=== multi_button_press_detector ===
Fig. 1: multi_button_press_detector, met2 routing
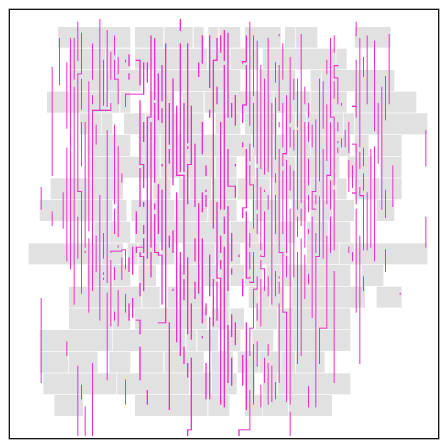
Fig. 2: multi_button_press_detector, congestion heat map
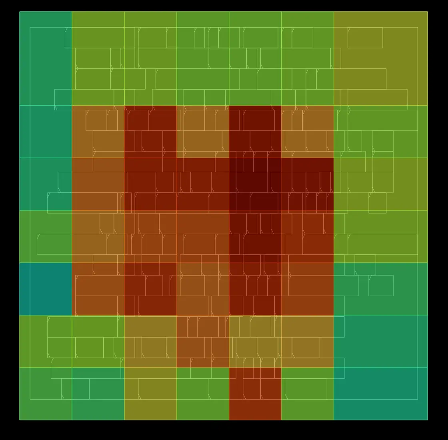
Fig. 3: multi_button_press_detector, port wiring
Bar = 20 microns.
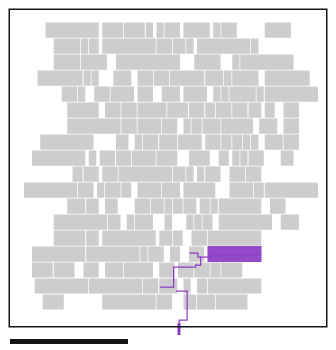
==> config.mk <==
export PLATFORM = sky130hd
export DESIGN_NAME = multi_button_press_detector
export DESIGN_NICKNAME = d
export VERILOG_FILES = /design/src/rtl/multi_button_press_detector.sv
export SDC_FILE = /design/constraint.sdc
export NUM_CORES = 1
export LEC_CHECK = 0
export CAP_MARGIN = 5
export CORE_UTILIZATION = 45
export DETAILED_ROUTE_END_ITERATION = 8
export PLACE_DENSITY = 0.77
export REMOVE_ABC_BUFFERS = 1
export SETUP_SLACK_MARGIN = 0.1
export SLEW_MARGIN = 20
export SYNTH_ARGS = -nofsm -noshare
export SYNTH_HDL_FRONTEND = slang
export SYNTH_SLANG_ARGS = --single-unit
==> constraint.sdc <==
create_clock -name clk_1kHz -period 1.85 [get_ports clk_1kHz]
set_clock_uncertainty 0.15 [all_clocks]
set_input_delay 0.4625 -clock clk_1kHz [delete_from_list [all_inputs] [get_ports clk_1kHz]]
set_output_delay 0.4625 -clock clk_1kHz [all_outputs]
set_load 0.01 [all_outputs]
==> src/rtl/multi_button_press_detector.sv <==
// Debounces N_BTN push-buttons, arbitrates one owner channel and emits step pulses
// with long-press auto-repeat. Optional repeat acceleration: define REPEAT_ACCEL_EN.
module multi_button_press_detector #(
   parameter int N_BTN       = 2,
   parameter int CH_W        = 1,
   parameter int DEBOUNCE_MS = 10,
   parameter int LONG_MS     = 500,
   parameter int REPEAT_MS   = 250,
   parameter int CNT_W       = 10,
   parameter int ACCEL_AFTER = 8
) (
   input  logic             clk_1kHz,
   input  logic             rst,
   input  logic [N_BTN-1:0] btn_raw,
   output logic             step,
   output logic [CH_W-1:0]  step_ch,
   output logic             long_active,
   output logic             busy
);

   typedef enum logic [1:0] {IDLE, DEBOUNCE, HELD, REPEAT} state_t;

   state_t           state;
   logic [N_BTN-1:0] btn_m;
   logic [N_BTN-1:0] btn_s;
   logic [CNT_W-1:0] cnt;
   logic [CNT_W-1:0] period;
   logic             held;

   function automatic logic [CH_W-1:0] lowest_set(input logic [N_BTN-1:0] v);
      logic [CH_W-1:0] idx;
      idx = '0;
      for (int i = N_BTN - 1; i >= 0; i--) begin
         if (v[i]) idx = CH_W'(i);
      end
      return idx;
   endfunction

   // step_ch doubles as the owned-channel register, so held always tracks the owner
   assign held = btn_s[step_ch];

   always_ff @(posedge clk_1kHz or negedge rst) begin
      if (!rst) begin
         btn_m <= '0;
         btn_s <= '0;
      end else begin
         btn_m <= btn_raw;
         btn_s <= btn_m;
      end
   end

`ifdef REPEAT_ACCEL_EN
   localparam int FAST_MS = (REPEAT_MS / 4 < 1) ? 1 : REPEAT_MS / 4;
   localparam int RC_W    = (ACCEL_AFTER < 1) ? 1 : $clog2(ACCEL_AFTER + 1);

   logic [RC_W-1:0] rep_cnt;
   logic            accel_on;

   assign accel_on = (rep_cnt >= RC_W'(ACCEL_AFTER));
   assign period   = accel_on ? CNT_W'(FAST_MS) : CNT_W'(REPEAT_MS);

   // Counts repeat steps up to ACCEL_AFTER, then holds; any exit from REPEAT clears it
   always_ff @(posedge clk_1kHz or negedge rst) begin
      if (!rst) begin
         rep_cnt <= '0;
      end else if (state != REPEAT) begin
         rep_cnt <= '0;
      end else if (held && (cnt == period) && !accel_on) begin
         rep_cnt <= rep_cnt + RC_W'(1);
      end
   end
`else
   logic unused_accel;
   assign unused_accel = ^ACCEL_AFTER;
   assign period       = CNT_W'(REPEAT_MS);
`endif

   always_ff @(posedge clk_1kHz or negedge rst) begin
      if (!rst) begin
         state       <= IDLE;
         cnt         <= '0;
         step        <= 1'b0;
         step_ch     <= '0;
         long_active <= 1'b0;
         busy        <= 1'b0;
      end else begin
         step <= 1'b0;
         case (state)
            IDLE: begin
               if (|btn_s) begin
                  step_ch <= lowest_set(btn_s);
                  cnt     <= CNT_W'(1);
                  busy    <= 1'b1;
                  state   <= DEBOUNCE;
               end
            end
            DEBOUNCE: begin
               if (!held) begin
                  cnt   <= '0;
                  busy  <= 1'b0;
                  state <= IDLE;
               end else if (cnt == CNT_W'(DEBOUNCE_MS)) begin
                  step  <= 1'b1;
                  cnt   <= CNT_W'(1);
                  state <= HELD;
               end else begin
                  cnt <= cnt + CNT_W'(1);
               end
            end
            HELD: begin
               if (!held) begin
                  cnt   <= '0;
                  busy  <= 1'b0;
                  state <= IDLE;
               end else if (cnt == CNT_W'(LONG_MS)) begin
                  step        <= 1'b1;
                  long_active <= 1'b1;
                  cnt         <= CNT_W'(1);
                  state       <= REPEAT;
               end else begin
                  cnt <= cnt + CNT_W'(1);
               end
            end
            REPEAT: begin
               if (!held) begin
                  cnt         <= '0;
                  busy        <= 1'b0;
                  long_active <= 1'b0;
                  state       <= IDLE;
               end else if (cnt == period) begin
                  step <= 1'b1;
                  cnt  <= CNT_W'(1);
               end else begin
                  cnt <= cnt + CNT_W'(1);
               end
            end
            default: begin
               cnt         <= '0;
               busy        <= 1'b0;
               long_active <= 1'b0;
               state       <= IDLE;
            end
         endcase
      end
   end

endmodule

==> qor.txt <==
Post-synth EDFFs = 0
Design Area, Final = 0.00179 sq mm
area fraction in compound gates = 24.7%
die height = 53.7 microns
status = complete, but fails checks
most numerous logic cell after layout = buf_4
Critical Path, Cell by Cell = inv_2, ha_4, nand2b_4, or3_4, a21o_4, a21oi_4, buf_6, o22ai_2
Final Hold Slack = 0.218 ns
worst hold stages = 0
final setup violation count = 11
sequential share of power = 27.1%
root buffer cell = clkbuf_4
Clock Path Buffers = 2
first-pass GRT wire length = 5.85 mm
Final Worst Setup Slack = -0.218 ns
CTS Buf Count = 3
H-tree levels = 1
FMAX = 483 MHz
grt ovf = 0
Adder-Cell Fraction of Synth Area = 3.12%
TritonCTS clock tree = yes
#FFs+latches synth = 20
syn avg cell area = 9.13 sq um
Crit Path Max Fanout = 5
NetSw = 773 uW
Seq share, synth = 41.5%
main flop type = dfrtp_1
violated checks = setup timing
Ant. Diodes = 0
Yosys Warn Count = 0
initial drt markers = 67
TritonRoute pass-1 iters = 4
## Picture notes: Fig. 1
The layer carries 1980 microns of wire. The wires run mostly vertical. 164 nets have wire on it. The layer holds 49% of the routed length.
final wirelength: 4.02 mm
Vias: 1275
met2 usage: 47.9%

## Picture notes: Fig. 2
met1 usage: 36.3%
DR WL/cell: 19.6 microns
busiest layer in global routing: met2
Tot GR Track Use: 29.4%

## Picture notes: Fig. 3
`step_ch`: marked purple, direction output, edge bottom, end cells 1, buffers 1, wire 33.8 microns.
PortBufs: 7
io pins: 8

-- final cells by class --
type                    count  area (sq um)
well taps                  30          37.5
repair buffers             44           374
clock inverters             1          30.0
clock buffers               3          22.5
flip-flops and latches     20           500
fillers                   171           714
multi-input cells          96           779
inverters                  11          41.3
-- layer usage --
metal  vias up  share of wire (%)  GRT usage (%)
met1       635                 40           36.3
met3        18                7.2           5.93
met4         0                3.9           15.4
met5         -                  0              0
met2        62                 49           47.9
li1        560                  -              -
-- flip-flops by register name, indices dropped and copies added, names as in the netlist --
register / cells
btn_s: 2
cnt: 10
state: 2
btn_m: 2
step_ch: 1
long_active: 1
step: 1
busy: 1
-- timing repair --
item | in CTS | in global routing
gates resized | 28 | 17
cloned | 2 | 0
pin swaps | 10 | 9
hold endpoints to repair | 0 | 0
hold buffers | 0 | 0
buffers inserted | 15 | 1
setup endpoints to repair | 16 | 14
-- synth_stat cells (3+ instances only) --
master	number	area share, %
o22ai_1	3	1.6
ha_1	3	3.1
a21o_1	3	1.9
o22ai_2	4	4.2
o21ai_0	3	1.2
nand3_1	6	2.5
dfrtp_1	20	42
o31ai_2	5	5.2
inv_1	11	3.4
a21oi_1	14	5.8
nor2_1	14	4.4
nand2_1	12	3.7

=== detection_event_tracker ===
--- config.mk ---
export PLATFORM = sky130hd
export DESIGN_NAME = detection_event_tracker
export DESIGN_NICKNAME = d
export VERILOG_FILES = /design/src/rtl/detection_event_tracker_pkg.sv /design/src/rtl/detection_event_tracker_fifo.sv /design/src/rtl/detection_event_tracker.sv
export SDC_FILE = /design/constraint.sdc
export NUM_CORES = 1
export LEC_CHECK = 0
export CORE_MARGIN = 5
export CORE_UTILIZATION = 40
export DETAILED_ROUTE_END_ITERATION = 12
export PLACE_DENSITY = 0.64
export SLEW_MARGIN = 30
export SYNTH_ARGS = -nofsm -noshare
export SYNTH_HDL_FRONTEND = slang
export SYNTH_HIERARCHICAL = 1
export SYNTH_SLANG_ARGS = --single-unit
export TNS_END_PERCENT = 5
--- constraint.sdc ---
create_clock -name clk -period 4.6 [get_ports clk]
set_input_delay 1.15 -clock clk [delete_from_list [all_inputs] [get_ports clk]]
set_output_delay 1.15 -clock clk [all_outputs]
set_load 0.01 [all_outputs]
--- src/rtl/detection_event_tracker_pkg.sv ---
// Shared FSM state encodings and a constant-width helper for the event tracker.
package detection_event_tracker_pkg;

   typedef enum logic [1:0] {
      StIdle     = 2'd0,
      StArming   = 2'd1,
      StActive   = 2'd2,
      StCooldown = 2'd3
   } det_state_e;

   function automatic int unsigned clog2(input int unsigned value);
      int unsigned result;
      result = 0;
      for (int i = 0; i < 32; i++) begin
         if ((64'd1 << i) < 64'(value)) begin
            result = i + 1;
         end
      end
      return result;
   endfunction

endpackage

--- src/rtl/detection_event_tracker_fifo.sv ---
// Show-ahead synchronous FIFO holding event timestamps; a push to a full FIFO
// lands only when a pop frees the head slot in the same cycle.
module detection_event_tracker_fifo
   import detection_event_tracker_pkg::*;
#(
   parameter int unsigned WIDTH = 16,
   parameter int unsigned DEPTH = 4
) (
   input  logic             clk,
   input  logic             rst,
   input  logic             push_i,
   input  logic [WIDTH-1:0] push_data_i,
   input  logic             pop_i,
   output logic             full_o,
   output logic             empty_o,
   output logic [WIDTH-1:0] head_o
);

   localparam int unsigned AddrW = clog2(DEPTH);
   localparam int unsigned PtrW  = AddrW + 1;

   logic [WIDTH-1:0] mem_q [DEPTH];
   logic [PtrW-1:0]  wr_ptr_q;
   logic [PtrW-1:0]  rd_ptr_q;
   logic             pop_en;
   logic             push_en;

   assign empty_o = (wr_ptr_q == rd_ptr_q);
   assign full_o  = (wr_ptr_q[AddrW] != rd_ptr_q[AddrW]) &&
                    (wr_ptr_q[AddrW-1:0] == rd_ptr_q[AddrW-1:0]);
   assign head_o  = mem_q[rd_ptr_q[AddrW-1:0]];

   assign pop_en  = pop_i && !empty_o;
   // When full, the write slot is the head being popped this cycle.
   assign push_en = push_i && (!full_o || pop_en);

   always_ff @(posedge clk or posedge rst) begin
      if (rst) begin
         wr_ptr_q <= '0;
         rd_ptr_q <= '0;
         for (int i = 0; i < int'(DEPTH); i++) begin
            mem_q[i] <= '0;
         end
      end else begin
         if (push_en) begin
            mem_q[wr_ptr_q[AddrW-1:0]] <= push_data_i;
            wr_ptr_q                   <= wr_ptr_q + PtrW'(1);
         end
         if (pop_en) begin
            rd_ptr_q <= rd_ptr_q + PtrW'(1);
         end
      end
   end

endmodule

--- src/rtl/detection_event_tracker.sv ---
// Debounces the per-pixel detection flag into confirmed object events, holds an alert,
// counts events and queues a timestamp per event for a valid/ready consumer.
module detection_event_tracker
   import detection_event_tracker_pkg::*;
#(
   parameter int unsigned CONFIRM_N  = 3,
   parameter int unsigned COOLDOWN   = 8,
   parameter int unsigned FIFO_DEPTH = 4,
   parameter int unsigned TS_W       = 16,
   parameter int unsigned CNT_W      = 8
) (
   input  logic             clk,
   input  logic             rst,
   input  logic             pix_valid_i,
   input  logic             det_in_i,
   input  logic             evt_ready_i,
   output logic             evt_valid_o,
   output logic [TS_W-1:0]  evt_data_o,
   output logic             alert_o,
   output logic [CNT_W-1:0] evt_count_o,
   output logic             overflow_o
);

   localparam int unsigned ArmW  = (clog2(CONFIRM_N) > 0) ? clog2(CONFIRM_N) : 1;
   localparam int unsigned CoolW = (clog2(COOLDOWN) > 0) ? clog2(COOLDOWN) : 1;

   det_state_e       state_q;
   logic [ArmW-1:0]  arm_cnt_q;
   logic [CoolW-1:0] cool_cnt_q;
   logic [TS_W-1:0]  ts_q;
   logic [CNT_W-1:0] evt_count_q;
   logic [CNT_W-1:0] evt_count_d;
   logic             overflow_q;
   logic             overflow_d;
   logic             alert_q;
   logic             hit;
   logic             miss;
   logic             confirm;
   logic             fifo_full;
   logic             fifo_empty;

   assign hit  = pix_valid_i && det_in_i;
   assign miss = pix_valid_i && !det_in_i;

   always_comb begin
      confirm = 1'b0;
      if (hit) begin
         if (state_q == StIdle && CONFIRM_N == 1) begin
            confirm = 1'b1;
         end
         if (state_q == StArming && arm_cnt_q == ArmW'(CONFIRM_N - 1)) begin
            confirm = 1'b1;
         end
      end
      evt_count_d = (confirm && evt_count_q != '1) ? evt_count_q + CNT_W'(1) : evt_count_q;
      // A full FIFO only loses the event if the consumer is not popping this cycle.
      overflow_d  = overflow_q || (confirm && fifo_full && !evt_ready_i);
   end

   always_ff @(posedge clk or posedge rst) begin
      if (rst) begin
         ts_q        <= '0;
         evt_count_q <= '0;
         overflow_q  <= 1'b0;
      end else begin
         ts_q        <= ts_q + TS_W'(1);
         evt_count_q <= evt_count_d;
         overflow_q  <= overflow_d;
      end
   end

   always_ff @(posedge clk or posedge rst) begin
      if (rst) begin
         state_q    <= StIdle;
         arm_cnt_q  <= '0;
         cool_cnt_q <= '0;
         alert_q    <= 1'b0;
      end else begin
         case (state_q)
            StIdle: begin
               if (hit) begin
                  if (CONFIRM_N == 1) begin
                     state_q <= StActive;
                     alert_q <= 1'b1;
                  end else begin
                     state_q   <= StArming;
                     arm_cnt_q <= ArmW'(1);
                  end
               end
            end
            StArming: begin
               if (confirm) begin
                  state_q   <= StActive;
                  arm_cnt_q <= '0;
                  alert_q   <= 1'b1;
               end else if (hit) begin
                  arm_cnt_q <= arm_cnt_q + ArmW'(1);
               end else if (miss) begin
                  state_q   <= StIdle;
                  arm_cnt_q <= '0;
               end
            end
            StActive: begin
               if (miss) begin
                  state_q    <= StCooldown;
                  cool_cnt_q <= '0;
               end
            end
            StCooldown: begin
               // Re-detection here is the same object, so no new event.
               if (hit) begin
                  state_q    <= StActive;
                  cool_cnt_q <= '0;
               end else if (cool_cnt_q == CoolW'(COOLDOWN - 1)) begin
                  state_q    <= StIdle;
                  cool_cnt_q <= '0;
                  alert_q    <= 1'b0;
               end else begin
                  cool_cnt_q <= cool_cnt_q + CoolW'(1);
               end
            end
            default: begin
               state_q <= StIdle;
               alert_q <= 1'b0;
            end
         endcase
      end
   end

   detection_event_tracker_fifo #(
      .WIDTH (TS_W),
      .DEPTH (FIFO_DEPTH)
   ) u_fifo (
      .clk         (clk),
      .rst         (rst),
      .push_i      (confirm),
      .push_data_i (ts_q),
      .pop_i       (evt_ready_i),
      .full_o      (fifo_full),
      .empty_o     (fifo_empty),
      .head_o      (evt_data_o)
   );

   assign evt_valid_o = !fifo_empty;
   assign alert_o     = alert_q;
   assign evt_count_o = evt_count_q;
   assign overflow_o  = overflow_q;

endmodule

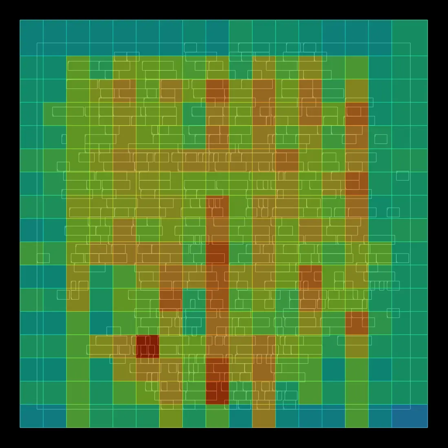
Fig. 4. Congestion heat map (detection_event_tracker).
met3 Track Usage GR: 2.10%
fin util: 47.3%
DR WL/cell: 16.7 microns
met1 usage: 18.4%
met2 usage: 21.9%

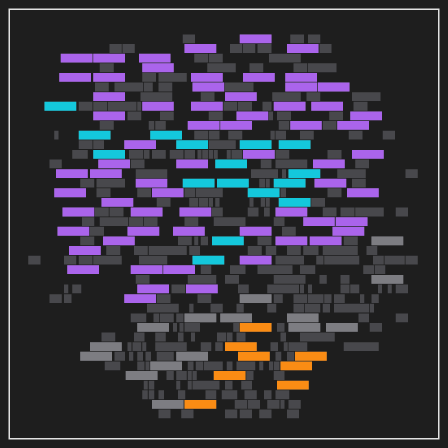
Fig. 5. Register map, names as in the netlist (detection_event_tracker).
Other sequential cells in the stronger grey, the rest of the logic in the fainter grey.
`ts_q`: marked cyan, flops 16. `u_fifo/mem_q`: marked purple, flops 64. `evt_count_o`: marked orange, flops 8, where bottom centre.
Another 15 sequential cells are not coloured.
Reg area: 0.00258 sq mm
Seq area share: 45.2%
seq pwr: 1100 uW

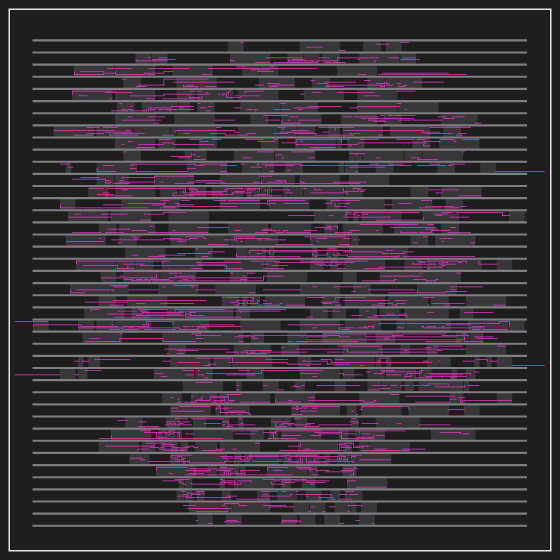
Fig. 6. Signal wires on met1 (detection_event_tracker).
Supply wires on this layer in grey.
The wires run mostly horizontal. 354 nets have wire on it. The layer holds 47% of the routed length.
final wirelength: 9.17 mm
Vias: 2808

==> qor.txt <==
Power Total = 2420 uW
Cells after Synth = 338
Final Hold Slack = 0.475 ns
clock share of power = 31.3%
Adder-Cell Fraction of Synth Area = 2.54%
Crit Path Max Fanout = 11
die height = 121 microns
vias per inst = 5.12
Final Hold Viols = 0
Least-Margin Pin Slew = 0.763 ns
#FFs+latches synth = 103
Combinational Power Share = 23.3%
initial antenna violation count = 0
xor/xnor share = 5.17%
Cell Type Count = 45
Final ANT Viol Nets = 0
worst hold stages = 1
OpenROAD warnings = 29
Gate Area = 0.00221 sq mm
root buffer cell = clkbuf_16
status = finished clean
die x size = 121 microns
RSZ-0062 raised after global routing = no
Core Footprint = 0.0121 sq mm
Yosys Warn Count = 6
max-cap violations = 0
[worst max-delay path: cells and delay by family, from the launching register on]
| family | cells | cell delay, ns |
|---|---|---|
| buffers and inverters | 2 | 0.82 |
| multiplexers | 1 | 0.52 |
| flip-flops | 1 | 0.76 |
[cells by family after synthesis]
logic type	Yosys count
simple gates	62
fa+ha+maj	10
flops	103
buf+inv	24
xor+xnor	24
compound gates	28
mux	87
[area by class of cell]
cell class,instances,share of cell area (%)
repair buffers,39,6.50
multi-input cells,211,38.7
clock inverters,4,0.966
clock buffers,12,4.15
flip-flops and latches,103,45.2
inverters,11,0.768
well taps,168,3.69
[power groups by stage]
stage	Combinational, uW	Clock, uW	Sequential [uW]
after floorplan	462	0	1070
after global placement	559	0	1120
after detailed placement	576	0	1120
after CTS	579	777	1100
after global routing	630	809	1120
final	563	756	1100
[registers in the layout, indices dropped and copies added (netlist names)]
name,flops
evt_count_o,8
u_fifo/mem_q,64
alert_o,1
u_fifo/rd_ptr_q,3
ts_q,16
u_fifo/wr_ptr_q,3
cool_cnt_q,3
arm_cnt_q,2
state_q,2
overflow_o,1

=== axis_burst_arbiter ===
<file path="config.mk">
export PLATFORM = sky130hd
export DESIGN_NAME = axis_burst_arbiter
export DESIGN_NICKNAME = d
export VERILOG_FILES = /design/src/rtl/axis_burst_arbiter.sv
export SDC_FILE = /design/constraint.sdc
export NUM_CORES = 1
export LEC_CHECK = 0
export CAP_MARGIN = 40
export CORE_AREA = 4 4 501 503
export CTS_CLUSTER_SIZE = 24
export DETAILED_ROUTE_END_ITERATION = 16
export DIE_AREA = 0 0 505 507
export MAX_ROUTING_LAYER = met4
export PLACE_DENSITY_LB_ADDON = 0.25
export SETUP_SLACK_MARGIN = 0.1
export SLEW_MARGIN = 0
export SYNTH_ARGS = -nofsm -noshare
export SYNTH_HDL_FRONTEND = slang
export SYNTH_SLANG_ARGS = --single-unit
</file>
<file path="constraint.sdc">
create_clock -name clk -period 6.1 [get_ports clk]
set_clock_uncertainty 0.15 [all_clocks]
set_input_delay 1.22 -clock clk [delete_from_list [all_inputs] [get_ports clk]]
set_output_delay 1.22 -clock clk [all_outputs]
set_load 0.1 [all_outputs]
</file>
<file path="src/rtl/axis_burst_arbiter.sv">
// Packet-level round-robin arbiter merging NUM_PORTS tlast-terminated AXI-stream bursts
// onto one registered output, tagging each beat with its source and abandoning hung bursts.
module axis_burst_arbiter #(
   parameter int NUM_PORTS    = 4,
   parameter int DATA_WIDTH   = 256,
   parameter int IDLE_TIMEOUT = 64
) (
   input  logic                              clk,
   input  logic                              rst,
   input  logic [NUM_PORTS-1:0]              s_axis_tvalid,
   output logic [NUM_PORTS-1:0]              s_axis_tready,
   input  logic [NUM_PORTS*DATA_WIDTH-1:0]   s_axis_tdata,
   input  logic [NUM_PORTS-1:0]              s_axis_tlast,
   output logic                              m_axis_tvalid,
   input  logic                              m_axis_tready,
   output logic [DATA_WIDTH-1:0]             m_axis_tdata,
   output logic                              m_axis_tlast,
   output logic [$clog2(NUM_PORTS)-1:0]      m_axis_tuser,
   output logic                              timeout_pulse
);

   localparam int SEL_WIDTH = $clog2(NUM_PORTS);
   localparam int CNT_WIDTH = (IDLE_TIMEOUT > 0) ? $clog2(IDLE_TIMEOUT + 1) : 1;
   localparam logic [CNT_WIDTH-1:0] CNT_MAX  = CNT_WIDTH'((IDLE_TIMEOUT > 0) ? IDLE_TIMEOUT : 0);
   localparam logic [CNT_WIDTH-1:0] CNT_LAST =
      CNT_WIDTH'((IDLE_TIMEOUT > 0) ? IDLE_TIMEOUT - 1 : 0);
   localparam logic [SEL_WIDTH-1:0] PTR_RESET = SEL_WIDTH'(NUM_PORTS - 1);

   typedef enum logic {StIdle, StPass} state_e;

   state_e                 state_q, state_d;
   logic [SEL_WIDTH-1:0]   grant_q, grant_d;
   logic [SEL_WIDTH-1:0]   ptr_q, ptr_d;
   logic [CNT_WIDTH-1:0]   cnt_q, cnt_d;
   logic                   m_valid_q, m_valid_d;
   logic [DATA_WIDTH-1:0]  m_data_q, m_data_d;
   logic                   m_last_q, m_last_d;
   logic [SEL_WIDTH-1:0]   m_user_q, m_user_d;

   logic                   arb_found;
   logic [SEL_WIDTH-1:0]   arb_sel;
   logic [SEL_WIDTH-1:0]   cand;
   logic                   out_free;
   logic                   src_hs;

   // Round-robin search starting just after the last served port.
   always_comb begin
      arb_found = 1'b0;
      arb_sel   = '0;
      cand      = '0;
      for (int i = 1; i <= NUM_PORTS; i++) begin
         cand = SEL_WIDTH'((int'(ptr_q) + i) % NUM_PORTS);
         if (!arb_found && s_axis_tvalid[cand]) begin
            arb_found = 1'b1;
            arb_sel   = cand;
         end
      end
   end

   always_comb begin
      state_d       = state_q;
      grant_d       = grant_q;
      ptr_d         = ptr_q;
      cnt_d         = cnt_q;
      m_valid_d     = m_valid_q;
      m_data_d      = m_data_q;
      m_last_d      = m_last_q;
      m_user_d      = m_user_q;
      s_axis_tready = '0;
      timeout_pulse = 1'b0;
      out_free      = ~m_valid_q | m_axis_tready;
      src_hs        = 1'b0;

      unique case (state_q)
         StIdle: begin
            if (arb_found) begin
               grant_d = arb_sel;
               cnt_d   = '0;
               state_d = StPass;
            end
         end
         StPass: begin
            s_axis_tready[grant_q] = out_free;
            src_hs = s_axis_tvalid[grant_q] & out_free;
            if (src_hs) begin
               cnt_d = '0;
               if (s_axis_tlast[grant_q]) begin
                  ptr_d   = grant_q;
                  state_d = StIdle;
               end
            end else if (!s_axis_tvalid[grant_q] && (IDLE_TIMEOUT > 0)) begin
               // Only source-side silence counts; output backpressure keeps valid high.
               if (cnt_q == CNT_LAST) begin
                  timeout_pulse = 1'b1;
                  ptr_d         = grant_q;
                  cnt_d         = '0;
                  state_d       = StIdle;
               end else if (cnt_q != CNT_MAX) begin
                  cnt_d = cnt_q + CNT_WIDTH'(1);
               end
            end
         end
         default: state_d = StIdle;
      endcase

      if (src_hs) begin
         m_valid_d = 1'b1;
         m_data_d  = s_axis_tdata[int'(grant_q)*DATA_WIDTH +: DATA_WIDTH];
         m_last_d  = s_axis_tlast[grant_q];
         m_user_d  = grant_q;
      end else if (m_valid_q && m_axis_tready) begin
         m_valid_d = 1'b0;
      end

      if (rst) begin
         s_axis_tready = '0;
         timeout_pulse = 1'b0;
      end
   end

   always_ff @(posedge clk) begin
      if (rst) begin
         state_q   <= StIdle;
         grant_q   <= '0;
         ptr_q     <= PTR_RESET;
         cnt_q     <= '0;
         m_valid_q <= 1'b0;
         m_data_q  <= '0;
         m_last_q  <= 1'b0;
         m_user_q  <= '0;
      end else begin
         state_q   <= state_d;
         grant_q   <= grant_d;
         ptr_q     <= ptr_d;
         cnt_q     <= cnt_d;
         m_valid_q <= m_valid_d;
         m_data_q  <= m_data_d;
         m_last_q  <= m_last_d;
         m_user_q  <= m_user_d;
      end
   end

   assign m_axis_tvalid = m_valid_q;
   assign m_axis_tdata  = m_data_q;
   assign m_axis_tlast  = m_last_q;
   assign m_axis_tuser  = m_user_q;

endmodule

</file>
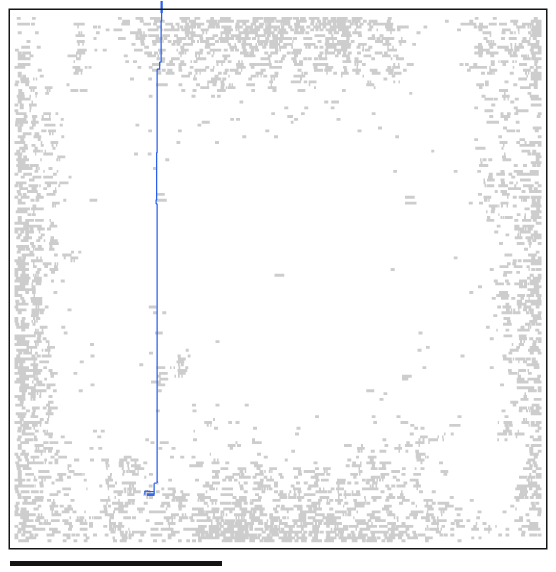
Fig. 7. Port wiring (axis_burst_arbiter).
Bar = 200 microns.
`m_axis_tvalid`: marked blue, direction output, edge top, end cells 1, buffers 1, wire 476 microns.
PortBufs: 1299
io pins: 1300

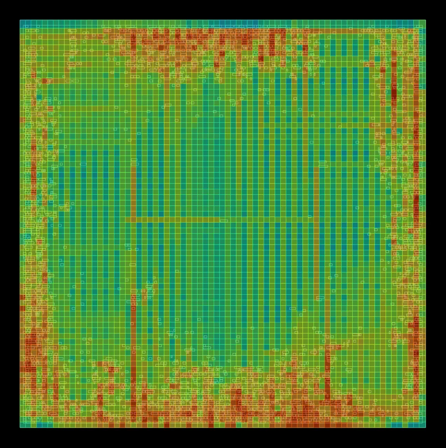
Fig. 8. Congestion heat map (axis_burst_arbiter).
busiest layer in global routing: met2
met2 usage: 23.0%
fin util: 16.2%
DR WL/cell: 30.3 microns

==> qor.txt <==
status = finished clean
Cell Area, Synth = 0.0159 sq mm
Slew Limit Fails = 0
CP Launch Point = s_axis_tvalid[0]
Combinational Power Share = 43.4%
FF-to-FF End = m_axis_tdata[103]$_SDFFE_PP0P_
P_int = 5560 uW
grt ovf = 0
critical path type = input port to primary output
metal2 WL = 85.5 mm
seq pwr = 2020 uW
die footprint = 0.256 sq mm
Comb/total area = 24.1%
OpenROAD warnings = 31
Floorplan Nets = 2584
xor/xnor share = 0%
initial drt markers = 1586
Final ANT Viol Nets = 0
Seq share, synth = 34.2%
minimum clock period = 4.63 ns
H-tree levels = 2
Comb gates = 1120
Post-synth EDFFs = 0
Combinational Power = 3840 uW
vias per inst = 3.23
Reg area = 0.00545 sq mm
CTS Buf Count = 45
Final Hold Viols = 0
Crit Path Max Fanout = 10
post-layout period usage = 75.9%
met3 Track Usage GR = 9.37%
Design Area, Final = 0.0399 sq mm
Mux cell area share = 36.7%
most area-consuming cells after synthesis = mux4_2 (37%), dfxtp_1 (34%), nand2_1 (12%)
TritonCTS clock tree = yes
max layer used = met4
final setup violation count = 0
Hold Path Sink = m_axis_tlast$_SDFFE_PP0P_
routed length on met1 = 75.4 mm
first-pass GRT wire length = 240 mm
Gate Area = 0.00962 sq mm
hold_sp = m_axis_tlast$_SDFFE_PP0P_
flip-flops by register name, summed over array words and instances, names as in the netlist:
register / cells
grant_q: 2
cnt_q: 7
m_axis_tuser: 2
state_q: 1
m_axis_tdata: 256
m_axis_tlast: 1
m_axis_tvalid: 1
ptr_q: 2
metrics by stage:
step / std cells / setup WS [ns] / hold WS [ns]
after floorplan: 1547 / 0.698 / 0.312
after global placement: 5951 / 1.42 / 0.291
after detailed placement: 6174 / 1.43 / 0.297
after CTS: 6256 / 1.42 / 0.305
after global routing: 6374 / 1.39 / 0.317
final: 6383 / 1.47 / 0.301
worst max-delay path: stages:
cell and delay [ns]:
clkdlybuf4s50_1 0.52, mux4_2 0.64, nor3_1 0.21, buf_2 0.59
cells in the final DEF (no fill, tap or decap), types with 3 or more instances in the layout:
cell type,instances
o21ai_0,4
buf_8,52
buf_4,59
clkdlybuf4s50_1,1254
dfxtp_1,270
diode_2,127
nor3_1,4
mux4_2,258
buf_2,9
nand2b_1,6
buf_16,172
buf_12,11
clkbuf_1,7
bufinv_16,6
nand2_1,527
a21oi_1,266
clkbuf_16,45
o41ai_1,3
inv_1,5
clkbuf_8,15
o21ai_1,3
nor2_1,10
nand3_1,5

=== lsu_mem_port ===
Fig. 9: lsu_mem_port, congestion heat map
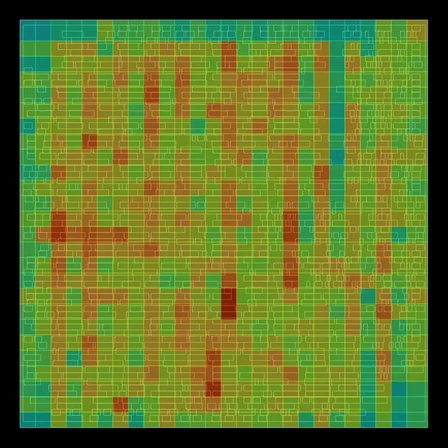
`src/rtl/lsu_mem_port.sv`:
```
// Load/store memory port: queues LW/SW requests from execute, runs one memory
// transaction at a time over req/gnt/rvalid and hands load data to writeback.
module lsu_mem_port #(
  parameter int DEPTH = 4,
  parameter int PD_W  = 6
) (
  input  logic            clk,
  input  logic            rst_n,
  input  logic            in_valid,
  output logic            in_ready,
  input  logic [6:0]      in_opcode,
  input  logic [31:0]     in_addr,
  input  logic [31:0]     in_sdata,
  input  logic [PD_W-1:0] in_pd,
  output logic            mem_req,
  output logic            mem_we,
  output logic [31:0]     mem_addr,
  output logic [31:0]     mem_wdata,
  input  logic            mem_gnt,
  input  logic            mem_rvalid,
  input  logic [31:0]     mem_rdata,
  output logic            wb_valid,
  input  logic            wb_ready,
  output logic [PD_W-1:0] wb_pd,
  output logic [31:0]     wb_data,
  output logic            err_misalign,
  output logic            err_illegal,
  output logic            busy
);

  localparam int PTR_W = $clog2(DEPTH);
  localparam int CNT_W = PTR_W + 1;
  localparam logic [6:0] OP_LW = 7'b0000011;
  localparam logic [6:0] OP_SW = 7'b0100011;

  typedef enum logic [1:0] {IDLE, REQ, WAIT, WB} state_t;

  state_t            state;
  logic [CNT_W-1:0]  count;
  logic [PTR_W-1:0]  wr_ptr;
  logic [PTR_W-1:0]  rd_ptr;
  logic              fifo_st    [DEPTH];
  logic [31:0]       fifo_addr  [DEPTH];
  logic [31:0]       fifo_sdata [DEPTH];
  logic [PD_W-1:0]   fifo_pd    [DEPTH];
  logic [PD_W-1:0]   op_pd;

  logic legal;
  logic accept;
  logic push;
  logic pop;

  // in_ready looks only at the registered count so it never depends on a same-cycle pop
  assign in_ready = (count != CNT_W'(DEPTH));
  assign legal    = (in_opcode == OP_LW) || (in_opcode == OP_SW);
  assign accept   = in_valid && in_ready;
  assign push     = accept && legal;
  assign pop      = (state == IDLE) && (count != '0);
  assign busy     = (count != '0) || (state != IDLE);

  always_ff @(posedge clk) begin
    if (push) begin
      fifo_st[wr_ptr]    <= (in_opcode == OP_SW);
      fifo_addr[wr_ptr]  <= in_addr;
      fifo_sdata[wr_ptr] <= in_sdata;
      fifo_pd[wr_ptr]    <= in_pd;
    end
  end

  always_ff @(posedge clk) begin
    if (!rst_n) begin
      count  <= '0;
      wr_ptr <= '0;
      rd_ptr <= '0;
    end else begin
      if (push) wr_ptr <= wr_ptr + 1'b1;
      if (pop)  rd_ptr <= rd_ptr + 1'b1;
      count <= count + CNT_W'(push) - CNT_W'(pop);
    end
  end

  always_ff @(posedge clk) begin
    if (!rst_n) begin
      state        <= IDLE;
      mem_req      <= 1'b0;
      mem_we       <= 1'b0;
      mem_addr     <= '0;
      mem_wdata    <= '0;
      wb_valid     <= 1'b0;
      wb_pd        <= '0;
      wb_data      <= '0;
      err_misalign <= 1'b0;
      err_illegal  <= 1'b0;
    end else begin
      err_misalign <= 1'b0;
      err_illegal  <= accept && !legal;
      case (state)
        IDLE: begin
          if (pop) begin
            if (fifo_addr[rd_ptr][1:0] != 2'b00) begin
              err_misalign <= 1'b1;
            end else begin
              state     <= REQ;
              mem_req   <= 1'b1;
              mem_we    <= fifo_st[rd_ptr];
              mem_addr  <= fifo_addr[rd_ptr];
              mem_wdata <= fifo_st[rd_ptr] ? fifo_sdata[rd_ptr] : 32'h0;
              op_pd     <= fifo_pd[rd_ptr];
            end
          end
        end
        REQ: begin
          if (mem_gnt) begin
            mem_req   <= 1'b0;
            mem_we    <= 1'b0;
            mem_addr  <= '0;
            mem_wdata <= '0;
            state     <= mem_we ? IDLE : WAIT;
          end
        end
        WAIT: begin
          if (mem_rvalid) begin
            // loads targeting x0 complete without a writeback
            if (op_pd != '0) begin
              state    <= WB;
              wb_valid <= 1'b1;
              wb_pd    <= op_pd;
              wb_data  <= mem_rdata;
            end else begin
              state <= IDLE;
            end
          end
        end
        WB: begin
          if (wb_ready) begin
            wb_valid <= 1'b0;
            state    <= IDLE;
          end
        end
        default: state <= IDLE;
      endcase
    end
  end

endmodule

```
`config.mk`:
```
export PLATFORM = sky130hd
export DESIGN_NAME = lsu_mem_port
export DESIGN_NICKNAME = d
export VERILOG_FILES = /design/src/rtl/lsu_mem_port.sv
export SDC_FILE = /design/constraint.sdc
export NUM_CORES = 1
export LEC_CHECK = 0
export CELL_PAD_IN_SITES_DETAIL_PLACEMENT = 1
export CELL_PAD_IN_SITES_GLOBAL_PLACEMENT = 1
export CORE_UTILIZATION = 45
export DETAILED_ROUTE_END_ITERATION = 6
export HOLD_SLACK_MARGIN = 0.03
export PLACE_DENSITY_LB_ADDON = 0.1
export SYNTH_ARGS = -nofsm -noshare
export SYNTH_HDL_FRONTEND = slang
export SYNTH_SLANG_ARGS = --single-unit
```
`constraint.sdc`:
```
create_clock -name clk -period 3.8 [get_ports clk]
set_input_delay 0.38 -clock clk [delete_from_list [all_inputs] [get_ports clk]]
set_output_delay 0.38 -clock clk [all_outputs]
set_load 0.05 [all_outputs]
```
==> qor.txt <==
Area leader share = 59.9%
Design Area, Final = 0.0186 sq mm
root buffer cell = clkbuf_16
Synth area leader = edfxtp_1
Power Total = 12700 uW
crit start category = register
minimum clock period = 2.76 ns
Core Footprint = 0.0317 sq mm
critical path type = register to primary output
Placement Rows = 65
metal2 WL = 14.6 mm
PortBufs = 223
status = finished clean
Slew Limit Fails = 0
die footprint = 0.0331 sq mm
Clock Path Buffers = 3
gpl congestion = 0.710
Slew headroom = 37.4%
largest net degree at the start of global routing = 72
TritonRoute pass-1 iters = 4
Setup Skew = 0.0216 ns
Final Worst Setup Slack = 1.04 ns
max layer used = met5
clk latency of the worst-skew pair = 0.54 ns
Notes on Fig. 9 above:
fin util: 58.7%
met2 usage: 30.4%
DR WL/cell: 21.1 microns

-- layout make-up --
class / count / area [sq um]
Multi-Input combinational cell: 321 / 3220
Clock inverter: 12 / 131
Inverter: 8 / 30.0
Timing Repair Buffer: 243 / 2440
Tap cell: 402 / 503
Fill cell: 2860 / 13100
Antenna cell: 2 / 5.00
Clock buffer: 66 / 1220
Sequential cell: 408 / 11100
-- cell usage in the layout (no fill, tap or decap), types with 2 or more instances in the layout --
master	n
diode_2	2
inv_1	8
nor3_1	3
clkinv_2	7
nor2_1	12
dfxtp_1	116
nor4b_1	2
dfxtp_4	2
buf_12	5
clkbuf_1	17
and2_1	4
nor2b_1	2
or3_1	2
or4_4	2
xnor2_1	4
clkinv_8	2
buf_4	15
and2_4	4
o21ai_0	30
o21ai_1	2
a21oi_1	9
clkbuf_16	43
a22o_1	62
nand2_1	44
mux4_2	70
clkbuf_8	6
ha_1	6
nand3_1	43
clkdlybuf4s50_1	222
bufinv_16	2
edfxtp_1	290
nor4_1	3
-- per-layer routing --
layer	vias up	track usage (%)
li1	3595	-
met2	223	30.4
met3	37	3.99
met1	3943	25.9
met4	2	4.51
met5	-	0

=== bullets_manager ===
Fig. 10: bullets_manager, register map, names as in the netlist
Other sequential cells in the stronger grey, the rest of the logic in the fainter grey.
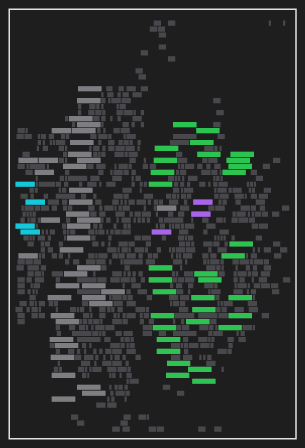
Fig. 11: bullets_manager, met2 routing
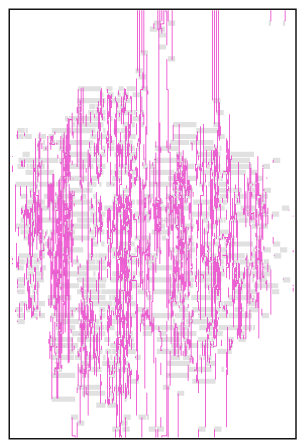
## src/rtl/bullets_manager.sv

```systemverilog
// Player-bullet sprite stage: allocates slots on fire, moves bullets once per frame,
// retires them off-screen or on hit, and emits registered per-slot draw requests.
module bullets_manager #(
  parameter int         NUM_BULLETS   = 3,
  parameter int         BULLET_W      = 4,
  parameter int         BULLET_H      = 8,
  parameter int         SPEED         = 4,
  parameter int         FIRE_COOLDOWN = 8,
  parameter logic [7:0] BULLET_COLOR  = 8'hFC
) (
  input  logic                   clk,
  input  logic                   reset,
  input  logic                   startOfFrame,
  input  logic [10:0]            pixelX,
  input  logic [10:0]            pixelY,
  input  logic                   fireReq,
  input  logic [10:0]            shooterX,
  input  logic [10:0]            shooterY,
  input  logic [NUM_BULLETS-1:0] hitBullet,
  output logic                   fireAck,
  output logic [NUM_BULLETS-1:0] bulletDrawingRequest,
  output logic [7:0]             bulletRGB,
  output logic [1:0]             activeCount
);

  localparam int CD_W  = (FIRE_COOLDOWN < 2) ? 1 : $clog2(FIRE_COOLDOWN + 1);
  localparam int CNT_W = $clog2(NUM_BULLETS + 1) + 2;

  // Per-slot FSM state: a set bit means FLYING, clear means IDLE.
  logic [NUM_BULLETS-1:0] flying, flying_next;
  logic [10:0]            x [NUM_BULLETS];
  logic [10:0]            y [NUM_BULLETS];
  logic [10:0]            x_next [NUM_BULLETS];
  logic [10:0]            y_next [NUM_BULLETS];
  logic [CD_W-1:0]        cooldown;
  logic [NUM_BULLETS-1:0] alloc, draw_hit;
  logic                   found, accept;
  logic [CNT_W-1:0]       cnt;

  // Free-slot search looks only at registered state, so a slot hit this cycle is not yet free.
  always_comb begin
    alloc = '0;
    found = 1'b0;
    for (int i = 0; i < NUM_BULLETS; i++) begin
      if (!flying[i] && !found) begin
        alloc[i] = 1'b1;
        found    = 1'b1;
      end
    end
  end

  assign accept = fireReq && (cooldown == '0) && found && (shooterY >= 11'(BULLET_H));

  // Hit beats move; a slot allocated this cycle was IDLE, so it cannot also move.
  always_comb begin
    flying_next = flying;
    cnt         = '0;
    for (int i = 0; i < NUM_BULLETS; i++) begin
      x_next[i] = x[i];
      y_next[i] = y[i];
      if (flying[i]) begin
        if (hitBullet[i]) begin
          flying_next[i] = 1'b0;
        end else if (startOfFrame) begin
          if (y[i] < 11'(SPEED)) flying_next[i] = 1'b0;
          else                   y_next[i]      = y[i] - 11'(SPEED);
        end
      end else if (accept && alloc[i]) begin
        flying_next[i] = 1'b1;
        x_next[i]      = shooterX;
        y_next[i]      = shooterY - 11'(BULLET_H);
      end
      cnt = cnt + CNT_W'(flying_next[i]);
    end
  end

  // Box test in 12 bits so x+W / y+H cannot wrap at the right/bottom screen edge.
  always_comb begin
    for (int i = 0; i < NUM_BULLETS; i++) begin
      draw_hit[i] = flying[i]
                 && ({1'b0, pixelX} >= {1'b0, x[i]})
                 && ({1'b0, pixelX} <  ({1'b0, x[i]} + 12'(BULLET_W)))
                 && ({1'b0, pixelY} >= {1'b0, y[i]})
                 && ({1'b0, pixelY} <  ({1'b0, y[i]} + 12'(BULLET_H)));
    end
  end

  always_ff @(posedge clk or posedge reset) begin
    if (reset) begin
      flying               <= '0;
      cooldown             <= '0;
      fireAck              <= 1'b0;
      bulletDrawingRequest <= '0;
      bulletRGB            <= 8'h00;
      activeCount          <= 2'd0;
    end else begin
      flying  <= flying_next;
      fireAck <= accept;
      if (accept)                            cooldown <= CD_W'(FIRE_COOLDOWN);
      else if (startOfFrame && cooldown != '0) cooldown <= cooldown - 1'b1;
      bulletDrawingRequest <= draw_hit;
      bulletRGB            <= (|draw_hit) ? BULLET_COLOR : 8'h00;
      activeCount          <= (cnt > CNT_W'(3)) ? 2'd3 : cnt[1:0];
    end
  end

  // Coordinates are only meaningful while the slot is FLYING, so they carry no reset.
  always_ff @(posedge clk) begin
    for (int i = 0; i < NUM_BULLETS; i++) begin
      x[i] <= x_next[i];
      y[i] <= y_next[i];
    end
  end

endmodule

```

## config.mk

```make
export PLATFORM = sky130hd
export DESIGN_NAME = bullets_manager
export DESIGN_NICKNAME = d
export VERILOG_FILES = /design/src/rtl/bullets_manager.sv
export SDC_FILE = /design/constraint.sdc
export NUM_CORES = 1
export LEC_CHECK = 0
export CAP_MARGIN = 25
export CORE_AREA = 2 2 128 193
export DETAILED_ROUTE_END_ITERATION = 8
export DIE_AREA = 0 0 130 195
export SLEW_MARGIN = 40
export SYNTH_ARGS = -nofsm -noshare
export SYNTH_HDL_FRONTEND = slang
export SYNTH_SLANG_ARGS = --single-unit
```

## constraint.sdc

```tcl
create_clock -name clk -period 3.1 [get_ports clk]
set_clock_uncertainty 0.1 [all_clocks]
set_input_delay 0.31 -clock clk [delete_from_list [all_inputs] [get_ports clk]]
set_output_delay 0.31 -clock clk [all_outputs]
set_load 0.01 [all_outputs]
```

==> qor.txt <==
status = finished clean
io pins = 65
wire length on met3 = 359 microns
Top Consumer = registers
Slew headroom = 56.8%
Adder-Cell Fraction of Synth Area = 24.1%
root buffer cell = clkbuf_16
FF-to-FF path depth = 9
Buffers & Inverters on Critical Path = 1
NetSw = 863 uW
max incr delay on CP = 0.51 ns
post-DP HPWL = 15.2 mm
min-delay worst type = input port to async pin
RSZ-0062 raised after global routing = no
Critical Path, Cell by Cell = inv_1, nor4_1, nand4_1, xnor2_1, ha_1, a211o_1, o41ai_1, nand4_1, o211ai_1
Mux cell area share = 0%
Tot GR Track Use = 14.9%
Combinational Power = 671 uW
most area-consuming cells after synthesis = edfxtp_1 (28%), ha_1 (24%), xnor2_1 (7.9%)
power density over the cells = 389 mW/mm^2
OpenROAD warnings = 38
Least-Margin Pin Slew = 0.648 ns
CTS Buf Count = 9
YS chip area = 0.00703 sq mm
Final Hold Viols = 0
Final Hold Slack = 0.245 ns
clock sink count = 80
Seq share, synth = 33.2%
Ant. Diodes = 0
Post-synth top cells = ha_1 (134), inv_1 (89), edfxtp_1 (66)
crit path to = bulletRGB[6]$_DFF_PP0_
routed length on met1 = 7.14 mm
met1 usage = 15.8%
floorplan utilization = 29.8%
Synth async-reset ratio = 17.5%
R2R setup slack = 0.21 ns
Final Worst Setup Slack = 0.208 ns
## Picture notes: Fig. 10
`bulletDrawingRequest`: marked purple, flops 3. `x`: marked green, flops 33. `cooldown`: marked cyan, flops 4, where middle left.
Another 40 sequential cells are not coloured.
fin util: 35.8%
Seq area share: 27.6%
seq pwr: 1310 uW
Reg area: 0.00233 sq mm

## Picture notes: Fig. 11
The wires run mostly vertical. The longest straight run is 92.5 microns. 828 nets have wire on it. The layer carries 9950 microns of wire.
met2 usage: 28.6%
final wirelength: 18.2 mm
Vias: 5462

-- stage by stage --
stage                     util (%)  power [uW]  std cells  area [sq um]
after floorplan                  -        1720        724          7030
after global placement        34.3        2000       1105          8080
after detailed placement      34.3        2010       1105          8080
after CTS                     35.8        3310       1121          8440
after global routing          35.8        3440       1121          8450
final                         35.8        3280       1121          8450
-- flip-flops by register name (all words and copies together) (netlist names) --
register,cells
x,33
y,33
cooldown,4
bulletDrawingRequest,3
flying,3
activeCount,2
bulletRGB,1
fireAck,1
-- cells in the final DEF, fill, tap and decap left out, types with 25 or more instances in the layout --
cell / netlist / final
ha_1: 134 / 134
edfxtp_1: 66 / 66
nand2_1: 36 / 36
inv_1: 89 / 89
a21oi_1: 34 / 34
nand3_1: 25 / 25
xnor2_1: 63 / 63
clkdlybuf4s50_1: 0 / 62
nor2_1: 30 / 30
o21ai_0: 26 / 26
-- final cells by class --
| class | instances | area (sq um) |
|---|---|---|
| Multi-Input combinational cell | 535 | 4260 |
| Timing Repair Buffer | 79 | 748 |
| Fill cell | 2385 | 15100 |
| Inverter | 92 | 345 |
| Clock inverter | 5 | 129 |
| Tap cell | 319 | 399 |
| Sequential cell | 80 | 2330 |
| Clock buffer | 11 | 233 |

=== _64b66b_rx ===
<file path="src/rtl/pcs_pkg.sv">
// Shared 10GBASE-R PCS definitions: sync headers, descrambler taps, block-lock states.
// Imported by the 64b/66b RX block and the reusable lock FSM.
package pcs_pkg;

   localparam logic [1:0] SYNC_DATA = 2'b01;
   localparam logic [1:0] SYNC_CTRL = 2'b10;

   // x^58 + x^39 + 1: taps are 39 and 58 bits back, i.e. history indices 38 and 57
   localparam int SCR_I0 = 38;
   localparam int SCR_I1 = 57;
   localparam int SCR_W  = 58;

   typedef enum logic [1:0] {
      ST_UNLOCKED,
      ST_LOCKED,
      ST_SLIP
   } lock_state_t;

   function automatic logic sync_good(input logic [1:0] h);
      return (h == SYNC_DATA) || (h == SYNC_CTRL);
   endfunction

endpackage

</file>
<file path="src/rtl/_64b66b_rx_lock_fsm.sv">
// Block-lock state machine: counts good/bad sync headers and requests slips.
// lock is registered from the state; slip is high for the single SLIP cycle.
module _64b66b_rx_lock_fsm
   import pcs_pkg::*;
#(
   parameter int LOCK_CNT = 64,
   parameter int INV_MAX  = 16
) (
   input  logic clk,
   input  logic nreset,
   input  logic hdr_evt,
   input  logic hdr_good,
   output logic lock,
   output logic slip
);

   localparam int SW = $clog2(LOCK_CNT + 1);
   localparam int IW = $clog2(INV_MAX + 1);

   lock_state_t   state, state_nx;
   logic [SW-1:0] sh_cnt, sh_nx, sh_inc;
   logic [IW-1:0] inv_cnt, inv_nx, inv_inc;

   // saturating increments
   assign sh_inc  = (sh_cnt  == SW'(LOCK_CNT)) ? sh_cnt  : sh_cnt  + 1'b1;
   assign inv_inc = (inv_cnt == IW'(INV_MAX))  ? inv_cnt : inv_cnt + 1'b1;

   always_comb begin
      state_nx = state;
      sh_nx    = sh_cnt;
      inv_nx   = inv_cnt;
      case (state)
         ST_UNLOCKED: begin
            if (hdr_evt) begin
               if (hdr_good) begin
                  sh_nx = sh_inc;
                  if (sh_inc == SW'(LOCK_CNT)) begin
                     state_nx = ST_LOCKED;
                     sh_nx    = '0;
                     inv_nx   = '0;
                  end
               end else begin
                  state_nx = ST_SLIP;
               end
            end
         end
         ST_LOCKED: begin
            if (hdr_evt) begin
               sh_nx  = sh_inc;
               inv_nx = hdr_good ? inv_cnt : inv_inc;
               // too many invalid headers wins over a window ending on the same header
               if (inv_nx >= IW'(INV_MAX)) begin
                  state_nx = ST_SLIP;
               end else if (sh_nx >= SW'(LOCK_CNT)) begin
                  sh_nx  = '0;
                  inv_nx = '0;
               end
            end
         end
         ST_SLIP: begin
            state_nx = ST_UNLOCKED;
            sh_nx    = '0;
            inv_nx   = '0;
         end
         default: begin
            state_nx = ST_UNLOCKED;
            sh_nx    = '0;
            inv_nx   = '0;
         end
      endcase
   end

   always_ff @(posedge clk) begin
      if (!nreset) begin
         state   <= ST_UNLOCKED;
         sh_cnt  <= '0;
         inv_cnt <= '0;
         lock    <= 1'b0;
      end else begin
         state   <= state_nx;
         sh_cnt  <= sh_nx;
         inv_cnt <= inv_nx;
         lock    <= (state == ST_LOCKED);
      end
   end

   assign slip = (state == ST_SLIP);

endmodule

</file>
<file path="src/rtl/_64b66b_rx.sv">
// 10GBASE-R RX 64b/66b: self-synchronizing descrambler plus block-lock, 1-cycle datapath.
// No backpressure; valid_i=0 cycles hold the descrambler history and data_o.
module _64b66b_rx
   import pcs_pkg::*;
#(
   parameter int LEN      = 32,
   parameter int LOCK_CNT = 64,
   parameter int INV_MAX  = 16
) (
   input  logic           clk,
   input  logic           nreset,
   input  logic           valid_i,
   input  logic           head_v_i,
   input  logic [1:0]     head_i,
   input  logic [LEN-1:0] data_i,
   output logic           valid_o,
   output logic           head_v_o,
   output logic [1:0]     head_o,
   output logic [LEN-1:0] data_o,
   output logic           lock_o,
   output logic           slip_o
);

   logic [SCR_W-1:0]     s_q, s_nx;
   logic [LEN+SCR_W-1:0] x;
   logic [LEN-1:0]       d;

   // x is the received line stream in arrival order: history in [SCR_W-1:0], current word above it
   always_comb begin
      x = {data_i, {SCR_W{1'b0}}};
      for (int k = 0; k < SCR_W; k++) begin
         x[SCR_W-1-k] = s_q[k];
      end
      d = '0;
      for (int i = 0; i < LEN; i++) begin
         d[i] = x[i+SCR_W] ^ x[i+SCR_W-1-SCR_I0] ^ x[i+SCR_W-1-SCR_I1];
      end
      s_nx = '0;
      for (int k = 0; k < SCR_W; k++) begin
         s_nx[k] = x[LEN+SCR_W-1-k];
      end
   end

   always_ff @(posedge clk) begin
      if (!nreset) begin
         s_q      <= '1;
         valid_o  <= 1'b0;
         head_v_o <= 1'b0;
         head_o   <= '0;
         data_o   <= '0;
      end else begin
         valid_o  <= valid_i;
         head_v_o <= valid_i & head_v_i;
         if (valid_i) begin
            s_q    <= s_nx;
            data_o <= d;
            head_o <= head_i;
         end
      end
   end

   _64b66b_rx_lock_fsm #(
      .LOCK_CNT (LOCK_CNT),
      .INV_MAX  (INV_MAX)
   ) u_lock_fsm (
      .clk      (clk),
      .nreset   (nreset),
      .hdr_evt  (valid_i & head_v_i),
      .hdr_good (sync_good(head_i)),
      .lock     (lock_o),
      .slip     (slip_o)
   );

endmodule

</file>
<file path="config.mk">
export PLATFORM = sky130hd
export DESIGN_NAME = _64b66b_rx
export DESIGN_NICKNAME = d
export VERILOG_FILES = /design/src/rtl/pcs_pkg.sv /design/src/rtl/_64b66b_rx_lock_fsm.sv /design/src/rtl/_64b66b_rx.sv
export SDC_FILE = /design/constraint.sdc
export NUM_CORES = 1
export LEC_CHECK = 0
export ABC_AREA = 1
export CELL_PAD_IN_SITES_DETAIL_PLACEMENT = 0
export CELL_PAD_IN_SITES_GLOBAL_PLACEMENT = 1
export CORE_UTILIZATION = 35
export DETAILED_ROUTE_END_ITERATION = 8
export GPL_ROUTABILITY_DRIVEN = 0
export PLACE_DENSITY_LB_ADDON = 0.1
export SLEW_MARGIN = 20
export SYNTH_ARGS = -nofsm -noshare
export SYNTH_HDL_FRONTEND = slang
export SYNTH_SLANG_ARGS = --single-unit
</file>
<file path="constraint.sdc">
create_clock -name clk -period 1.6 [get_ports clk]
set_input_delay 0.32 -clock clk [delete_from_list [all_inputs] [get_ports clk]]
set_output_delay 0.32 -clock clk [all_outputs]
set_load 0.05 [all_outputs]
</file>
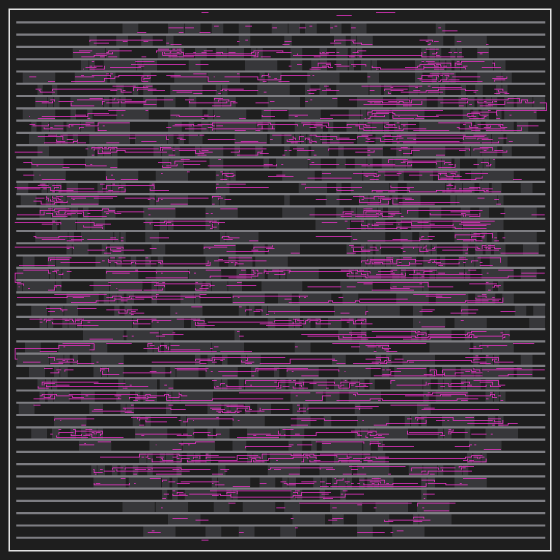
Fig. 12. Signal wires on met1 (_64b66b_rx).
Supply wires on this layer in grey.
The wires run mostly horizontal. 719 nets have wire on it.
final wirelength: 12.5 mm
Vias: 4404
met1 usage: 22.1%

how the worst min path moves through the flow:
stage | to | slack [ns]
after floorplan | s_q[0]$_SDFFE_PN1P_ | 0.43
after global placement | s_q[4]$_SDFFE_PN1P_ | 0.44
after detailed placement | s_q[5]$_SDFFE_PN1P_ | 0.45
after CTS | valid_o$_SDFF_PN0_ | 0.27
after global routing | valid_o$_SDFF_PN0_ | 0.31
final | valid_o$_SDFF_PN0_ | 0.29
registers in the layout (all words and copies together), names as in the netlist:
register,flops
u_lock_fsm.inv_cnt,5
head_v_o,1
u_lock_fsm.state,2
s_q,58
u_lock_fsm.sh_cnt,7
u_lock_fsm.lock,1
data_o,32
valid_o,1
head_o,2
repair_timing:
| item | CTS | global route |
|---|---|---|
| buffers inserted | 1 | 3 |
| resized | 13 | 40 |
| cloned | 1 | 0 |
| endpoints found under the setup margin | 8 | 15 |
| pin swaps | 3 | 16 |
final cells by class:
cell class / instances / area, sq um / area share (%)
clock buffers: 12 / 267 / 4.01
inverters: 49 / 190 / 2.86
clock inverters: 4 / 52.6 / 0.790
repair buffers: 116 / 1190 / 17.9
flip-flops and latches: 109 / 2190 / 33.0
well taps: 176 / 220 / 3.31
multi-input cells: 466 / 2540 / 38.1
==> qor.txt <==
status = complete, but fails checks
violated checks = setup timing
R2R setup slack = -0.07 ns
Clock Path Buffers = 2
Placed Area = 0.00610 sq mm
floorplan utilization = 36.2%
initial drt markers = 232
NetSw = 1980 uW
Mux cell area share = 0%
crit path capture type = register
Post-synth EDFFs = 0
Buffers & Inverters on Critical Path = 3
Core Footprint = 0.0134 sq mm
Power Total = 6860 uW
Tot GR Track Use = 18.1%
vias in the first global route = 4089
metal2 WL = 6.19 mm
most common cell in the synthesized netlist = nand2_1
TritonCTS clock tree = yes
vias per inst = 4.73
Final ANT Viol Nets = 0
area fraction in and, or, nand and nor cells = 31.1%
most numerous logic cell after layout = nand2_1
RSZ-0062 raised after global routing = yes
sequential share of power = 44.7%
crit path to = u_lock_fsm.inv_cnt[1]$_SDFFE_PN0P_
fin util = 49.6%
CP arrival = 1.97 ns
area fraction in compound gates = 7.28%
YS chip area = 0.00485 sq mm
Yosys Warn Count = 0
clock share of power = 34.5%
Final Worst Setup Slack = -0.0734 ns
Cell Area, Synth = 0.00485 sq mm
Post-Place Worst Slack = -0.317 ns
r2r startpoint = u_lock_fsm.sh_cnt[0]$_SDFFE_PN0P_
final setup violation count = 7
routed length on met1 = 5.69 mm
synth-to-layout area growth = 37.2%
Cell Type Count = 28
die x size = 120 microns
OpenROAD warnings = 30
crit start category = register
max layer used = met4
Fin Setup TNS = -0.333 ns

=== bin2bcd_seq_flat ===
Fig. 13: bin2bcd_seq_flat, signal wires on met1
Supply wires on this layer in grey.
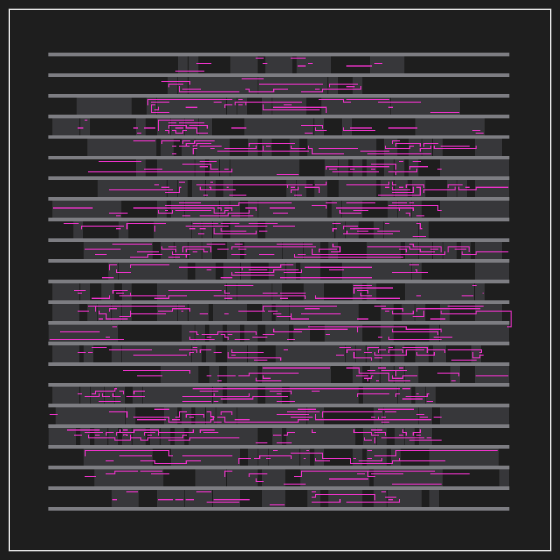
Fig. 14: bin2bcd_seq_flat, congestion heat map
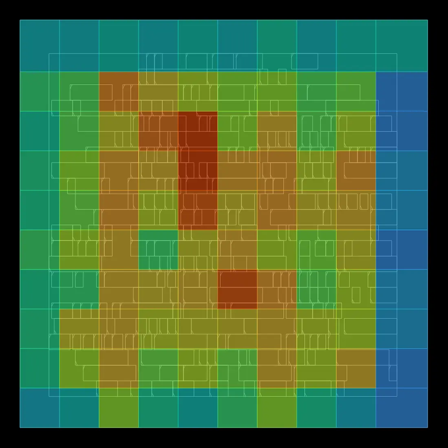
==> config.mk <==
export PLATFORM = sky130hd
export DESIGN_NAME = bin2bcd_seq_flat
export DESIGN_NICKNAME = d
export VERILOG_FILES = /design/src/rtl/bin2bcd_pkg.sv /design/src/rtl/bin2bcd_seq_if.sv /design/src/rtl/bin2bcd_seq_digit_adj.sv /design/src/rtl/bin2bcd_seq.sv /design/src/flat_wrapper.sv
export SDC_FILE = /design/constraint.sdc
export NUM_CORES = 1
export LEC_CHECK = 0
export ABC_AREA = 1
export CORE_MARGIN = 5
export CORE_UTILIZATION = 53
export CTS_CLUSTER_SIZE = 24
export DETAILED_ROUTE_END_ITERATION = 8
export GPL_ROUTABILITY_DRIVEN = 0
export MAX_ROUTING_LAYER = met4
export PLACE_DENSITY = 0.78
export SETUP_SLACK_MARGIN = 0.15
export SLEW_MARGIN = 20
export SYNTH_ARGS = -nofsm -noshare
export SYNTH_HDL_FRONTEND = slang
export SYNTH_SLANG_ARGS = --single-unit
==> constraint.sdc <==
create_clock -name clk -period 1.71 [get_ports clk]
set_input_delay 0.342 -clock clk [delete_from_list [all_inputs] [get_ports clk]]
set_output_delay 0.342 -clock clk [all_outputs]
set_load 0.01 [all_outputs]
==> src/rtl/bin2bcd_pkg.sv <==
// bin2bcd_pkg: shared state encoding and digit-adjust constants for bin2bcd_seq
package bin2bcd_pkg;
  typedef enum logic [1:0] {IDLE = 2'b00, OP = 2'b01, DONE = 2'b10} state_t;
  localparam int DIGIT_W = 4;
  localparam int ADJ_THRESH = 5;
  localparam int ADJ_ADD = 3;
endpackage

==> src/rtl/bin2bcd_seq_if.sv <==
// bin2bcd_seq_if: start/result bundle between a binary source and bin2bcd_seq
interface bin2bcd_seq_if import bin2bcd_pkg::*; #(parameter int WIDTH = 8, parameter int DIGITS = 3);
  logic start;
  logic [WIDTH-1:0] bin;
  logic ready;
  logic done_tick;
  logic [DIGIT_W*DIGITS-1:0] bcd;
  logic overflow;
  logic [DIGITS-1:0] blank;
  modport master(output start, bin, input ready, done_tick, bcd, overflow, blank);
  modport slave(input start, bin, output ready, done_tick, bcd, overflow, blank);
endinterface

==> src/rtl/bin2bcd_seq_digit_adj.sv <==
// bcd_digit_adj: one BCD digit of the shift-and-add-3 step (>= 5 gets +3, mod 16)
module bcd_digit_adj import bin2bcd_pkg::*; (
  input  logic [DIGIT_W-1:0] d,
  output logic [DIGIT_W-1:0] q
);
  always_comb q = (d >= DIGIT_W'(ADJ_THRESH)) ? d + DIGIT_W'(ADJ_ADD) : d;
endmodule

==> src/rtl/bin2bcd_seq.sv <==
// bin2bcd_seq: sequential binary-to-BCD converter, one bit per clock; BIN2BCD_LEADING_BLANK_EN enables the leading-zero blank mask
module bin2bcd_seq import bin2bcd_pkg::*; #(
  parameter int WIDTH = 8,
  parameter int DIGITS = 3
) (
  input logic clk,
  input logic clr,
  bin2bcd_seq_if.slave bus
);
  localparam int BW = DIGIT_W * DIGITS;
  localparam int NW = $clog2(WIDTH + 1);
  state_t state_q, state_d;
  logic [WIDTH-1:0] sh_q, sh_d;
  logic [BW-1:0] dig_q, dig_d, adj, bcd_q, bcd_d;
  logic ovf_q, ovf_d, ovo_q, ovo_d;
  logic [NW-1:0] n_q, n_d;
  for (genvar i = 0; i < DIGITS; i++) begin : g_adj
    bcd_digit_adj u_adj (.d(dig_q[i*DIGIT_W +: DIGIT_W]), .q(adj[i*DIGIT_W +: DIGIT_W]));
  end
  always_comb begin
    state_d = state_q;
    sh_d = sh_q;
    dig_d = dig_q;
    ovf_d = ovf_q;
    n_d = n_q;
    bcd_d = bcd_q;
    ovo_d = ovo_q;
    if (state_q == IDLE && bus.start) begin
      sh_d = bus.bin;
      dig_d = '0;
      ovf_d = 1'b0;
      n_d = NW'(WIDTH);
      state_d = OP;
    end else if (state_q == OP) begin
      sh_d = sh_q << 1;
      dig_d = {adj[BW-2:0], sh_q[WIDTH-1]};
      ovf_d = ovf_q | adj[BW-1];
      n_d = n_q - NW'(1);
      // last shift: publish the freshly shifted digits together with DONE
      if (n_q == NW'(1)) begin
        state_d = DONE;
        bcd_d = dig_d;
        ovo_d = ovf_d;
      end
    end else if (state_q != IDLE) begin
      state_d = IDLE;
    end
  end
  always_ff @(posedge clk or posedge clr) begin
    if (clr) begin
      state_q <= IDLE;
      sh_q <= '0;
      dig_q <= '0;
      ovf_q <= 1'b0;
      n_q <= '0;
      bcd_q <= '0;
      ovo_q <= 1'b0;
    end else begin
      state_q <= state_d;
      sh_q <= sh_d;
      dig_q <= dig_d;
      ovf_q <= ovf_d;
      n_q <= n_d;
      bcd_q <= bcd_d;
      ovo_q <= ovo_d;
    end
  end
  assign bus.ready = state_q == IDLE;
  assign bus.done_tick = state_q == DONE;
  assign bus.bcd = bcd_q;
  assign bus.overflow = ovo_q;
`ifdef BIN2BCD_LEADING_BLANK_EN
  assign bus.blank[0] = 1'b0;
  for (genvar i = 1; i < DIGITS; i++) begin : g_blank
    assign bus.blank[i] = bcd_q[BW-1:i*DIGIT_W] == '0;
  end
`else
  assign bus.blank = '0;
`endif
endmodule

==> src/flat_wrapper.sv <==
// flat-port wrapper written by rule: the top's interface ports become plain ports
module bin2bcd_seq_flat import bin2bcd_pkg::*;
#(
  parameter int WIDTH = 8,
  parameter int DIGITS = 3
)
  (clk, clr, bus_start, bus_bin, bus_ready, bus_done_tick, bus_bcd, bus_overflow, bus_blank);
  bin2bcd_seq_if #(.WIDTH(WIDTH), .DIGITS(DIGITS)) bus_i ();
  input logic clk;
  input logic clr;
  input wire logic [$bits(bus_i.start)-1:0] bus_start;
  input wire logic [$bits(bus_i.bin)-1:0] bus_bin;
  output wire logic [$bits(bus_i.ready)-1:0] bus_ready;
  output wire logic [$bits(bus_i.done_tick)-1:0] bus_done_tick;
  output wire logic [$bits(bus_i.bcd)-1:0] bus_bcd;
  output wire logic [$bits(bus_i.overflow)-1:0] bus_overflow;
  output wire logic [$bits(bus_i.blank)-1:0] bus_blank;
  assign bus_i.start = bus_start;
  assign bus_i.bin = bus_bin;
  assign bus_ready = bus_i.ready;
  assign bus_done_tick = bus_i.done_tick;
  assign bus_bcd = bus_i.bcd;
  assign bus_overflow = bus_i.overflow;
  assign bus_blank = bus_i.blank;
  bin2bcd_seq #(.WIDTH(WIDTH), .DIGITS(DIGITS)) u_core (.clk(clk), .clr(clr), .bus(bus_i));
endmodule
==> qor.txt <==
R2R setup slack = 0.32 ns
static leakage = 0.00136 uW
most numerous logic cell after layout = nand2_1
PortBufs = 25
Critical Path, Cell by Cell = clkdlybuf4s50_1
most common cell in the synthesized netlist = nand2_1
status = finished clean
H-tree levels = 2
r2r startpoint = u_core.dig_q[4]$_DFFE_PP0P_
Post-synth top cells = nand2_1 (89), dfrtp_1 (40), nand3_1 (32)
most area-consuming cells after synthesis = dfrtp_1 (51%), nand2_1 (17%), nand3_1 (8.1%)
CTS Buf Count = 5
metal2 WL = 1.92 mm
Crit Path Max Fanout = 2
Final ANT Viol Nets = 0
Core Footprint = 0.00363 sq mm
post-DP HPWL = 2.63 mm
die footprint = 0.00506 sq mm
Seq share, synth = 50.5%
seq pwr = 1680 uW
YS chip area = 0.00198 sq mm
Synth async-reset ratio = 100%
min-delay worst type = input port to async pin
Notes on Fig. 13 above:
The wires run mostly horizontal. The layer holds 44% of the routed length.
Vias: 1604
final wirelength: 3.75 mm

Notes on Fig. 14 above:
met1 usage: 19.2%
busiest layer in global routing: met2
met3 Track Usage GR: 5.11%
met2 usage: 28.5%

## stage by stage
stage	hold slack, ns	setup slack, ns	cell area [sq um]	instances
finish	0.402	0.202	2420	321
global route	0.442	0.150	2420	321
CTS	0.412	0.180	2370	318
detailed placement	0.465	0.224	2280	310
global placement	0.459	0.253	2280	310
floorplan	0.442	0.404	1990	240
## flip-flops by register name, indices dropped and copies added (netlist names)
| signal | flops |
|---|---|
| u_core.bus.bcd | 12 |
| u_core.bus.overflow | 1 |
| u_core.dig_q | 12 |
| u_core.n_q | 4 |
| u_core.ovf_q | 1 |
| u_core.sh_q | 8 |
| u_core.state_q | 2 |
## kinds of logic after synthesis
family / after synthesis / share of synthesized area, %
fa+ha+maj: 8 / 5.05
mux: 1 / 0.505
xor+xnor: 1 / 0.442
other cells: 1 / 0.189
buf+inv: 34 / 8.34
simple gates: 129 / 28.2
compound gates: 24 / 6.76
flops: 40 / 50.5
## cell type report
class	instances	area (sq um)	share of cell area [%]
multi-input cells	166	827	34.2
clock buffers	8	90.1	3.72
inverters	26	100	4.14
flip-flops and latches	40	1000	41.4
repair buffers	33	340	14.1
well taps	48	60.1	2.48

=== ivector_heard_serializer ===
==> src/rtl/ivector_pkg.sv <==
// Shared constants for the IVector heard() serializer: FSM encodings, header layout, defaults.
package ivector_pkg;

  localparam int          HALF_WIDTH_DEF = 192;
  localparam int          WORD_WIDTH_DEF = 32;
  localparam logic [15:0] METHOD_ID_DEF  = 16'h0001;

  localparam logic [1:0] IDLE = 2'd0;
  localparam logic [1:0] HDR  = 2'd1;
  localparam logic [1:0] DATA = 2'd2;

  localparam int HDR_SEQ_LSB = 0;
  localparam int HDR_LEN_LSB = 8;
  localparam int HDR_ID_LSB  = 16;

  function automatic int nwords(input int half_width, input int word_width);
    return (2 * half_width) / word_width;
  endfunction

  function automatic logic [31:0] make_hdr(input logic [15:0] id, input logic [7:0] len,
                                           input logic [7:0] seq);
    logic [31:0] h;
    h = '0;
    h[HDR_ID_LSB  +: 16] = id;
    h[HDR_LEN_LSB +: 8]  = len;
    h[HDR_SEQ_LSB +: 8]  = seq;
    return h;
  endfunction

endpackage

==> src/rtl/ivector_word_mux.sv <==
// Selects word sel_i (LS word = 0) from a wide vector.
// Latency: combinational. Backpressure: none, pure datapath.
module ivector_word_mux #(
  parameter int VEC_WIDTH  = 384,
  parameter int WORD_WIDTH = 32,
  parameter int SEL_WIDTH  = 4
) (
  input  logic [VEC_WIDTH-1:0]  vec_i,
  input  logic [SEL_WIDTH-1:0]  sel_i,
  output logic [WORD_WIDTH-1:0] word_o
);

  localparam int NW = VEC_WIDTH / WORD_WIDTH;

  always_comb begin
    word_o = '0;
    for (int k = 0; k < NW; k++) begin
      if (sel_i == SEL_WIDTH'(k)) word_o = vec_i[k*WORD_WIDTH +: WORD_WIDTH];
    end
  end

endmodule

==> src/rtl/ivector_heard_serializer.sv <==
// Serializes heard(meth, v) into a header + NWORDS payload frame; header valid the cycle after accept.
// Output stalls hold word/state; IVECTOR_SER_SKID_EN adds a holding buffer so a frame can queue with no bubble.
module ivector_heard_serializer
  import ivector_pkg::*;
#(
  parameter int          HALF_WIDTH = HALF_WIDTH_DEF,
  parameter int          WORD_WIDTH = WORD_WIDTH_DEF,
  parameter logic [15:0] METHOD_ID  = METHOD_ID_DEF
) (
  input  logic                  CLK,
  input  logic                  nRST,
  input  logic                  heard__ENA,
  input  logic [HALF_WIDTH-1:0] heard_meth,
  input  logic [HALF_WIDTH-1:0] heard_v,
  output logic                  heard__RDY,
  output logic                  out__ENA,
  output logic [WORD_WIDTH-1:0] out_data,
  output logic                  out_last,
  input  logic                  out__RDY
);

  localparam int              NWORDS   = nwords(HALF_WIDTH, WORD_WIDTH);
  localparam int              CW       = (NWORDS > 1) ? $clog2(NWORDS) : 1;
  localparam int              VW       = 2 * HALF_WIDTH;
  localparam logic [CW-1:0]   CNT_LAST = CW'(NWORDS - 1);

  logic [1:0]            state_q, state_d;
  logic [CW-1:0]         cnt_q, cnt_d;
  logic [7:0]            seq_q, seq_d;
  logic [VW-1:0]         buf_q, buf_d;
  logic                  busy, last_word, xfer, last_xfer, accept;
  logic [WORD_WIDTH-1:0] pay_word, hdr_word;

  ivector_word_mux #(
    .VEC_WIDTH (VW),
    .WORD_WIDTH(WORD_WIDTH),
    .SEL_WIDTH (CW)
  ) u_word_mux (
    .vec_i (buf_q),
    .sel_i (cnt_q),
    .word_o(pay_word)
  );

  assign hdr_word  = WORD_WIDTH'(make_hdr(METHOD_ID, 8'(NWORDS), seq_q));
  assign busy      = (state_q == HDR) || (state_q == DATA);
  assign last_word = (state_q == DATA) && (cnt_q == CNT_LAST);
  assign xfer      = out__ENA & out__RDY;
  assign last_xfer = xfer & last_word;
  assign accept    = heard__ENA & heard__RDY;

  // Outputs are gated by nRST so nothing is offered while reset is held.
  assign out__ENA = nRST & busy;
  assign out_last = nRST & last_word;
  always_comb begin
    out_data = '0;
    if (nRST && state_q == HDR)  out_data = hdr_word;
    if (nRST && state_q == DATA) out_data = pay_word;
  end

`ifdef IVECTOR_SER_SKID_EN
  logic [VW-1:0] hold_q, hold_d;
  logic          hold_vld_q, hold_vld_d;

  assign heard__RDY = nRST & ~hold_vld_q;
`else
  assign heard__RDY = nRST & (state_q == IDLE);
`endif

  always_comb begin
    state_d = state_q;
    cnt_d   = cnt_q;
    seq_d   = seq_q;
    buf_d   = buf_q;
    case (state_q)
      IDLE: if (accept) begin
        buf_d   = {heard_v, heard_meth};
        state_d = HDR;
      end
      HDR: if (xfer) begin
        cnt_d   = '0;
        state_d = DATA;
      end
      DATA: if (last_xfer) begin
        cnt_d   = '0;
        seq_d   = seq_q + 8'd1;
        state_d = IDLE;
      end else if (xfer) begin
        cnt_d = cnt_q + 1'b1;
      end
      default: state_d = IDLE;
    endcase
`ifdef IVECTOR_SER_SKID_EN
    hold_d     = hold_q;
    hold_vld_d = hold_vld_q;
    if (busy && accept && !last_xfer) begin
      hold_d     = {heard_v, heard_meth};
      hold_vld_d = 1'b1;
    end
    // End of frame chains the next one straight into HDR: queued first, else a same-cycle arrival.
    if (last_xfer) begin
      if (hold_vld_q) begin
        buf_d      = hold_q;
        hold_vld_d = 1'b0;
        state_d    = HDR;
      end else if (accept) begin
        buf_d   = {heard_v, heard_meth};
        state_d = HDR;
      end
    end
`endif
  end

  always_ff @(posedge CLK) begin
    if (!nRST) begin
      state_q <= IDLE;
      cnt_q   <= '0;
      seq_q   <= '0;
    end else begin
      state_q <= state_d;
      cnt_q   <= cnt_d;
      seq_q   <= seq_d;
    end
    buf_q <= buf_d;
  end

`ifdef IVECTOR_SER_SKID_EN
  always_ff @(posedge CLK) begin
    if (!nRST) hold_vld_q <= 1'b0;
    else       hold_vld_q <= hold_vld_d;
    hold_q <= hold_d;
  end
`endif

endmodule

==> config.mk <==
export PLATFORM = sky130hd
export DESIGN_NAME = ivector_heard_serializer
export DESIGN_NICKNAME = d
export VERILOG_FILES = /design/src/rtl/ivector_pkg.sv /design/src/rtl/ivector_word_mux.sv /design/src/rtl/ivector_heard_serializer.sv
export SDC_FILE = /design/constraint.sdc
export NUM_CORES = 1
export LEC_CHECK = 0
export CORE_MARGIN = 2
export CORE_UTILIZATION = 40
export DETAILED_ROUTE_END_ITERATION = 6
export PLACE_DENSITY = 0.7
export SLEW_MARGIN = 20
export SYNTH_ARGS = -nofsm -noshare
export SYNTH_HDL_FRONTEND = slang
export SYNTH_SLANG_ARGS = --single-unit
==> constraint.sdc <==
create_clock -name CLK -period 19.3 [get_ports CLK]
set_input_delay 1.93 -clock CLK [delete_from_list [all_inputs] [get_ports CLK]]
set_output_delay 1.93 -clock CLK [all_outputs]
set_load 0.05 [all_outputs]
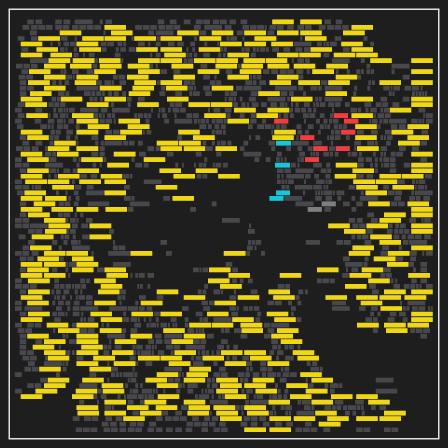
Fig. 15. Register map, names as in the netlist (ivector_heard_serializer).
Other sequential cells in the stronger grey, the rest of the logic in the fainter grey.
`seq_q`: marked red, flops 8. `cnt_q`: marked cyan, flops 4. `buf_q`: marked yellow, flops 384, where widely spread.
Another 2 sequential cells are not coloured.
fin util: 55.3%
Reg area: 0.0118 sq mm

==> qor.txt <==
status = finished clean
xor/xnor share = 0.357%
Clock buffer cells = 51
clock share of power = 37.3%
CP arrival = 5.03 ns
final setup violation count = 0
main flop type = edfxtp_1
min-delay worst type = register to register
gpl congestion = 0.870
die footprint = 0.0446 sq mm
Placement Rows = 75
area fraction in compound gates = 15.8%
grt ovf = 0
flop count = 398
r2r startpoint = state_q[0]$_SDFFE_PN0P_
power density over the cells = 95.8 mW/mm^2
Post-synth top cells = edfxtp_1 (384), a21oi_1 (121), nand2_1 (74)
Top logic family = AND-OR/OR-AND gates
sequential share of power = 49.5%
Synth area leader = edfxtp_1
PortBufs = 422
Hold Path Sink = state_q[1]$_SDFFE_PN0P_
seq pwr = 1100 uW
==> through the flow <==
step	util, %	cells	instance area, sq um
final	55.3	2239	23300
after global routing	55.3	2236	23300
after CTS	55.1	2225	23200
after global placement	51.8	2146	21800
after detailed placement	51.8	2146	21800
after floorplan	-	1274	17200
==> state kept, by name, indices dropped and copies added (netlist names) <==
name and count:
buf_q 384, state_q 2, cnt_q 4, seq_q 8
==> worst max-delay path by stage <==
stage | from | endpoint | cells past startpoint
final | cnt_q[0]$_SDFFE_PN0P_ | out_data[11] | 7
after CTS | cnt_q[0]$_SDFFE_PN0P_ | out_data[11] | 7
after global placement | nRST | out_data[25] | 5
after global routing | cnt_q[0]$_SDFFE_PN0P_ | out_data[11] | 7
after detailed placement | nRST | out_data[25] | 5
after floorplan | nRST | state_q[0]$_SDFFE_PN0P_ | 4
==> metal layers <==
| metal | up-vias | global-route usage [%] | wire length [microns] |
|---|---|---|---|
| li1 | 5716 | - | - |
| met1 | 6180 | 29.3 | 21100 |
| met2 | 650 | 38.3 | 25700 |
| met3 | 142 | 6.45 | 4940 |
| met4 | 12 | 10.6 | 2080 |
| met5 | - | 0 | 89 |

=== hazard_scoreboard ===
Fig. 16: hazard_scoreboard, met2 routing
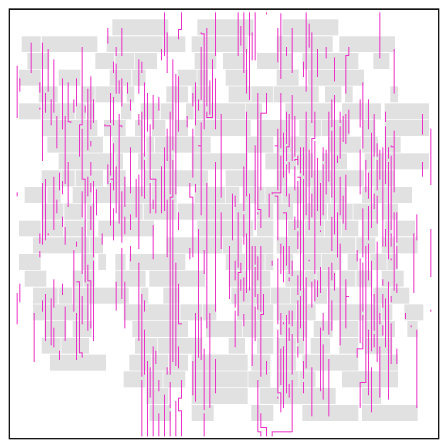
`src/rtl/pipe_pkg.sv`:
```
// Shared types and constants for the pipeline hazard scoreboard.
package pipe_pkg;

  // Forward-select value meaning "take the operand from the register file".
  localparam int FWD_RF   = 0;
  // Stage indices counted from ID: EX = 1, MEM = 2, WB = 3.
  localparam int STG_EX   = 1;
  localparam int STG_MEM  = 2;
  localparam int STG_WB   = 3;

  // Producer latencies: ALU results forward from EX, load results from MEM.
  localparam int LAT_ALU  = 1;
  localparam int LAT_LOAD = 2;

  // Entry fields are sized for the largest supported configuration;
  // narrower instances zero-extend into them.
  localparam int ENT_AW   = 8;
  localparam int ENT_LW   = 4;

  typedef struct packed {
    logic              valid;
    logic [ENT_AW-1:0] dst;
    logic [ENT_LW-1:0] lat;
  } entry_t;

endpackage

```
`src/rtl/sb_src_check.sv`:
```
// Checks one source operand against every tracked in-flight write.
// The youngest matching entry decides: hazard if its result is not ready
// yet, otherwise its stage index becomes the forward select.
module sb_src_check
  import pipe_pkg::*;
#(
  parameter int REG_AW = 5,
  parameter int DEPTH  = 3
) (
  input  entry_t [DEPTH-1:0] ents,      // index s-1 holds stage s
  input  logic [REG_AW-1:0]  src_addr,
  input  logic               src_used,
  output logic               hazard,
  output logic [1:0]         fwd_sel
);

  logic              hit;
  logic [ENT_LW-1:0] hit_s;
  logic [ENT_LW-1:0] hit_lat;

  // Priority search: scan oldest to youngest so the youngest match is kept.
  always_comb begin
    hit     = 1'b0;
    hit_s   = '0;
    hit_lat = '0;
    for (int s = DEPTH; s >= 1; s--) begin
      if (ents[s-1].valid && (ents[s-1].dst == ENT_AW'(src_addr))) begin
        hit     = 1'b1;
        hit_s   = ENT_LW'(s);
        hit_lat = ents[s-1].lat;
      end
    end
  end

  // Register 0 and unread operands never depend on anything.
  always_comb begin
    hazard  = 1'b0;
    fwd_sel = 2'(FWD_RF);
    if (src_used && (src_addr != '0) && hit) begin
      if (hit_s < hit_lat) hazard = 1'b1;
      else                 fwd_sel = hit_s[1:0];
    end
  end

endmodule

```
`src/rtl/hazard_scoreboard.sv`:
```
// Load-use hazard detector and forwarding selector for the ID stage.
// Tracks in-flight register writes in a DEPTH-entry shift register and
// raises stall whenever a read source depends on a result that is not yet
// forwardable; otherwise tells the EX operand muxes which stage to use.
//
// stall is a same-cycle, combinational request: while it is high the ID
// instruction holds and a bubble enters stage 1 on the next edge.
module hazard_scoreboard
  import pipe_pkg::*;
#(
  parameter int REG_AW  = 5,
  parameter int NUM_SRC = 2,
  parameter int DEPTH   = 3,
  parameter int LAT_W   = 2,
  parameter int CNT_W   = 16
) (
  input  logic                      clk,
  input  logic                      Rst,
  input  logic                      issue_valid,
  input  logic                      issue_wr,
  input  logic [REG_AW-1:0]         issue_dst,
  input  logic [LAT_W-1:0]          issue_lat,
  input  logic [NUM_SRC*REG_AW-1:0] src_addr,
  input  logic [NUM_SRC-1:0]        src_used,
  input  logic                      flush_ex,
  output logic                      stall,
  output logic [NUM_SRC*2-1:0]      fwd_sel,
  output logic [CNT_W-1:0]          stall_cnt
);

  entry_t [DEPTH-1:0] ent_q, ent_d, ent_view;
  logic [CNT_W-1:0]   stall_cnt_q, stall_cnt_d;
  logic [NUM_SRC-1:0] hazard;

  // A flushed EX instruction will never produce its result, so it must not
  // cause a stall or a forward in the cycle it is killed either.
  always_comb begin
    ent_view = ent_q;
    if (flush_ex) ent_view[STG_EX-1].valid = 1'b0;
  end

  for (genvar g = 0; g < NUM_SRC; g++) begin : g_src
    sb_src_check #(
      .REG_AW (REG_AW),
      .DEPTH  (DEPTH)
    ) u_chk (
      .ents     (ent_view),
      .src_addr (src_addr[g*REG_AW +: REG_AW]),
      .src_used (src_used[g]),
      .hazard   (hazard[g]),
      .fwd_sel  (fwd_sel[g*2 +: 2])
    );
  end

  assign stall     = issue_valid & (|hazard);
  assign stall_cnt = stall_cnt_q;

  // Next state: shift entries one stage older, load the issuing instruction
  // (or a bubble) into stage 1, and count stalled cycles with saturation.
  always_comb begin
    ent_d          = ent_q;
    ent_d[0].valid = issue_valid & ~stall & issue_wr & (issue_dst != '0);
    ent_d[0].dst   = ENT_AW'(issue_dst);
    ent_d[0].lat   = (issue_lat == '0) ? ENT_LW'(LAT_ALU) : ENT_LW'(issue_lat);
    for (int s = 2; s <= DEPTH; s++) begin
      ent_d[s-1] = ent_q[s-2];
      if ((s == STG_MEM) && flush_ex) ent_d[s-1].valid = 1'b0;
    end
    stall_cnt_d = stall_cnt_q;
    if (stall && (stall_cnt_q != '1)) stall_cnt_d = stall_cnt_q + 1'b1;
  end

  // State registers with asynchronous active-low clear.
  always_ff @(posedge clk or negedge Rst) begin
    if (!Rst) begin
      ent_q       <= '0;
      stall_cnt_q <= '0;
    end else begin
      ent_q       <= ent_d;
      stall_cnt_q <= stall_cnt_d;
    end
  end

endmodule

```
`config.mk`:
```
export PLATFORM = sky130hd
export DESIGN_NAME = hazard_scoreboard
export DESIGN_NICKNAME = d
export VERILOG_FILES = /design/src/rtl/pipe_pkg.sv /design/src/rtl/sb_src_check.sv /design/src/rtl/hazard_scoreboard.sv
export SDC_FILE = /design/constraint.sdc
export NUM_CORES = 1
export LEC_CHECK = 0
export CORE_MARGIN = 1
export CORE_UTILIZATION = 45
export CTS_CLUSTER_DIAMETER = 100
export DETAILED_ROUTE_END_ITERATION = 10
export PLACE_DENSITY_LB_ADDON = 0.15
export SKIP_LAST_GASP = 1
export SLEW_MARGIN = 30
export SYNTH_ARGS = -nofsm -noshare
export SYNTH_HDL_FRONTEND = slang
export SYNTH_SLANG_ARGS = --single-unit
export TNS_END_PERCENT = 30
```
`constraint.sdc`:
```
create_clock -name clk -period 4.19 [get_ports clk]
set_input_delay 0.838 -clock clk [delete_from_list [all_inputs] [get_ports clk]]
set_output_delay 0.838 -clock clk [all_outputs]
set_load 0.1 [all_outputs]
```
==> qor.txt <==
clk latency of the worst-skew pair = 0.29 ns
syn avg cell area = 11.3 sq um
CTS resizes = 19
postcts setup bufs = 0
Fin Setup TNS = 0 ns
Final Hold Slack = 0.357 ns
initial drt markers = 97
ys cells = 182
#FFs+latches synth = 39
min-delay worst type = register to register
Post-synth EDFFs = 0
crit path to = stall
Combinational Power Share = 13.3%
Cells after Synth = 182
Design Area, Final = 0.00294 sq mm
Slowest cell on crit path = or3_4
top logic cells by instance count in the layout = dfrtp_1 (39), buf_4 (29), clkdlybuf4s50_1 (28)
met1 usage = 28.3%
Placed Area = 0.00274 sq mm
minimum clock period = 4.09 ns
NetSw = 187 uW
seq pwr = 399 uW
filler cell count = 339
Top Consumer = registers
status = finished clean
R2R setup slack = 1.11 ns
Clock Path Buffers = 2
sw frac = 24.9%
Final Worst Setup Slack = 0.0971 ns
CTS Buf Count = 5
Combinational Power = 100 uW
r2r startpoint = ent_d[32]$_DFF_PN0_
Ant. Diodes = 0
Cell Type Count = 41
sequential share of power = 52.9%
fin util = 67.5%
FF-to-FF End = stall_cnt[12]$_DFFE_PN0P_
worst hold stages = 0
PortBufs = 44
Setup Skew = 0.00786 ns
## Picture notes: Fig. 16
The wires run mostly vertical. The longest straight run is 28.7 microns. 261 nets have wire on it. The layer carries 2580 microns of wire. The layer holds 51% of the routed length.
Vias: 1663
met2 usage: 37.5%
final wirelength: 5.06 mm

-- flip-flops by register name, summed over array words and instances (netlist names) --
| name | count |
|---|---|
| ent_q | 8 |
| ent_d | 15 |
| stall_cnt | 16 |
-- kinds of logic (layout without fill, tap and decap cells) --
group,after synthesis,after routing,share of synthesized area [%]
muxes,4,4,2.26
DFF,39,39,47.6
AOI/OAI and AO/OA,16,16,5.62
buffers and inverters,8,83,2.57
and+or+nand+nor,68,68,21.3
xor gates and xnor gates,44,44,18.8
adders and majority gates,3,3,1.83
-- layout make-up --
cell class	instances	area [sq um]	area share [%]
multi-input cells	135	1120	38.1
flip-flops and latches	39	976	33.2
repair buffers	72	674	22.9
clock buffers	6	82.6	2.81
well taps	52	65.1	2.21
inverters	4	15.0	0.511
clock inverters	1	5.00	0.170
-- worst register-to-register path, cell delays in order (launching register included) --
cell and delay [ns]:
dfrtp_1 0.44, xnor2_1 0.18, nand3_1 0.12, or3_4 0.39
buf_4 0.16, nand3_2 0.07, o22ai_2 0.06, mux2i_1 0.15
ha_2 0.30, o2bb2ai_1 0.16, a32o_2 0.23, buf_4 0.26
nand4_2 0.14, mux2_4 0.31

=== clock_div_gen ===
Fig. 17: clock_div_gen, met2 routing
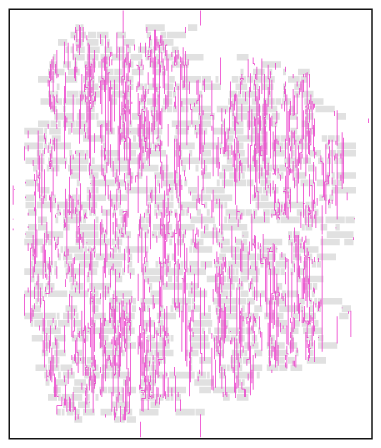
Fig. 18: clock_div_gen, congestion heat map
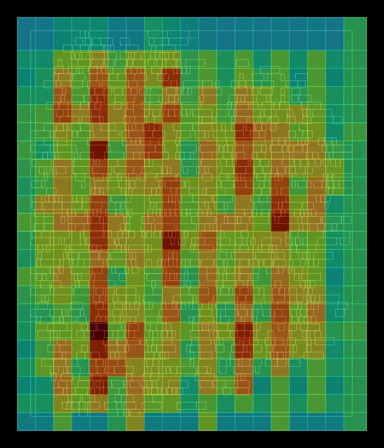
==> src/rtl/clock_div_gen_pkg.sv <==
// clock_div_gen_pkg: shared constants and helpers for the
// multi-channel clock/tick generator.
package clock_div_gen_pkg;

  localparam int DFLT_NUM_CH    = 4;
  localparam int DFLT_CNT_WIDTH = 8;
  localparam int DFLT_DIV       = 10;

  // A divide ratio of zero parks the channel.
  localparam int DIV_DISABLED = 0;

  // Channel index width; never narrower than one bit.
  function automatic int ch_idx_w(input int n);
    if (n <= 1) begin
      return 1;
    end
    return $clog2(n);
  endfunction

endpackage

==> src/rtl/clock_div_ch.sv <==
// clock_div_ch: one divider channel of clock_div_gen.
// Holds cnt/div/shadow/pending and the tick/div_clk flops.
//
// Ports:
//   clk, reset   system clock, sync active-high reset
//   run          global enable, 0 freezes the counter
//   sync         phase-align strobe (PHASE_ALIGN_EN only)
//   load         accepted config write for this channel
//   load_div     divide ratio carried by that write
//   pending      shadow holds a ratio not yet applied
//   tick         one-cycle strobe per period
//   div_clk      divided clock, ceil(D/2) high
//
// Macro PHASE_ALIGN_EN adds the sync restart path.
module clock_div_ch
  import clock_div_gen_pkg::*;
#(
  parameter int CNT_WIDTH = DFLT_CNT_WIDTH,
  parameter int DEF_DIV   = DFLT_DIV
) (
  input  logic                 clk,
  input  logic                 reset,
  input  logic                 run,
  input  logic                 sync,
  input  logic                 load,
  input  logic [CNT_WIDTH-1:0] load_div,
  output logic                 pending,
  output logic                 tick,
  output logic                 div_clk
);

  logic [CNT_WIDTH-1:0] cnt;
  logic [CNT_WIDTH-1:0] div;
  logic [CNT_WIDTH-1:0] shadow;
  logic [CNT_WIDTH-1:0] div_m1;
  logic [CNT_WIDTH-1:0] cnt_nxt;
  logic [CNT_WIDTH-1:0] hi_len;
  logic                 enabled;
  logic                 active;
  logic                 wrap;
  logic                 copy;

  always_comb begin
    div_m1  = div - CNT_WIDTH'(1);
    hi_len  = div - (div >> 1);
    enabled = (div != CNT_WIDTH'(DIV_DISABLED));
    active  = run & enabled;
    wrap    = active & (cnt == div_m1);
    cnt_nxt = wrap ? '0 : cnt + CNT_WIDTH'(1);
    // Apply a new ratio only at a period boundary
    // or while nothing is counting, so no runt pulse.
    copy    = pending & (wrap | ~active);
  end

`ifdef PHASE_ALIGN_EN
  logic sync_en;

  // Enable state after sync folds in the shadow.
  always_comb begin
    if (pending) begin
      sync_en = (shadow != CNT_WIDTH'(DIV_DISABLED));
    end else begin
      sync_en = enabled;
    end
  end
`else
  logic unused_sync;

  assign unused_sync = sync;
`endif

  always_ff @(posedge clk) begin
    if (reset) begin
      cnt     <= '0;
      div     <= CNT_WIDTH'(DEF_DIV);
      shadow  <= '0;
      pending <= 1'b0;
      tick    <= 1'b0;
      div_clk <= 1'b0;
    end
`ifdef PHASE_ALIGN_EN
    else if (sync) begin
      cnt     <= '0;
      tick    <= 1'b0;
      div_clk <= sync_en;
      if (pending) begin
        div     <= shadow;
        pending <= 1'b0;
      end
    end
`endif
    else begin
      // load only arrives while pending is clear,
      // so it never collides with copy.
      if (load) begin
        shadow  <= load_div;
        pending <= 1'b1;
      end
      if (copy) begin
        div     <= shadow;
        pending <= 1'b0;
      end
      if (copy) begin
        cnt <= '0;
      end else if (active) begin
        cnt <= cnt_nxt;
      end
      tick <= wrap;
      if (active) begin
        div_clk <= (cnt_nxt < hi_len);
      end else if (!enabled) begin
        div_clk <= 1'b0;
      end
    end
  end

endmodule

==> src/rtl/clock_div_gen.sv <==
// clock_div_gen: NUM_CH runtime-programmable clock dividers
// with per-channel tick strobes and divided clocks.
//
// Ports:
//   clk, reset    system clock, sync active-high reset
//   i_run         global enable, 0 freezes all counters
//   i_sync        phase-align request
//   i_cfg_valid   config request valid
//   o_cfg_ready   target channel can take a new ratio
//   i_cfg_ch      target channel index
//   i_cfg_div     new ratio, 0 disables the channel
//   o_tick        one-cycle strobe per channel period
//   o_div_clk     divided clock per channel
//
// Macro PHASE_ALIGN_EN enables i_sync; otherwise ignored.
module clock_div_gen
  import clock_div_gen_pkg::*;
#(
  parameter  int NUM_CH    = DFLT_NUM_CH,
  parameter  int CNT_WIDTH = DFLT_CNT_WIDTH,
  parameter  int DEF_DIV   = DFLT_DIV,
  localparam int CH_IDX_W  = ch_idx_w(NUM_CH)
) (
  input  logic                 clk,
  input  logic                 reset,
  input  logic                 i_run,
  input  logic                 i_sync,
  input  logic                 i_cfg_valid,
  output logic                 o_cfg_ready,
  input  logic [CH_IDX_W-1:0]  i_cfg_ch,
  input  logic [CNT_WIDTH-1:0] i_cfg_div,
  output logic [NUM_CH-1:0]    o_tick,
  output logic [NUM_CH-1:0]    o_div_clk
);

  logic [NUM_CH-1:0] pending;
  logic [NUM_CH-1:0] load;

  // Out-of-range channels stay ready and load nothing,
  // so such requests are silently dropped.
  always_comb begin
    o_cfg_ready = 1'b1;
    load        = '0;
    for (int c = 0; c < NUM_CH; c++) begin
      if (i_cfg_ch == CH_IDX_W'(c)) begin
        o_cfg_ready = ~pending[c];
        load[c]     = i_cfg_valid & ~pending[c];
      end
    end
  end

  for (genvar g = 0; g < NUM_CH; g++) begin : g_ch
    clock_div_ch #(
      .CNT_WIDTH (CNT_WIDTH),
      .DEF_DIV   (DEF_DIV)
    ) u_ch (
      .clk      (clk),
      .reset    (reset),
      .run      (i_run),
      .sync     (i_sync),
      .load     (load[g]),
      .load_div (i_cfg_div),
      .pending  (pending[g]),
      .tick     (o_tick[g]),
      .div_clk  (o_div_clk[g])
    );
  end

endmodule

==> config.mk <==
export PLATFORM = sky130hd
export DESIGN_NAME = clock_div_gen
export DESIGN_NICKNAME = d
export VERILOG_FILES = /design/src/rtl/clock_div_gen_pkg.sv /design/src/rtl/clock_div_ch.sv /design/src/rtl/clock_div_gen.sv
export SDC_FILE = /design/constraint.sdc
export NUM_CORES = 1
export LEC_CHECK = 0
export CAP_MARGIN = 40
export CORE_ASPECT_RATIO = 1.2
export CORE_MARGIN = 5
export CORE_UTILIZATION = 45
export CTS_CLUSTER_SIZE = 8
export DETAILED_ROUTE_END_ITERATION = 8
export GPL_ROUTABILITY_DRIVEN = 0
export SLEW_MARGIN = 0
export SYNTH_ARGS = -nofsm -noshare
export SYNTH_HDL_FRONTEND = slang
export SYNTH_SLANG_ARGS = --single-unit
==> constraint.sdc <==
create_clock -name clk -period 4.1 [get_ports clk]
set_clock_uncertainty 0.05 [all_clocks]
set_input_delay 0.82 -clock clk [delete_from_list [all_inputs] [get_ports clk]]
set_output_delay 0.82 -clock clk [all_outputs]
set_load 0.05 [all_outputs]
==> qor.txt <==
status = finished clean
VDD IR-drop max = 0.215 mV
Top class by area = logic gates
Final Hold Slack = 0.402 ns
most common cell in the synthesized netlist = nand2_1
Slew headroom = 49.2%
Inst Count DP = 1216
Critical Path, Cell by Cell = inv_1, ha_1, or2b_2, and3_2, a2111oi_4, nand2_1, and4b_1, o21ba_2, ha_1, a21oi_1, nor2b_1, o21ai_0, a31o_2, nand4_1, a41oi_1
Fin Setup TNS = 0 ns
synth-to-layout area growth = 9.24%
OpenROAD warnings = 71
power density over the cells = 265 mW/mm^2
share of layout cells above drive strength 1 = 6.25%
R2R setup slack = 0.45 ns
Design Area, Final = 0.00890 sq mm
floorplan utilization = 45.4%
Placement Rows = 54
Tap Cells = 224
Least-Margin Pin Slew = 0.756 ns
## Picture notes: Fig. 17
The layer carries 8160 microns of wire. 862 nets have wire on it. The longest straight run is 46.9 microns. The wires run mostly vertical. The layer holds 47% of the routed length.
final wirelength: 17.5 mm
met2 usage: 29.3%
Vias: 6514

## Picture notes: Fig. 18
DR WL/cell: 14.2 microns
fin util: 49.5%
Tot GR Track Use: 17.4%
busiest layer in global routing: met2

==> sequential cells by signal (all words and copies together), names as in the netlist <==
signal,cells
g_ch.u_ch.pending,4
g_ch.u_ch.div_clk,4
g_ch.u_ch.tick,4
g_ch.u_ch.div,32
g_ch.u_ch.shadow,32
g_ch.u_ch.cnt,32
==> per-layer routing <==
layer / global-route usage (%) / part of all wire (%) / vias up
met4: 6.34 / 1.9 / 0
met5: 0 / 0 / -
met1: 22.9 / 48 / 2990
met3: 2.46 / 3.3 / 25
met2: 29.3 / 47 / 82
li1: - / - / 3417
==> critical path, delay by kind of cell, from the launching register on <==
family | cells | cell delay [ns]
buffers and inverters | 1 | 0.13
flip-flops | 1 | 0.39
AND-OR/OR-AND | 6 | 1.30
adder cells (fa/ha/maj) | 2 | 0.55
AND/OR/NAND/NOR | 6 | 1.17
==> stage by stage <==
step	utilization (%)	setup slack, ns	power, uW
floorplan	-	0.776	1340
global placement	47.5	0.406	1420
detailed placement	47.8	0.410	1430
CTS	49.5	0.413	2390
global route	49.5	0.142	2470
finish	49.5	0.451	2360
==> power by group <==
group | switching, uW | internal, uW
Combinational | 175 | 127
Sequential | 26.1 | 1070
Clock | 408 | 553

=== alu_writeback_flat ===
Fig. 19: alu_writeback_flat, port wiring
Bar = 20 microns.
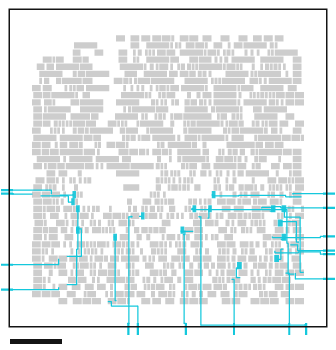
Fig. 20: alu_writeback_flat, register map, names as in the netlist
Other sequential cells in the stronger grey, the rest of the logic in the fainter grey.
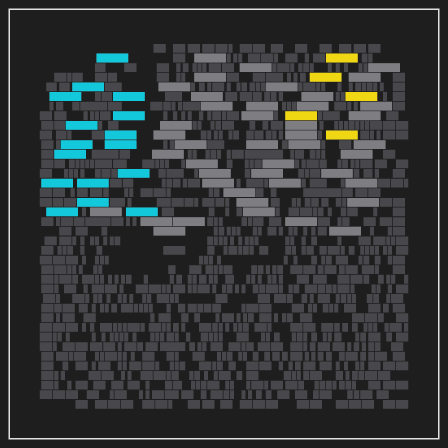
Fig. 21: alu_writeback_flat, signal wires on met1
Supply wires on this layer in grey.
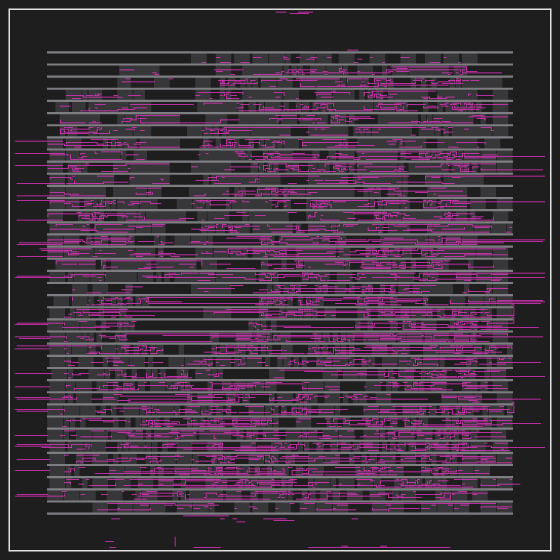
==> config.mk <==
export PLATFORM = sky130hd
export DESIGN_NAME = alu_writeback_flat
export DESIGN_NICKNAME = d
export VERILOG_FILES = /design/src/rtl/alu_writeback_if.sv /design/src/rtl/alu_writeback.sv /design/src/flat_wrapper.sv
export SDC_FILE = /design/constraint.sdc
export NUM_CORES = 1
export LEC_CHECK = 0
export ABC_AREA = 1
export CORE_MARGIN = 8
export CORE_UTILIZATION = 41
export CTS_BUF_LIST = sky130_fd_sc_hd__clkbuf_8 sky130_fd_sc_hd__clkbuf_16
export DETAILED_ROUTE_END_ITERATION = 6
export PLACE_DENSITY_LB_ADDON = 0.25
export SLEW_MARGIN = 20
export SYNTH_ARGS = -nofsm -noshare
export SYNTH_HDL_FRONTEND = slang
export SYNTH_SLANG_ARGS = --single-unit
==> constraint.sdc <==
create_clock -name clk -period 3.4 [get_ports clk]
set_input_delay 0.68 -clock clk [delete_from_list [all_inputs] [get_ports clk]]
set_output_delay 0.68 -clock clk [all_outputs]
set_load 0.01 [all_outputs]
==> src/rtl/alu_writeback_if.sv <==
// alu_writeback_if: input bus of the ALU writeback stage.
//   Carries the decoded instruction (opcode, rdst1/rdst2), the divisor operand,
//   every ALU result word and the 2*WIDTH MUL product, plus the
//   in_valid/in_ready handshake.
//   master: instruction source (drives everything except in_ready).
//   slave : writeback stage (drives in_ready only).
interface alu_writeback_if #(
  parameter int WIDTH  = 16,
  parameter int ADDR_W = 5
);
  logic                 in_valid;
  logic                 in_ready;
  logic [5:0]           opcode;
  logic [ADDR_W-1:0]    rdst1;
  logic [ADDR_W-1:0]    rdst2;
  logic [WIDTH-1:0]     op_a;
  logic [WIDTH-1:0]     sum;
  logic [WIDTH-1:0]     diff;
  logic [WIDTH-1:0]     negate;
  logic [WIDTH-1:0]     divi;
  logic [WIDTH-1:0]     or_gat;
  logic [WIDTH-1:0]     xor_gat;
  logic [WIDTH-1:0]     nand_gat;
  logic [WIDTH-1:0]     nor_gat;
  logic [WIDTH-1:0]     xnor_gat;
  logic [WIDTH-1:0]     not_gat;
  logic [2*WIDTH-1:0]   multiplied;

  modport master (
    output in_valid, opcode, rdst1, rdst2, op_a,
           sum, diff, negate, divi, or_gat, xor_gat,
           nand_gat, nor_gat, xnor_gat, not_gat, multiplied,
    input  in_ready
  );

  modport slave (
    input  in_valid, opcode, rdst1, rdst2, op_a,
           sum, diff, negate, divi, or_gat, xor_gat,
           nand_gat, nor_gat, xnor_gat, not_gat, multiplied,
    output in_ready
  );
endinterface

==> src/rtl/alu_writeback.sv <==
// alu_writeback: writeback stage after the ALU result mux.
//   Accepts one decoded ALU instruction per handshake, selects the result word
//   by opcode and drives the register-file write port. MUL writes its product
//   over two cycles (low word to rdst1, then high word to rdst2).
// Ports:
//   clk, rst          : clock, asynchronous active-high reset
//   bus (slave)       : instruction/result inputs and in_valid/in_ready
//   wr_en/addr/data   : registered register-file write port
//   flag_zero/neg     : flags of the last retired result
//   err_illegal/div0  : one-cycle error pulses
//   retired           : retired-instruction counter (wraps)
module alu_writeback #(
  parameter int WIDTH  = 16,
  parameter int ADDR_W = 5,
  parameter int CNT_W  = 16
) (
  input  logic              clk,
  input  logic              rst,
  alu_writeback_if.slave    bus,
  output logic              wr_en,
  output logic [ADDR_W-1:0] wr_addr,
  output logic [WIDTH-1:0]  wr_data,
  output logic              flag_zero,
  output logic              flag_neg,
  output logic              err_illegal,
  output logic              err_div0,
  output logic [CNT_W-1:0]  retired
);

  typedef enum logic {IDLE, BUSY_HI} state_t;

  state_t            state_q, state_d;
  logic              wr_en_q, wr_en_d;
  logic [ADDR_W-1:0] wr_addr_q, wr_addr_d;
  logic [WIDTH-1:0]  wr_data_q, wr_data_d;
  logic              flag_zero_q, flag_zero_d;
  logic              flag_neg_q, flag_neg_d;
  logic              err_illegal_q, err_illegal_d;
  logic              err_div0_q, err_div0_d;
  logic [CNT_W-1:0]  retired_q, retired_d;
  logic [WIDTH-1:0]  hi_data_q, hi_data_d;
  logic [ADDR_W-1:0] hi_addr_q, hi_addr_d;

  logic              accept;
  logic [WIDTH-1:0]  sel;
  logic              is_legal;
  logic              is_mul;
  logic              is_div;

  assign bus.in_ready = (state_q != BUSY_HI);
  assign accept       = bus.in_valid && bus.in_ready;

  // Opcode decode and result select.
  always_comb begin
    sel      = '0;
    is_legal = 1'b1;
    is_mul   = 1'b0;
    is_div   = 1'b0;
    case (bus.opcode)
      6'b000100: sel = bus.sum;
      6'b000101: sel = bus.diff;
      6'b000110: sel = bus.negate;
      6'b000111: is_mul = 1'b1;
      6'b001000: begin
        sel    = bus.divi;
        is_div = 1'b1;
      end
      6'b001001: sel = bus.or_gat;
      6'b001010: sel = bus.xor_gat;
      6'b001011: sel = bus.nand_gat;
      6'b001100: sel = bus.nor_gat;
      6'b001101: sel = bus.xnor_gat;
      6'b001110: sel = bus.not_gat;
      default:   is_legal = 1'b0;
    endcase
  end

  always_comb begin
    state_d       = state_q;
    wr_en_d       = 1'b0;
    wr_addr_d     = wr_addr_q;
    wr_data_d     = wr_data_q;
    flag_zero_d   = flag_zero_q;
    flag_neg_d    = flag_neg_q;
    err_illegal_d = 1'b0;
    err_div0_d    = 1'b0;
    retired_d     = retired_q;
    hi_data_d     = hi_data_q;
    hi_addr_d     = hi_addr_q;

    case (state_q)
      BUSY_HI: begin
        // Second MUL write: high word latched at accept; flags already set.
        wr_en_d   = 1'b1;
        wr_addr_d = hi_addr_q;
        wr_data_d = hi_data_q;
        state_d   = IDLE;
      end
      default: begin
        if (accept) begin
          if (!is_legal) begin
            err_illegal_d = 1'b1;
          end else if (is_mul) begin
            wr_en_d     = 1'b1;
            wr_addr_d   = bus.rdst1;
            wr_data_d   = bus.multiplied[WIDTH-1:0];
            flag_zero_d = (bus.multiplied == '0);
            flag_neg_d  = bus.multiplied[2*WIDTH-1];
            hi_data_d   = bus.multiplied[2*WIDTH-1:WIDTH];
            hi_addr_d   = bus.rdst2;
            retired_d   = retired_q + CNT_W'(1);
            state_d     = BUSY_HI;
          end else if (is_div && (bus.op_a == '0)) begin
            err_div0_d = 1'b1;
            retired_d  = retired_q + CNT_W'(1);
          end else begin
            wr_en_d     = 1'b1;
            wr_addr_d   = bus.rdst1;
            wr_data_d   = sel;
            flag_zero_d = (sel == '0);
            flag_neg_d  = sel[WIDTH-1];
            retired_d   = retired_q + CNT_W'(1);
          end
        end
      end
    endcase
  end

  always_ff @(posedge clk or posedge rst) begin
    if (rst) begin
      state_q       <= IDLE;
      wr_en_q       <= 1'b0;
      wr_addr_q     <= '0;
      wr_data_q     <= '0;
      flag_zero_q   <= 1'b0;
      flag_neg_q    <= 1'b0;
      err_illegal_q <= 1'b0;
      err_div0_q    <= 1'b0;
      retired_q     <= '0;
      hi_data_q     <= '0;
      hi_addr_q     <= '0;
    end else begin
      state_q       <= state_d;
      wr_en_q       <= wr_en_d;
      wr_addr_q     <= wr_addr_d;
      wr_data_q     <= wr_data_d;
      flag_zero_q   <= flag_zero_d;
      flag_neg_q    <= flag_neg_d;
      err_illegal_q <= err_illegal_d;
      err_div0_q    <= err_div0_d;
      retired_q     <= retired_d;
      hi_data_q     <= hi_data_d;
      hi_addr_q     <= hi_addr_d;
    end
  end

  assign wr_en       = wr_en_q;
  assign wr_addr     = wr_addr_q;
  assign wr_data     = wr_data_q;
  assign flag_zero   = flag_zero_q;
  assign flag_neg    = flag_neg_q;
  assign err_illegal = err_illegal_q;
  assign err_div0    = err_div0_q;
  assign retired     = retired_q;

endmodule

==> src/flat_wrapper.sv <==
// flat-port wrapper written by rule: the top's interface ports become plain ports
module alu_writeback_flat 
#(
  parameter int WIDTH  = 16,
  parameter int ADDR_W = 5,
  parameter int CNT_W  = 16
)
  (clk, rst, wr_en, wr_addr, wr_data, flag_zero, flag_neg, err_illegal, err_div0, retired, bus_in_valid, bus_opcode, bus_rdst1, bus_rdst2, bus_op_a, bus_sum, bus_diff, bus_negate, bus_divi, bus_or_gat, bus_xor_gat, bus_nand_gat, bus_nor_gat, bus_xnor_gat, bus_not_gat, bus_multiplied, bus_in_ready);
  alu_writeback_if #(.WIDTH(WIDTH), .ADDR_W(ADDR_W)) bus_i ();
  input  logic clk;
  input  logic rst;
  output logic wr_en;
  output logic [ADDR_W-1:0] wr_addr;
  output logic [WIDTH-1:0] wr_data;
  output logic flag_zero;
  output logic flag_neg;
  output logic err_illegal;
  output logic err_div0;
  output logic [CNT_W-1:0] retired;
  input wire logic [$bits(bus_i.in_valid)-1:0] bus_in_valid;
  input wire logic [$bits(bus_i.opcode)-1:0] bus_opcode;
  input wire logic [$bits(bus_i.rdst1)-1:0] bus_rdst1;
  input wire logic [$bits(bus_i.rdst2)-1:0] bus_rdst2;
  input wire logic [$bits(bus_i.op_a)-1:0] bus_op_a;
  input wire logic [$bits(bus_i.sum)-1:0] bus_sum;
  input wire logic [$bits(bus_i.diff)-1:0] bus_diff;
  input wire logic [$bits(bus_i.negate)-1:0] bus_negate;
  input wire logic [$bits(bus_i.divi)-1:0] bus_divi;
  input wire logic [$bits(bus_i.or_gat)-1:0] bus_or_gat;
  input wire logic [$bits(bus_i.xor_gat)-1:0] bus_xor_gat;
  input wire logic [$bits(bus_i.nand_gat)-1:0] bus_nand_gat;
  input wire logic [$bits(bus_i.nor_gat)-1:0] bus_nor_gat;
  input wire logic [$bits(bus_i.xnor_gat)-1:0] bus_xnor_gat;
  input wire logic [$bits(bus_i.not_gat)-1:0] bus_not_gat;
  input wire logic [$bits(bus_i.multiplied)-1:0] bus_multiplied;
  output wire logic [$bits(bus_i.in_ready)-1:0] bus_in_ready;
  assign bus_i.in_valid = bus_in_valid;
  assign bus_i.opcode = bus_opcode;
  assign bus_i.rdst1 = bus_rdst1;
  assign bus_i.rdst2 = bus_rdst2;
  assign bus_i.op_a = bus_op_a;
  assign bus_i.sum = bus_sum;
  assign bus_i.diff = bus_diff;
  assign bus_i.negate = bus_negate;
  assign bus_i.divi = bus_divi;
  assign bus_i.or_gat = bus_or_gat;
  assign bus_i.xor_gat = bus_xor_gat;
  assign bus_i.nand_gat = bus_nand_gat;
  assign bus_i.nor_gat = bus_nor_gat;
  assign bus_i.xnor_gat = bus_xnor_gat;
  assign bus_i.not_gat = bus_not_gat;
  assign bus_i.multiplied = bus_multiplied;
  assign bus_in_ready = bus_i.in_ready;
  alu_writeback #(.WIDTH(WIDTH), .ADDR_W(ADDR_W), .CNT_W(CNT_W)) u_core (.clk(clk), .rst(rst), .bus(bus_i), .wr_en(wr_en), .wr_addr(wr_addr), .wr_data(wr_data), .flag_zero(flag_zero), .flag_neg(flag_neg), .err_illegal(err_illegal), .err_div0(err_div0), .retired(retired));
endmodule
==> qor.txt <==
status = finished clean
crit start category = input port
Final Hold Viols = 0
worst hold stages = 1
most numerous logic cell after layout = clkdlybuf4s50_1
Cells after Synth = 699
Top logic family = simple AND/OR/NAND/NOR gates
Slew Limit Fails = 0
Slowest cell on crit path = clkdlybuf4s50_1
TritonRoute pass-1 iters = 5
DR WL/cell = 18.0 microns
first-pass GRT wire length = 30.4 mm
die x size = 121 microns
critical path type = input port to register
Critical Path RT = 3.68 ns
YS chip area = 0.00452 sq mm
root buffer cell = clkbuf_8
most area-consuming cells after synthesis = dfrtp_1 (35%), nand2_1 (22%), nand3_1 (10%)
max-cap violations = 0
CTS resizes = 0
ys cells = 699
Cell Count, Final, Fillers Out = 1109
crit path capture type = register
TritonCTS clock tree = yes
vias per inst = 5.10
clock transition at the registers of the reported paths = 0.07 ns
Cell Type Count = 39
Post-synth top cells = nand2_1 (262), nand3_1 (94), nor2_1 (93)
Mux cell area share = 0%
Setup Skew = 0.00729 ns
Post-synth EDFFs = 0
area fraction in and, or, nand and nor cells = 48.8%
die height = 121 microns
Yosys Warn Count = 0
Final ANT Viol Nets = 0
hold_sp = u_core.retired[15]$_DFFE_PP0P_
FMAX = 349 MHz
initial antenna violation count = 0
max incr delay on CP = 0.56 ns
floorplan utilization = 41.9%
Tot GR Track Use = 26.9%
main flop type = dfrtp_1
Floorplan Nets = 927
Notes on Fig. 19 above:
`bus_negate`: marked cyan, direction input, edge 6 bottom, 6 right, 4 left, end cells 16, buffers 16, wire 670 microns.
PortBufs: 269
io pins: 270

Notes on Fig. 20 above:
`u_core.retired`: marked cyan, flops 16. `u_core.hi_addr_q`: marked yellow, flops 5, where upper right.
seq pwr: 963 uW
Reg area: 0.00160 sq mm
Seq area share: 21.1%
fin util: 70.2%

Notes on Fig. 21 above:
The wires run mostly horizontal. The longest straight run is 40.0 microns. The layer holds 40% of the routed length. 1044 nets have wire on it. The layer carries 7900 microns of wire.
final wirelength: 19.9 mm
met1 usage: 31.2%
Vias: 5659

==> per-stage QoR <==
stage	total power, uW	area, sq um	hold slack, ns	setup WS, ns
final	2450	7580	0.468	0.537
after global placement	1720	7360	0.454	0.228
after global routing	2570	7580	0.489	0.377
after CTS	2460	7580	0.475	0.579
after detailed placement	1730	7360	0.459	0.204
after floorplan	1210	4520	0.442	1.12
==> state kept, by name (all words and copies together) (netlist names), 5 cells and up <==
name and flops:
u_core.hi_data_q 16, u_core.retired 16, u_core.wr_addr 5, u_core.wr_data 16, u_core.hi_addr_q 5
==> layout make-up <==
cell class                      count  area share, %
Timing Repair Buffer              278           36.6
Multi-Input combinational cell    562           34.6
Sequential cell                    64           21.1
Inverter                           49           2.43
Clock buffer                       10           1.82
Clock inverter                      6           1.09
Tap cell                          140           2.31
==> report_power, final <==
group          total [uW]  switching (uW)  internal [uW]
Combinational         763             306            457
Sequential            963            86.0            877
Clock                 728             299            429
Total                2450             691           1760
==> routing by layer <==
metal	GRT usage [%]	routed length, microns	part of all wire [%]	vias up
li1	-	-	-	2764
met1	31.2	7900	40	2597
met5	0	0	0	-
met2	44.6	9380	47	257
met3	10.5	2000	10	41
met4	8.90	652	3.3	0

=== window_vgauss_filter ===
$ cat config.mk
export PLATFORM = sky130hd
export DESIGN_NAME = window_vgauss_filter
export DESIGN_NICKNAME = d
export VERILOG_FILES = /design/src/rtl/window_vgauss_filter.sv
export SDC_FILE = /design/constraint.sdc
export NUM_CORES = 1
export LEC_CHECK = 0
export CAP_MARGIN = 20
export CORE_AREA = 2 2 106 108
export DETAILED_ROUTE_END_ITERATION = 7
export DIE_AREA = 0 0 108 110
export GPL_TIMING_DRIVEN = 0
export PLACE_DENSITY = 0.79
export SLEW_MARGIN = 20
export SYNTH_ARGS = -nofsm -noshare
export SYNTH_HDL_FRONTEND = slang
export SYNTH_SLANG_ARGS = --single-unit
$ cat constraint.sdc
create_clock -name clk -period 3.7 [get_ports clk]
set_clock_uncertainty 0.05 [all_clocks]
set_input_delay 0.925 -clock clk [delete_from_list [all_inputs] [get_ports clk]]
set_output_delay 0.925 -clock clk [all_outputs]
set_load 0.01 [all_outputs]
$ cat src/rtl/window_vgauss_filter.sv
`default_nettype none
// ============================================================================
// Module   : window_vgauss_filter
// Brief    : Vertical Gaussian over a BLK_H-tall window column; emits a
//            valid-tagged pixel stream for windows fully inside the frame.
// Revision : 1.0
// ============================================================================
module window_vgauss_filter #(
    parameter int                      BLK_H   = 5,
    parameter int                      PIX_W   = 8,
    parameter int                      FRAME_W = 640,
    parameter int                      FRAME_H = 480,
    parameter int                      COEF_W  = 8,
    parameter logic [BLK_H*COEF_W-1:0] COEFS   = 40'h01_04_06_04_01,
    parameter int                      SHIFT   = 4
) (
    input  logic                   clk,
    input  logic                   rst_n,
    input  logic                   in_en,
    input  logic                   in_sof,
    input  logic [BLK_H*PIX_W-1:0] win,
    output logic [PIX_W-1:0]       out_pix,
    output logic                   out_valid,
    output logic [9:0]             out_col,
    output logic                   out_eol,
    output logic                   out_eof
);

    localparam int c_PROD_W = PIX_W + COEF_W;
    localparam int c_SUM_W  = c_PROD_W + $clog2(BLK_H);
    localparam int c_RND_W  = c_SUM_W + 1;
    localparam int c_COL_W  = 10;
    localparam int c_ROW_W  = (FRAME_H > 1) ? $clog2(FRAME_H) : 1;

    localparam logic [c_COL_W-1:0] c_COL_LAST  = c_COL_W'(FRAME_W - 1);
    localparam logic [c_ROW_W-1:0] c_ROW_LAST  = c_ROW_W'(FRAME_H - 1);
    localparam logic [c_ROW_W-1:0] c_ROW_FIRST = c_ROW_W'(BLK_H - 1);
    localparam logic [c_RND_W-1:0] c_HALF      =
        c_RND_W'((SHIFT > 0) ? 1 : 0) << ((SHIFT > 0) ? SHIFT - 1 : 0);
    localparam logic [c_RND_W-1:0] c_PIX_MAX   = c_RND_W'({PIX_W{1'b1}});

    logic [c_COL_W-1:0]  r_col, r_tagCol, w_posCol, w_nextCol;
    logic [c_ROW_W-1:0]  r_row, r_tagRow, w_posRow, w_nextRow;
    logic                r_enD1;
    logic                w_s0Valid, w_s0Eol, w_s0Eof;
    logic [c_PROD_W-1:0] r_prod [BLK_H];
    logic [c_SUM_W-1:0]  w_sum, r_sum;
    logic [c_RND_W-1:0]  w_rnd;
    logic [PIX_W-1:0]    w_sat;
    logic                r_v1, r_v2, r_eol1, r_eol2, r_eof1, r_eof2;
    logic [c_COL_W-1:0]  r_col1, r_col2;

    // A start-of-frame pixel is (0,0) regardless of where the counters stood.
    always_comb begin
        w_posCol  = in_sof ? '0 : r_col;
        w_posRow  = in_sof ? '0 : r_row;
        w_nextCol = w_posCol + c_COL_W'(1);
        w_nextRow = w_posRow;
        if (w_posCol == c_COL_LAST) begin
            w_nextCol = '0;
            w_nextRow = (w_posRow == c_ROW_LAST) ? '0 : w_posRow + c_ROW_W'(1);
        end
    end

    always_ff @(posedge clk) begin
        if (!rst_n) begin
            r_col    <= '0;
            r_row    <= '0;
            r_enD1   <= 1'b0;
            r_tagCol <= '0;
            r_tagRow <= '0;
        end else begin
            r_enD1 <= in_en;
            if (in_en) begin
                r_col    <= w_nextCol;
                r_row    <= w_nextRow;
                r_tagCol <= w_posCol;
                r_tagRow <= w_posRow;
            end
        end
    end

    assign w_s0Valid = r_enD1 && (r_tagRow >= c_ROW_FIRST);
    assign w_s0Eol   = (r_tagCol == c_COL_LAST);
    assign w_s0Eof   = w_s0Eol && (r_tagRow == c_ROW_LAST);

    // Datapath runs unconditionally; only the valid bits decide what is emitted.
    always_ff @(posedge clk) begin
        for (int i = 0; i < BLK_H; i++) begin
            r_prod[i] <= c_PROD_W'(win[i*PIX_W +: PIX_W]) *
                         c_PROD_W'(COEFS[i*COEF_W +: COEF_W]);
        end
        r_sum <= w_sum;
    end

    always_comb begin
        w_sum = '0;
        for (int i = 0; i < BLK_H; i++) begin
            w_sum = w_sum + c_SUM_W'(r_prod[i]);
        end
    end

    // One guard bit keeps the rounding add from wrapping.
    assign w_rnd = ({1'b0, r_sum} + c_HALF) >> SHIFT;
    assign w_sat = (w_rnd > c_PIX_MAX) ? '1 : w_rnd[PIX_W-1:0];

    always_ff @(posedge clk) begin
        if (!rst_n) begin
            r_v1      <= 1'b0;
            r_v2      <= 1'b0;
            r_eol1    <= 1'b0;
            r_eol2    <= 1'b0;
            r_eof1    <= 1'b0;
            r_eof2    <= 1'b0;
            r_col1    <= '0;
            r_col2    <= '0;
            out_valid <= 1'b0;
            out_eol   <= 1'b0;
            out_eof   <= 1'b0;
            out_col   <= '0;
            out_pix   <= '0;
        end else begin
            r_v1      <= w_s0Valid;
            r_eol1    <= w_s0Eol;
            r_eof1    <= w_s0Eof;
            r_col1    <= r_tagCol;
            r_v2      <= r_v1;
            r_eol2    <= r_eol1;
            r_eof2    <= r_eof1;
            r_col2    <= r_col1;
            out_valid <= r_v2;
            out_eol   <= r_v2 && r_eol2;
            out_eof   <= r_v2 && r_eof2;
            if (r_v2) begin
                out_col <= r_col2;
                out_pix <= w_sat;
            end
        end
    end

endmodule
`default_nettype wire

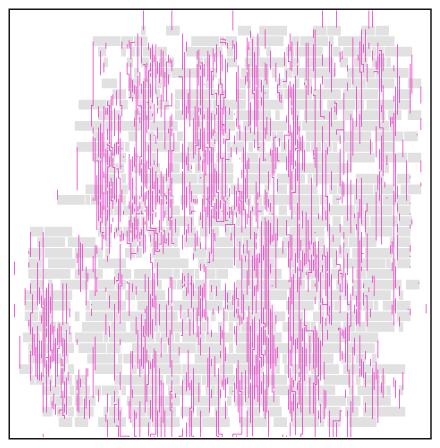
Fig. 22. Met2 routing (window_vgauss_filter).
The wires run mostly vertical. 664 nets have wire on it. The longest straight run is 46.9 microns.
Vias: 4498
met2 usage: 40.0%
final wirelength: 12.5 mm

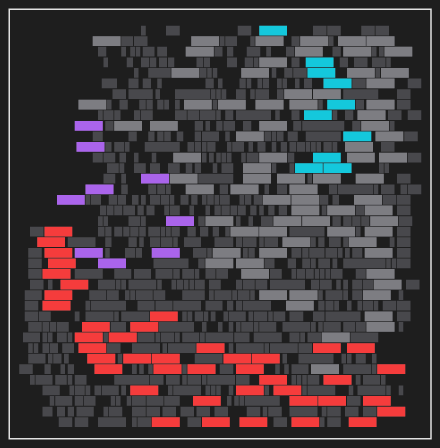
Fig. 23. Register map, names as in the netlist (window_vgauss_filter).
Other sequential cells in the stronger grey, the rest of the logic in the fainter grey.
`r_col1`: marked cyan, flops 10, where upper right. `r_row`: marked purple, flops 9, where middle left. `r_prod`: marked red, flops 42.
Reg area: 0.00276 sq mm
fin util: 68.8%

==> qor.txt <==
status = finished clean
ys cells = 629
R2R setup slack = 0.15 ns
Slew headroom = 45.5%
#FFs+latches synth = 138
crit start category = register
Adder-Cell Fraction of Synth Area = 13.7%
Hold Path Sink = r_v1$_SDFF_PN0_
Inst Count DP = 832
Tap Cells = 140
final setup violation count = 0
Top logic family = simple AND/OR/NAND/NOR gates
post-DP HPWL = 8.49 mm
Clock Path Buffers = 2
crit-path most repeated cell = inv_1
postcts setup bufs = 1
post-layout period usage = 95.9%
CP arrival = 3.96 ns
Final Hold Viols = 0
top logic cells by instance count in the layout = dfxtp_1 (138), inv_1 (85), nor2_1 (73)
Fin Setup TNS = 0 ns
critical path type = register to register
## per-stage QoR
stage               hold slack, ns  worst slack [ns]  power (uW)  instance area, sq um  utilization, %
global placement             0.365            0.0388        2640                  6740            63.0
floorplan                    0.347             0.373        2450                  5930               -
global route                 0.386         -0.000583        4710                  7360            68.8
finish                       0.370             0.150        4470                  7360            68.8
CTS                          0.376            0.0650        4440                  7340            68.6
detailed placement           0.367            0.0442        2680                  6740            63.0
## per-layer routing
layer / up-vias / share of wire, % / track usage, %
met4: 0 / 1.3 / 8.61
met2: 135 / 50 / 40.0
met1: 2104 / 43 / 27.3
met3: 20 / 5.5 / 5.29
met5: - / 0 / 0
li1: 2239 / - / -
## power by group
group | switching [uW] | internal (uW) | total, uW
clock network | 693 | 987 | 1680
logic | 602 | 515 | 1120
registers | 70.2 | 1600 | 1670
## critical path: cells and delay by family, from the launching register on
kind	cells	cell delay [ns]
flip-flops	1	0.31
adder cells (fa/ha/maj)	4	1.88
AND-OR/OR-AND	4	0.76
XOR/XNOR	1	0.10
buffers and inverters	5	0.40


## Gallery

Met2 routing.
Plate I
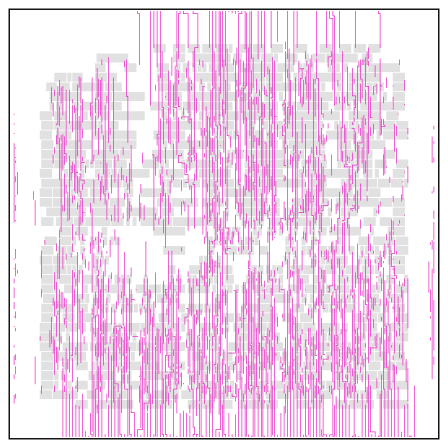
Plate II
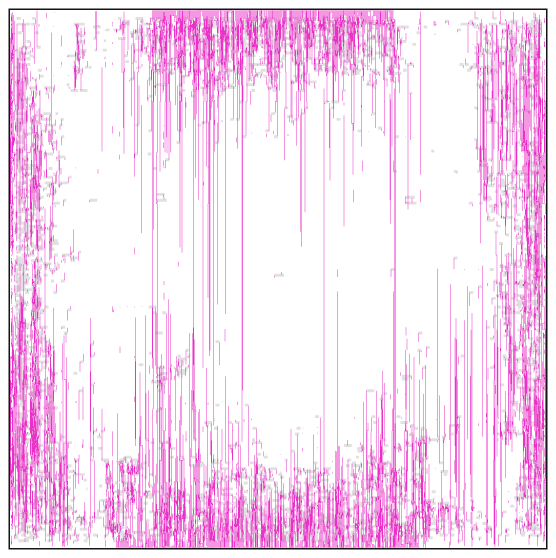
Plate III
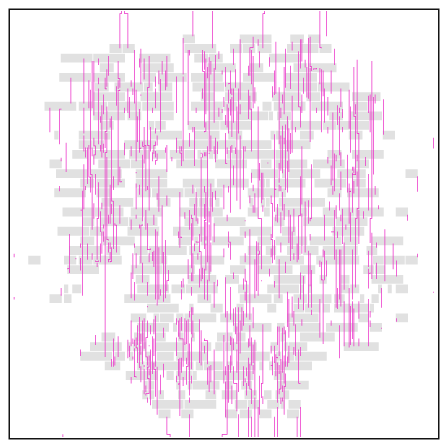
Plate IV
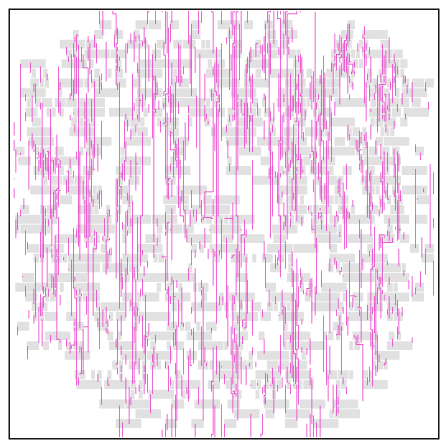
Plate V
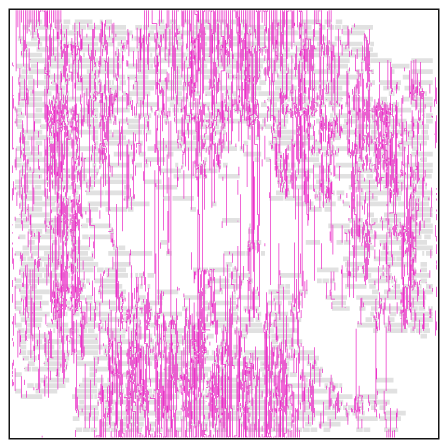
Plate VI
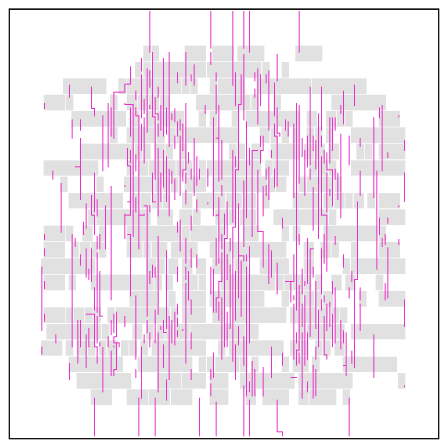
Plate II: axis_burst_arbiter
Plate V: ivector_heard_serializer
Plate III: detection_event_tracker
Plate VI: bin2bcd_seq_flat
Plate I: alu_writeback_flat
Plate IV: _64b66b_rx

Key to Plate IV:
The layer holds 49% of the routed length. The longest straight run is 66.0 microns. The layer carries 6190 microns of wire.


## Gallery

Signal wires on met1.
Supply wires on this layer in grey.
(a)
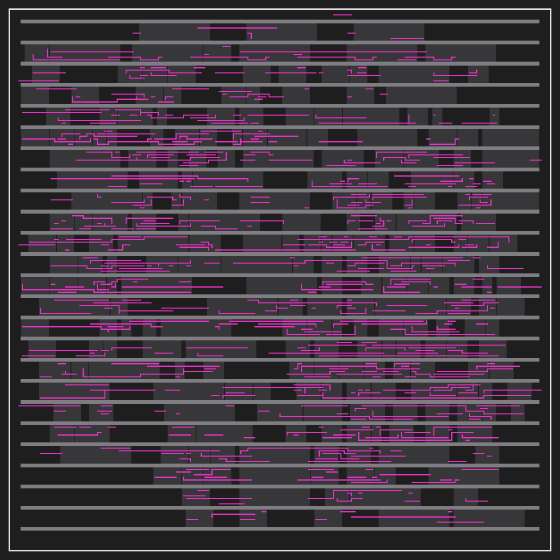
(b)
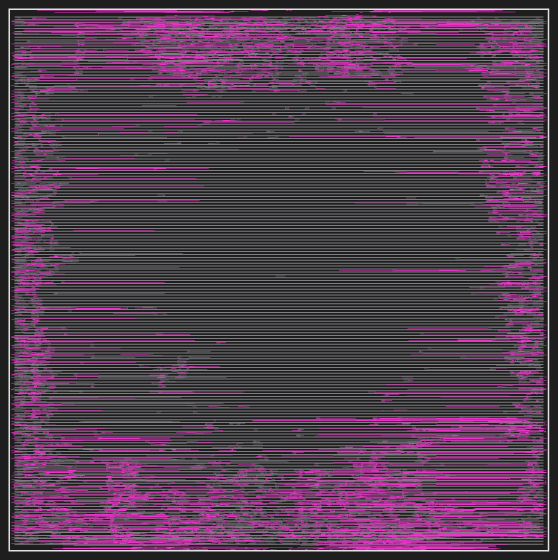
(c)
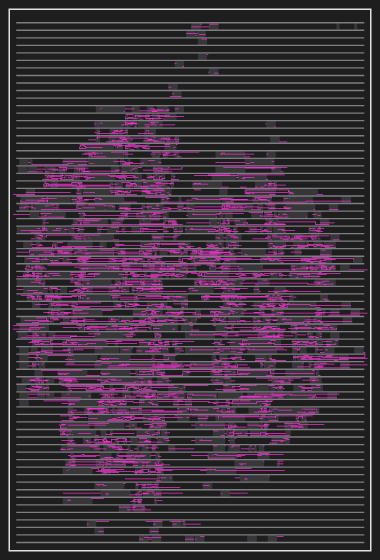
(d)
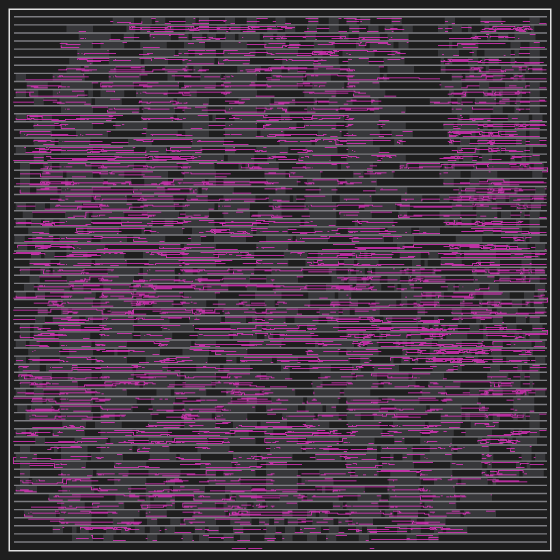
(e)
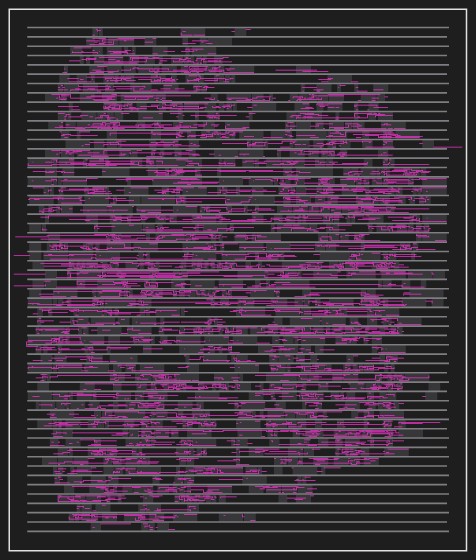
(f)
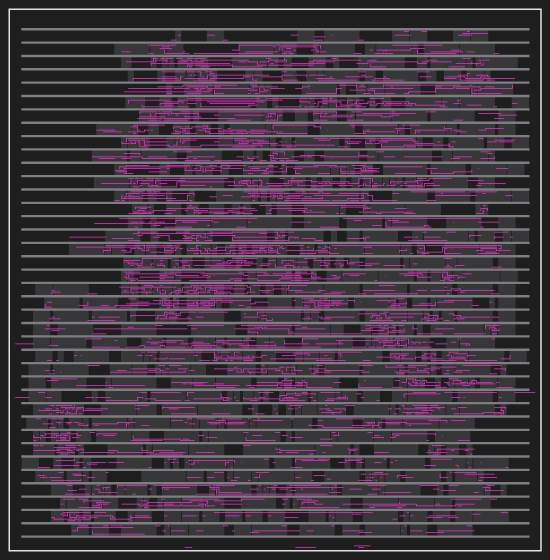
- axis_burst_arbiter = (b)
- bullets_manager = (c)
- clock_div_gen = (e)
- window_vgauss_filter = (f)
- hazard_scoreboard = (a)
- lsu_mem_port = (d)

Power and IR drop assume default switching activity.
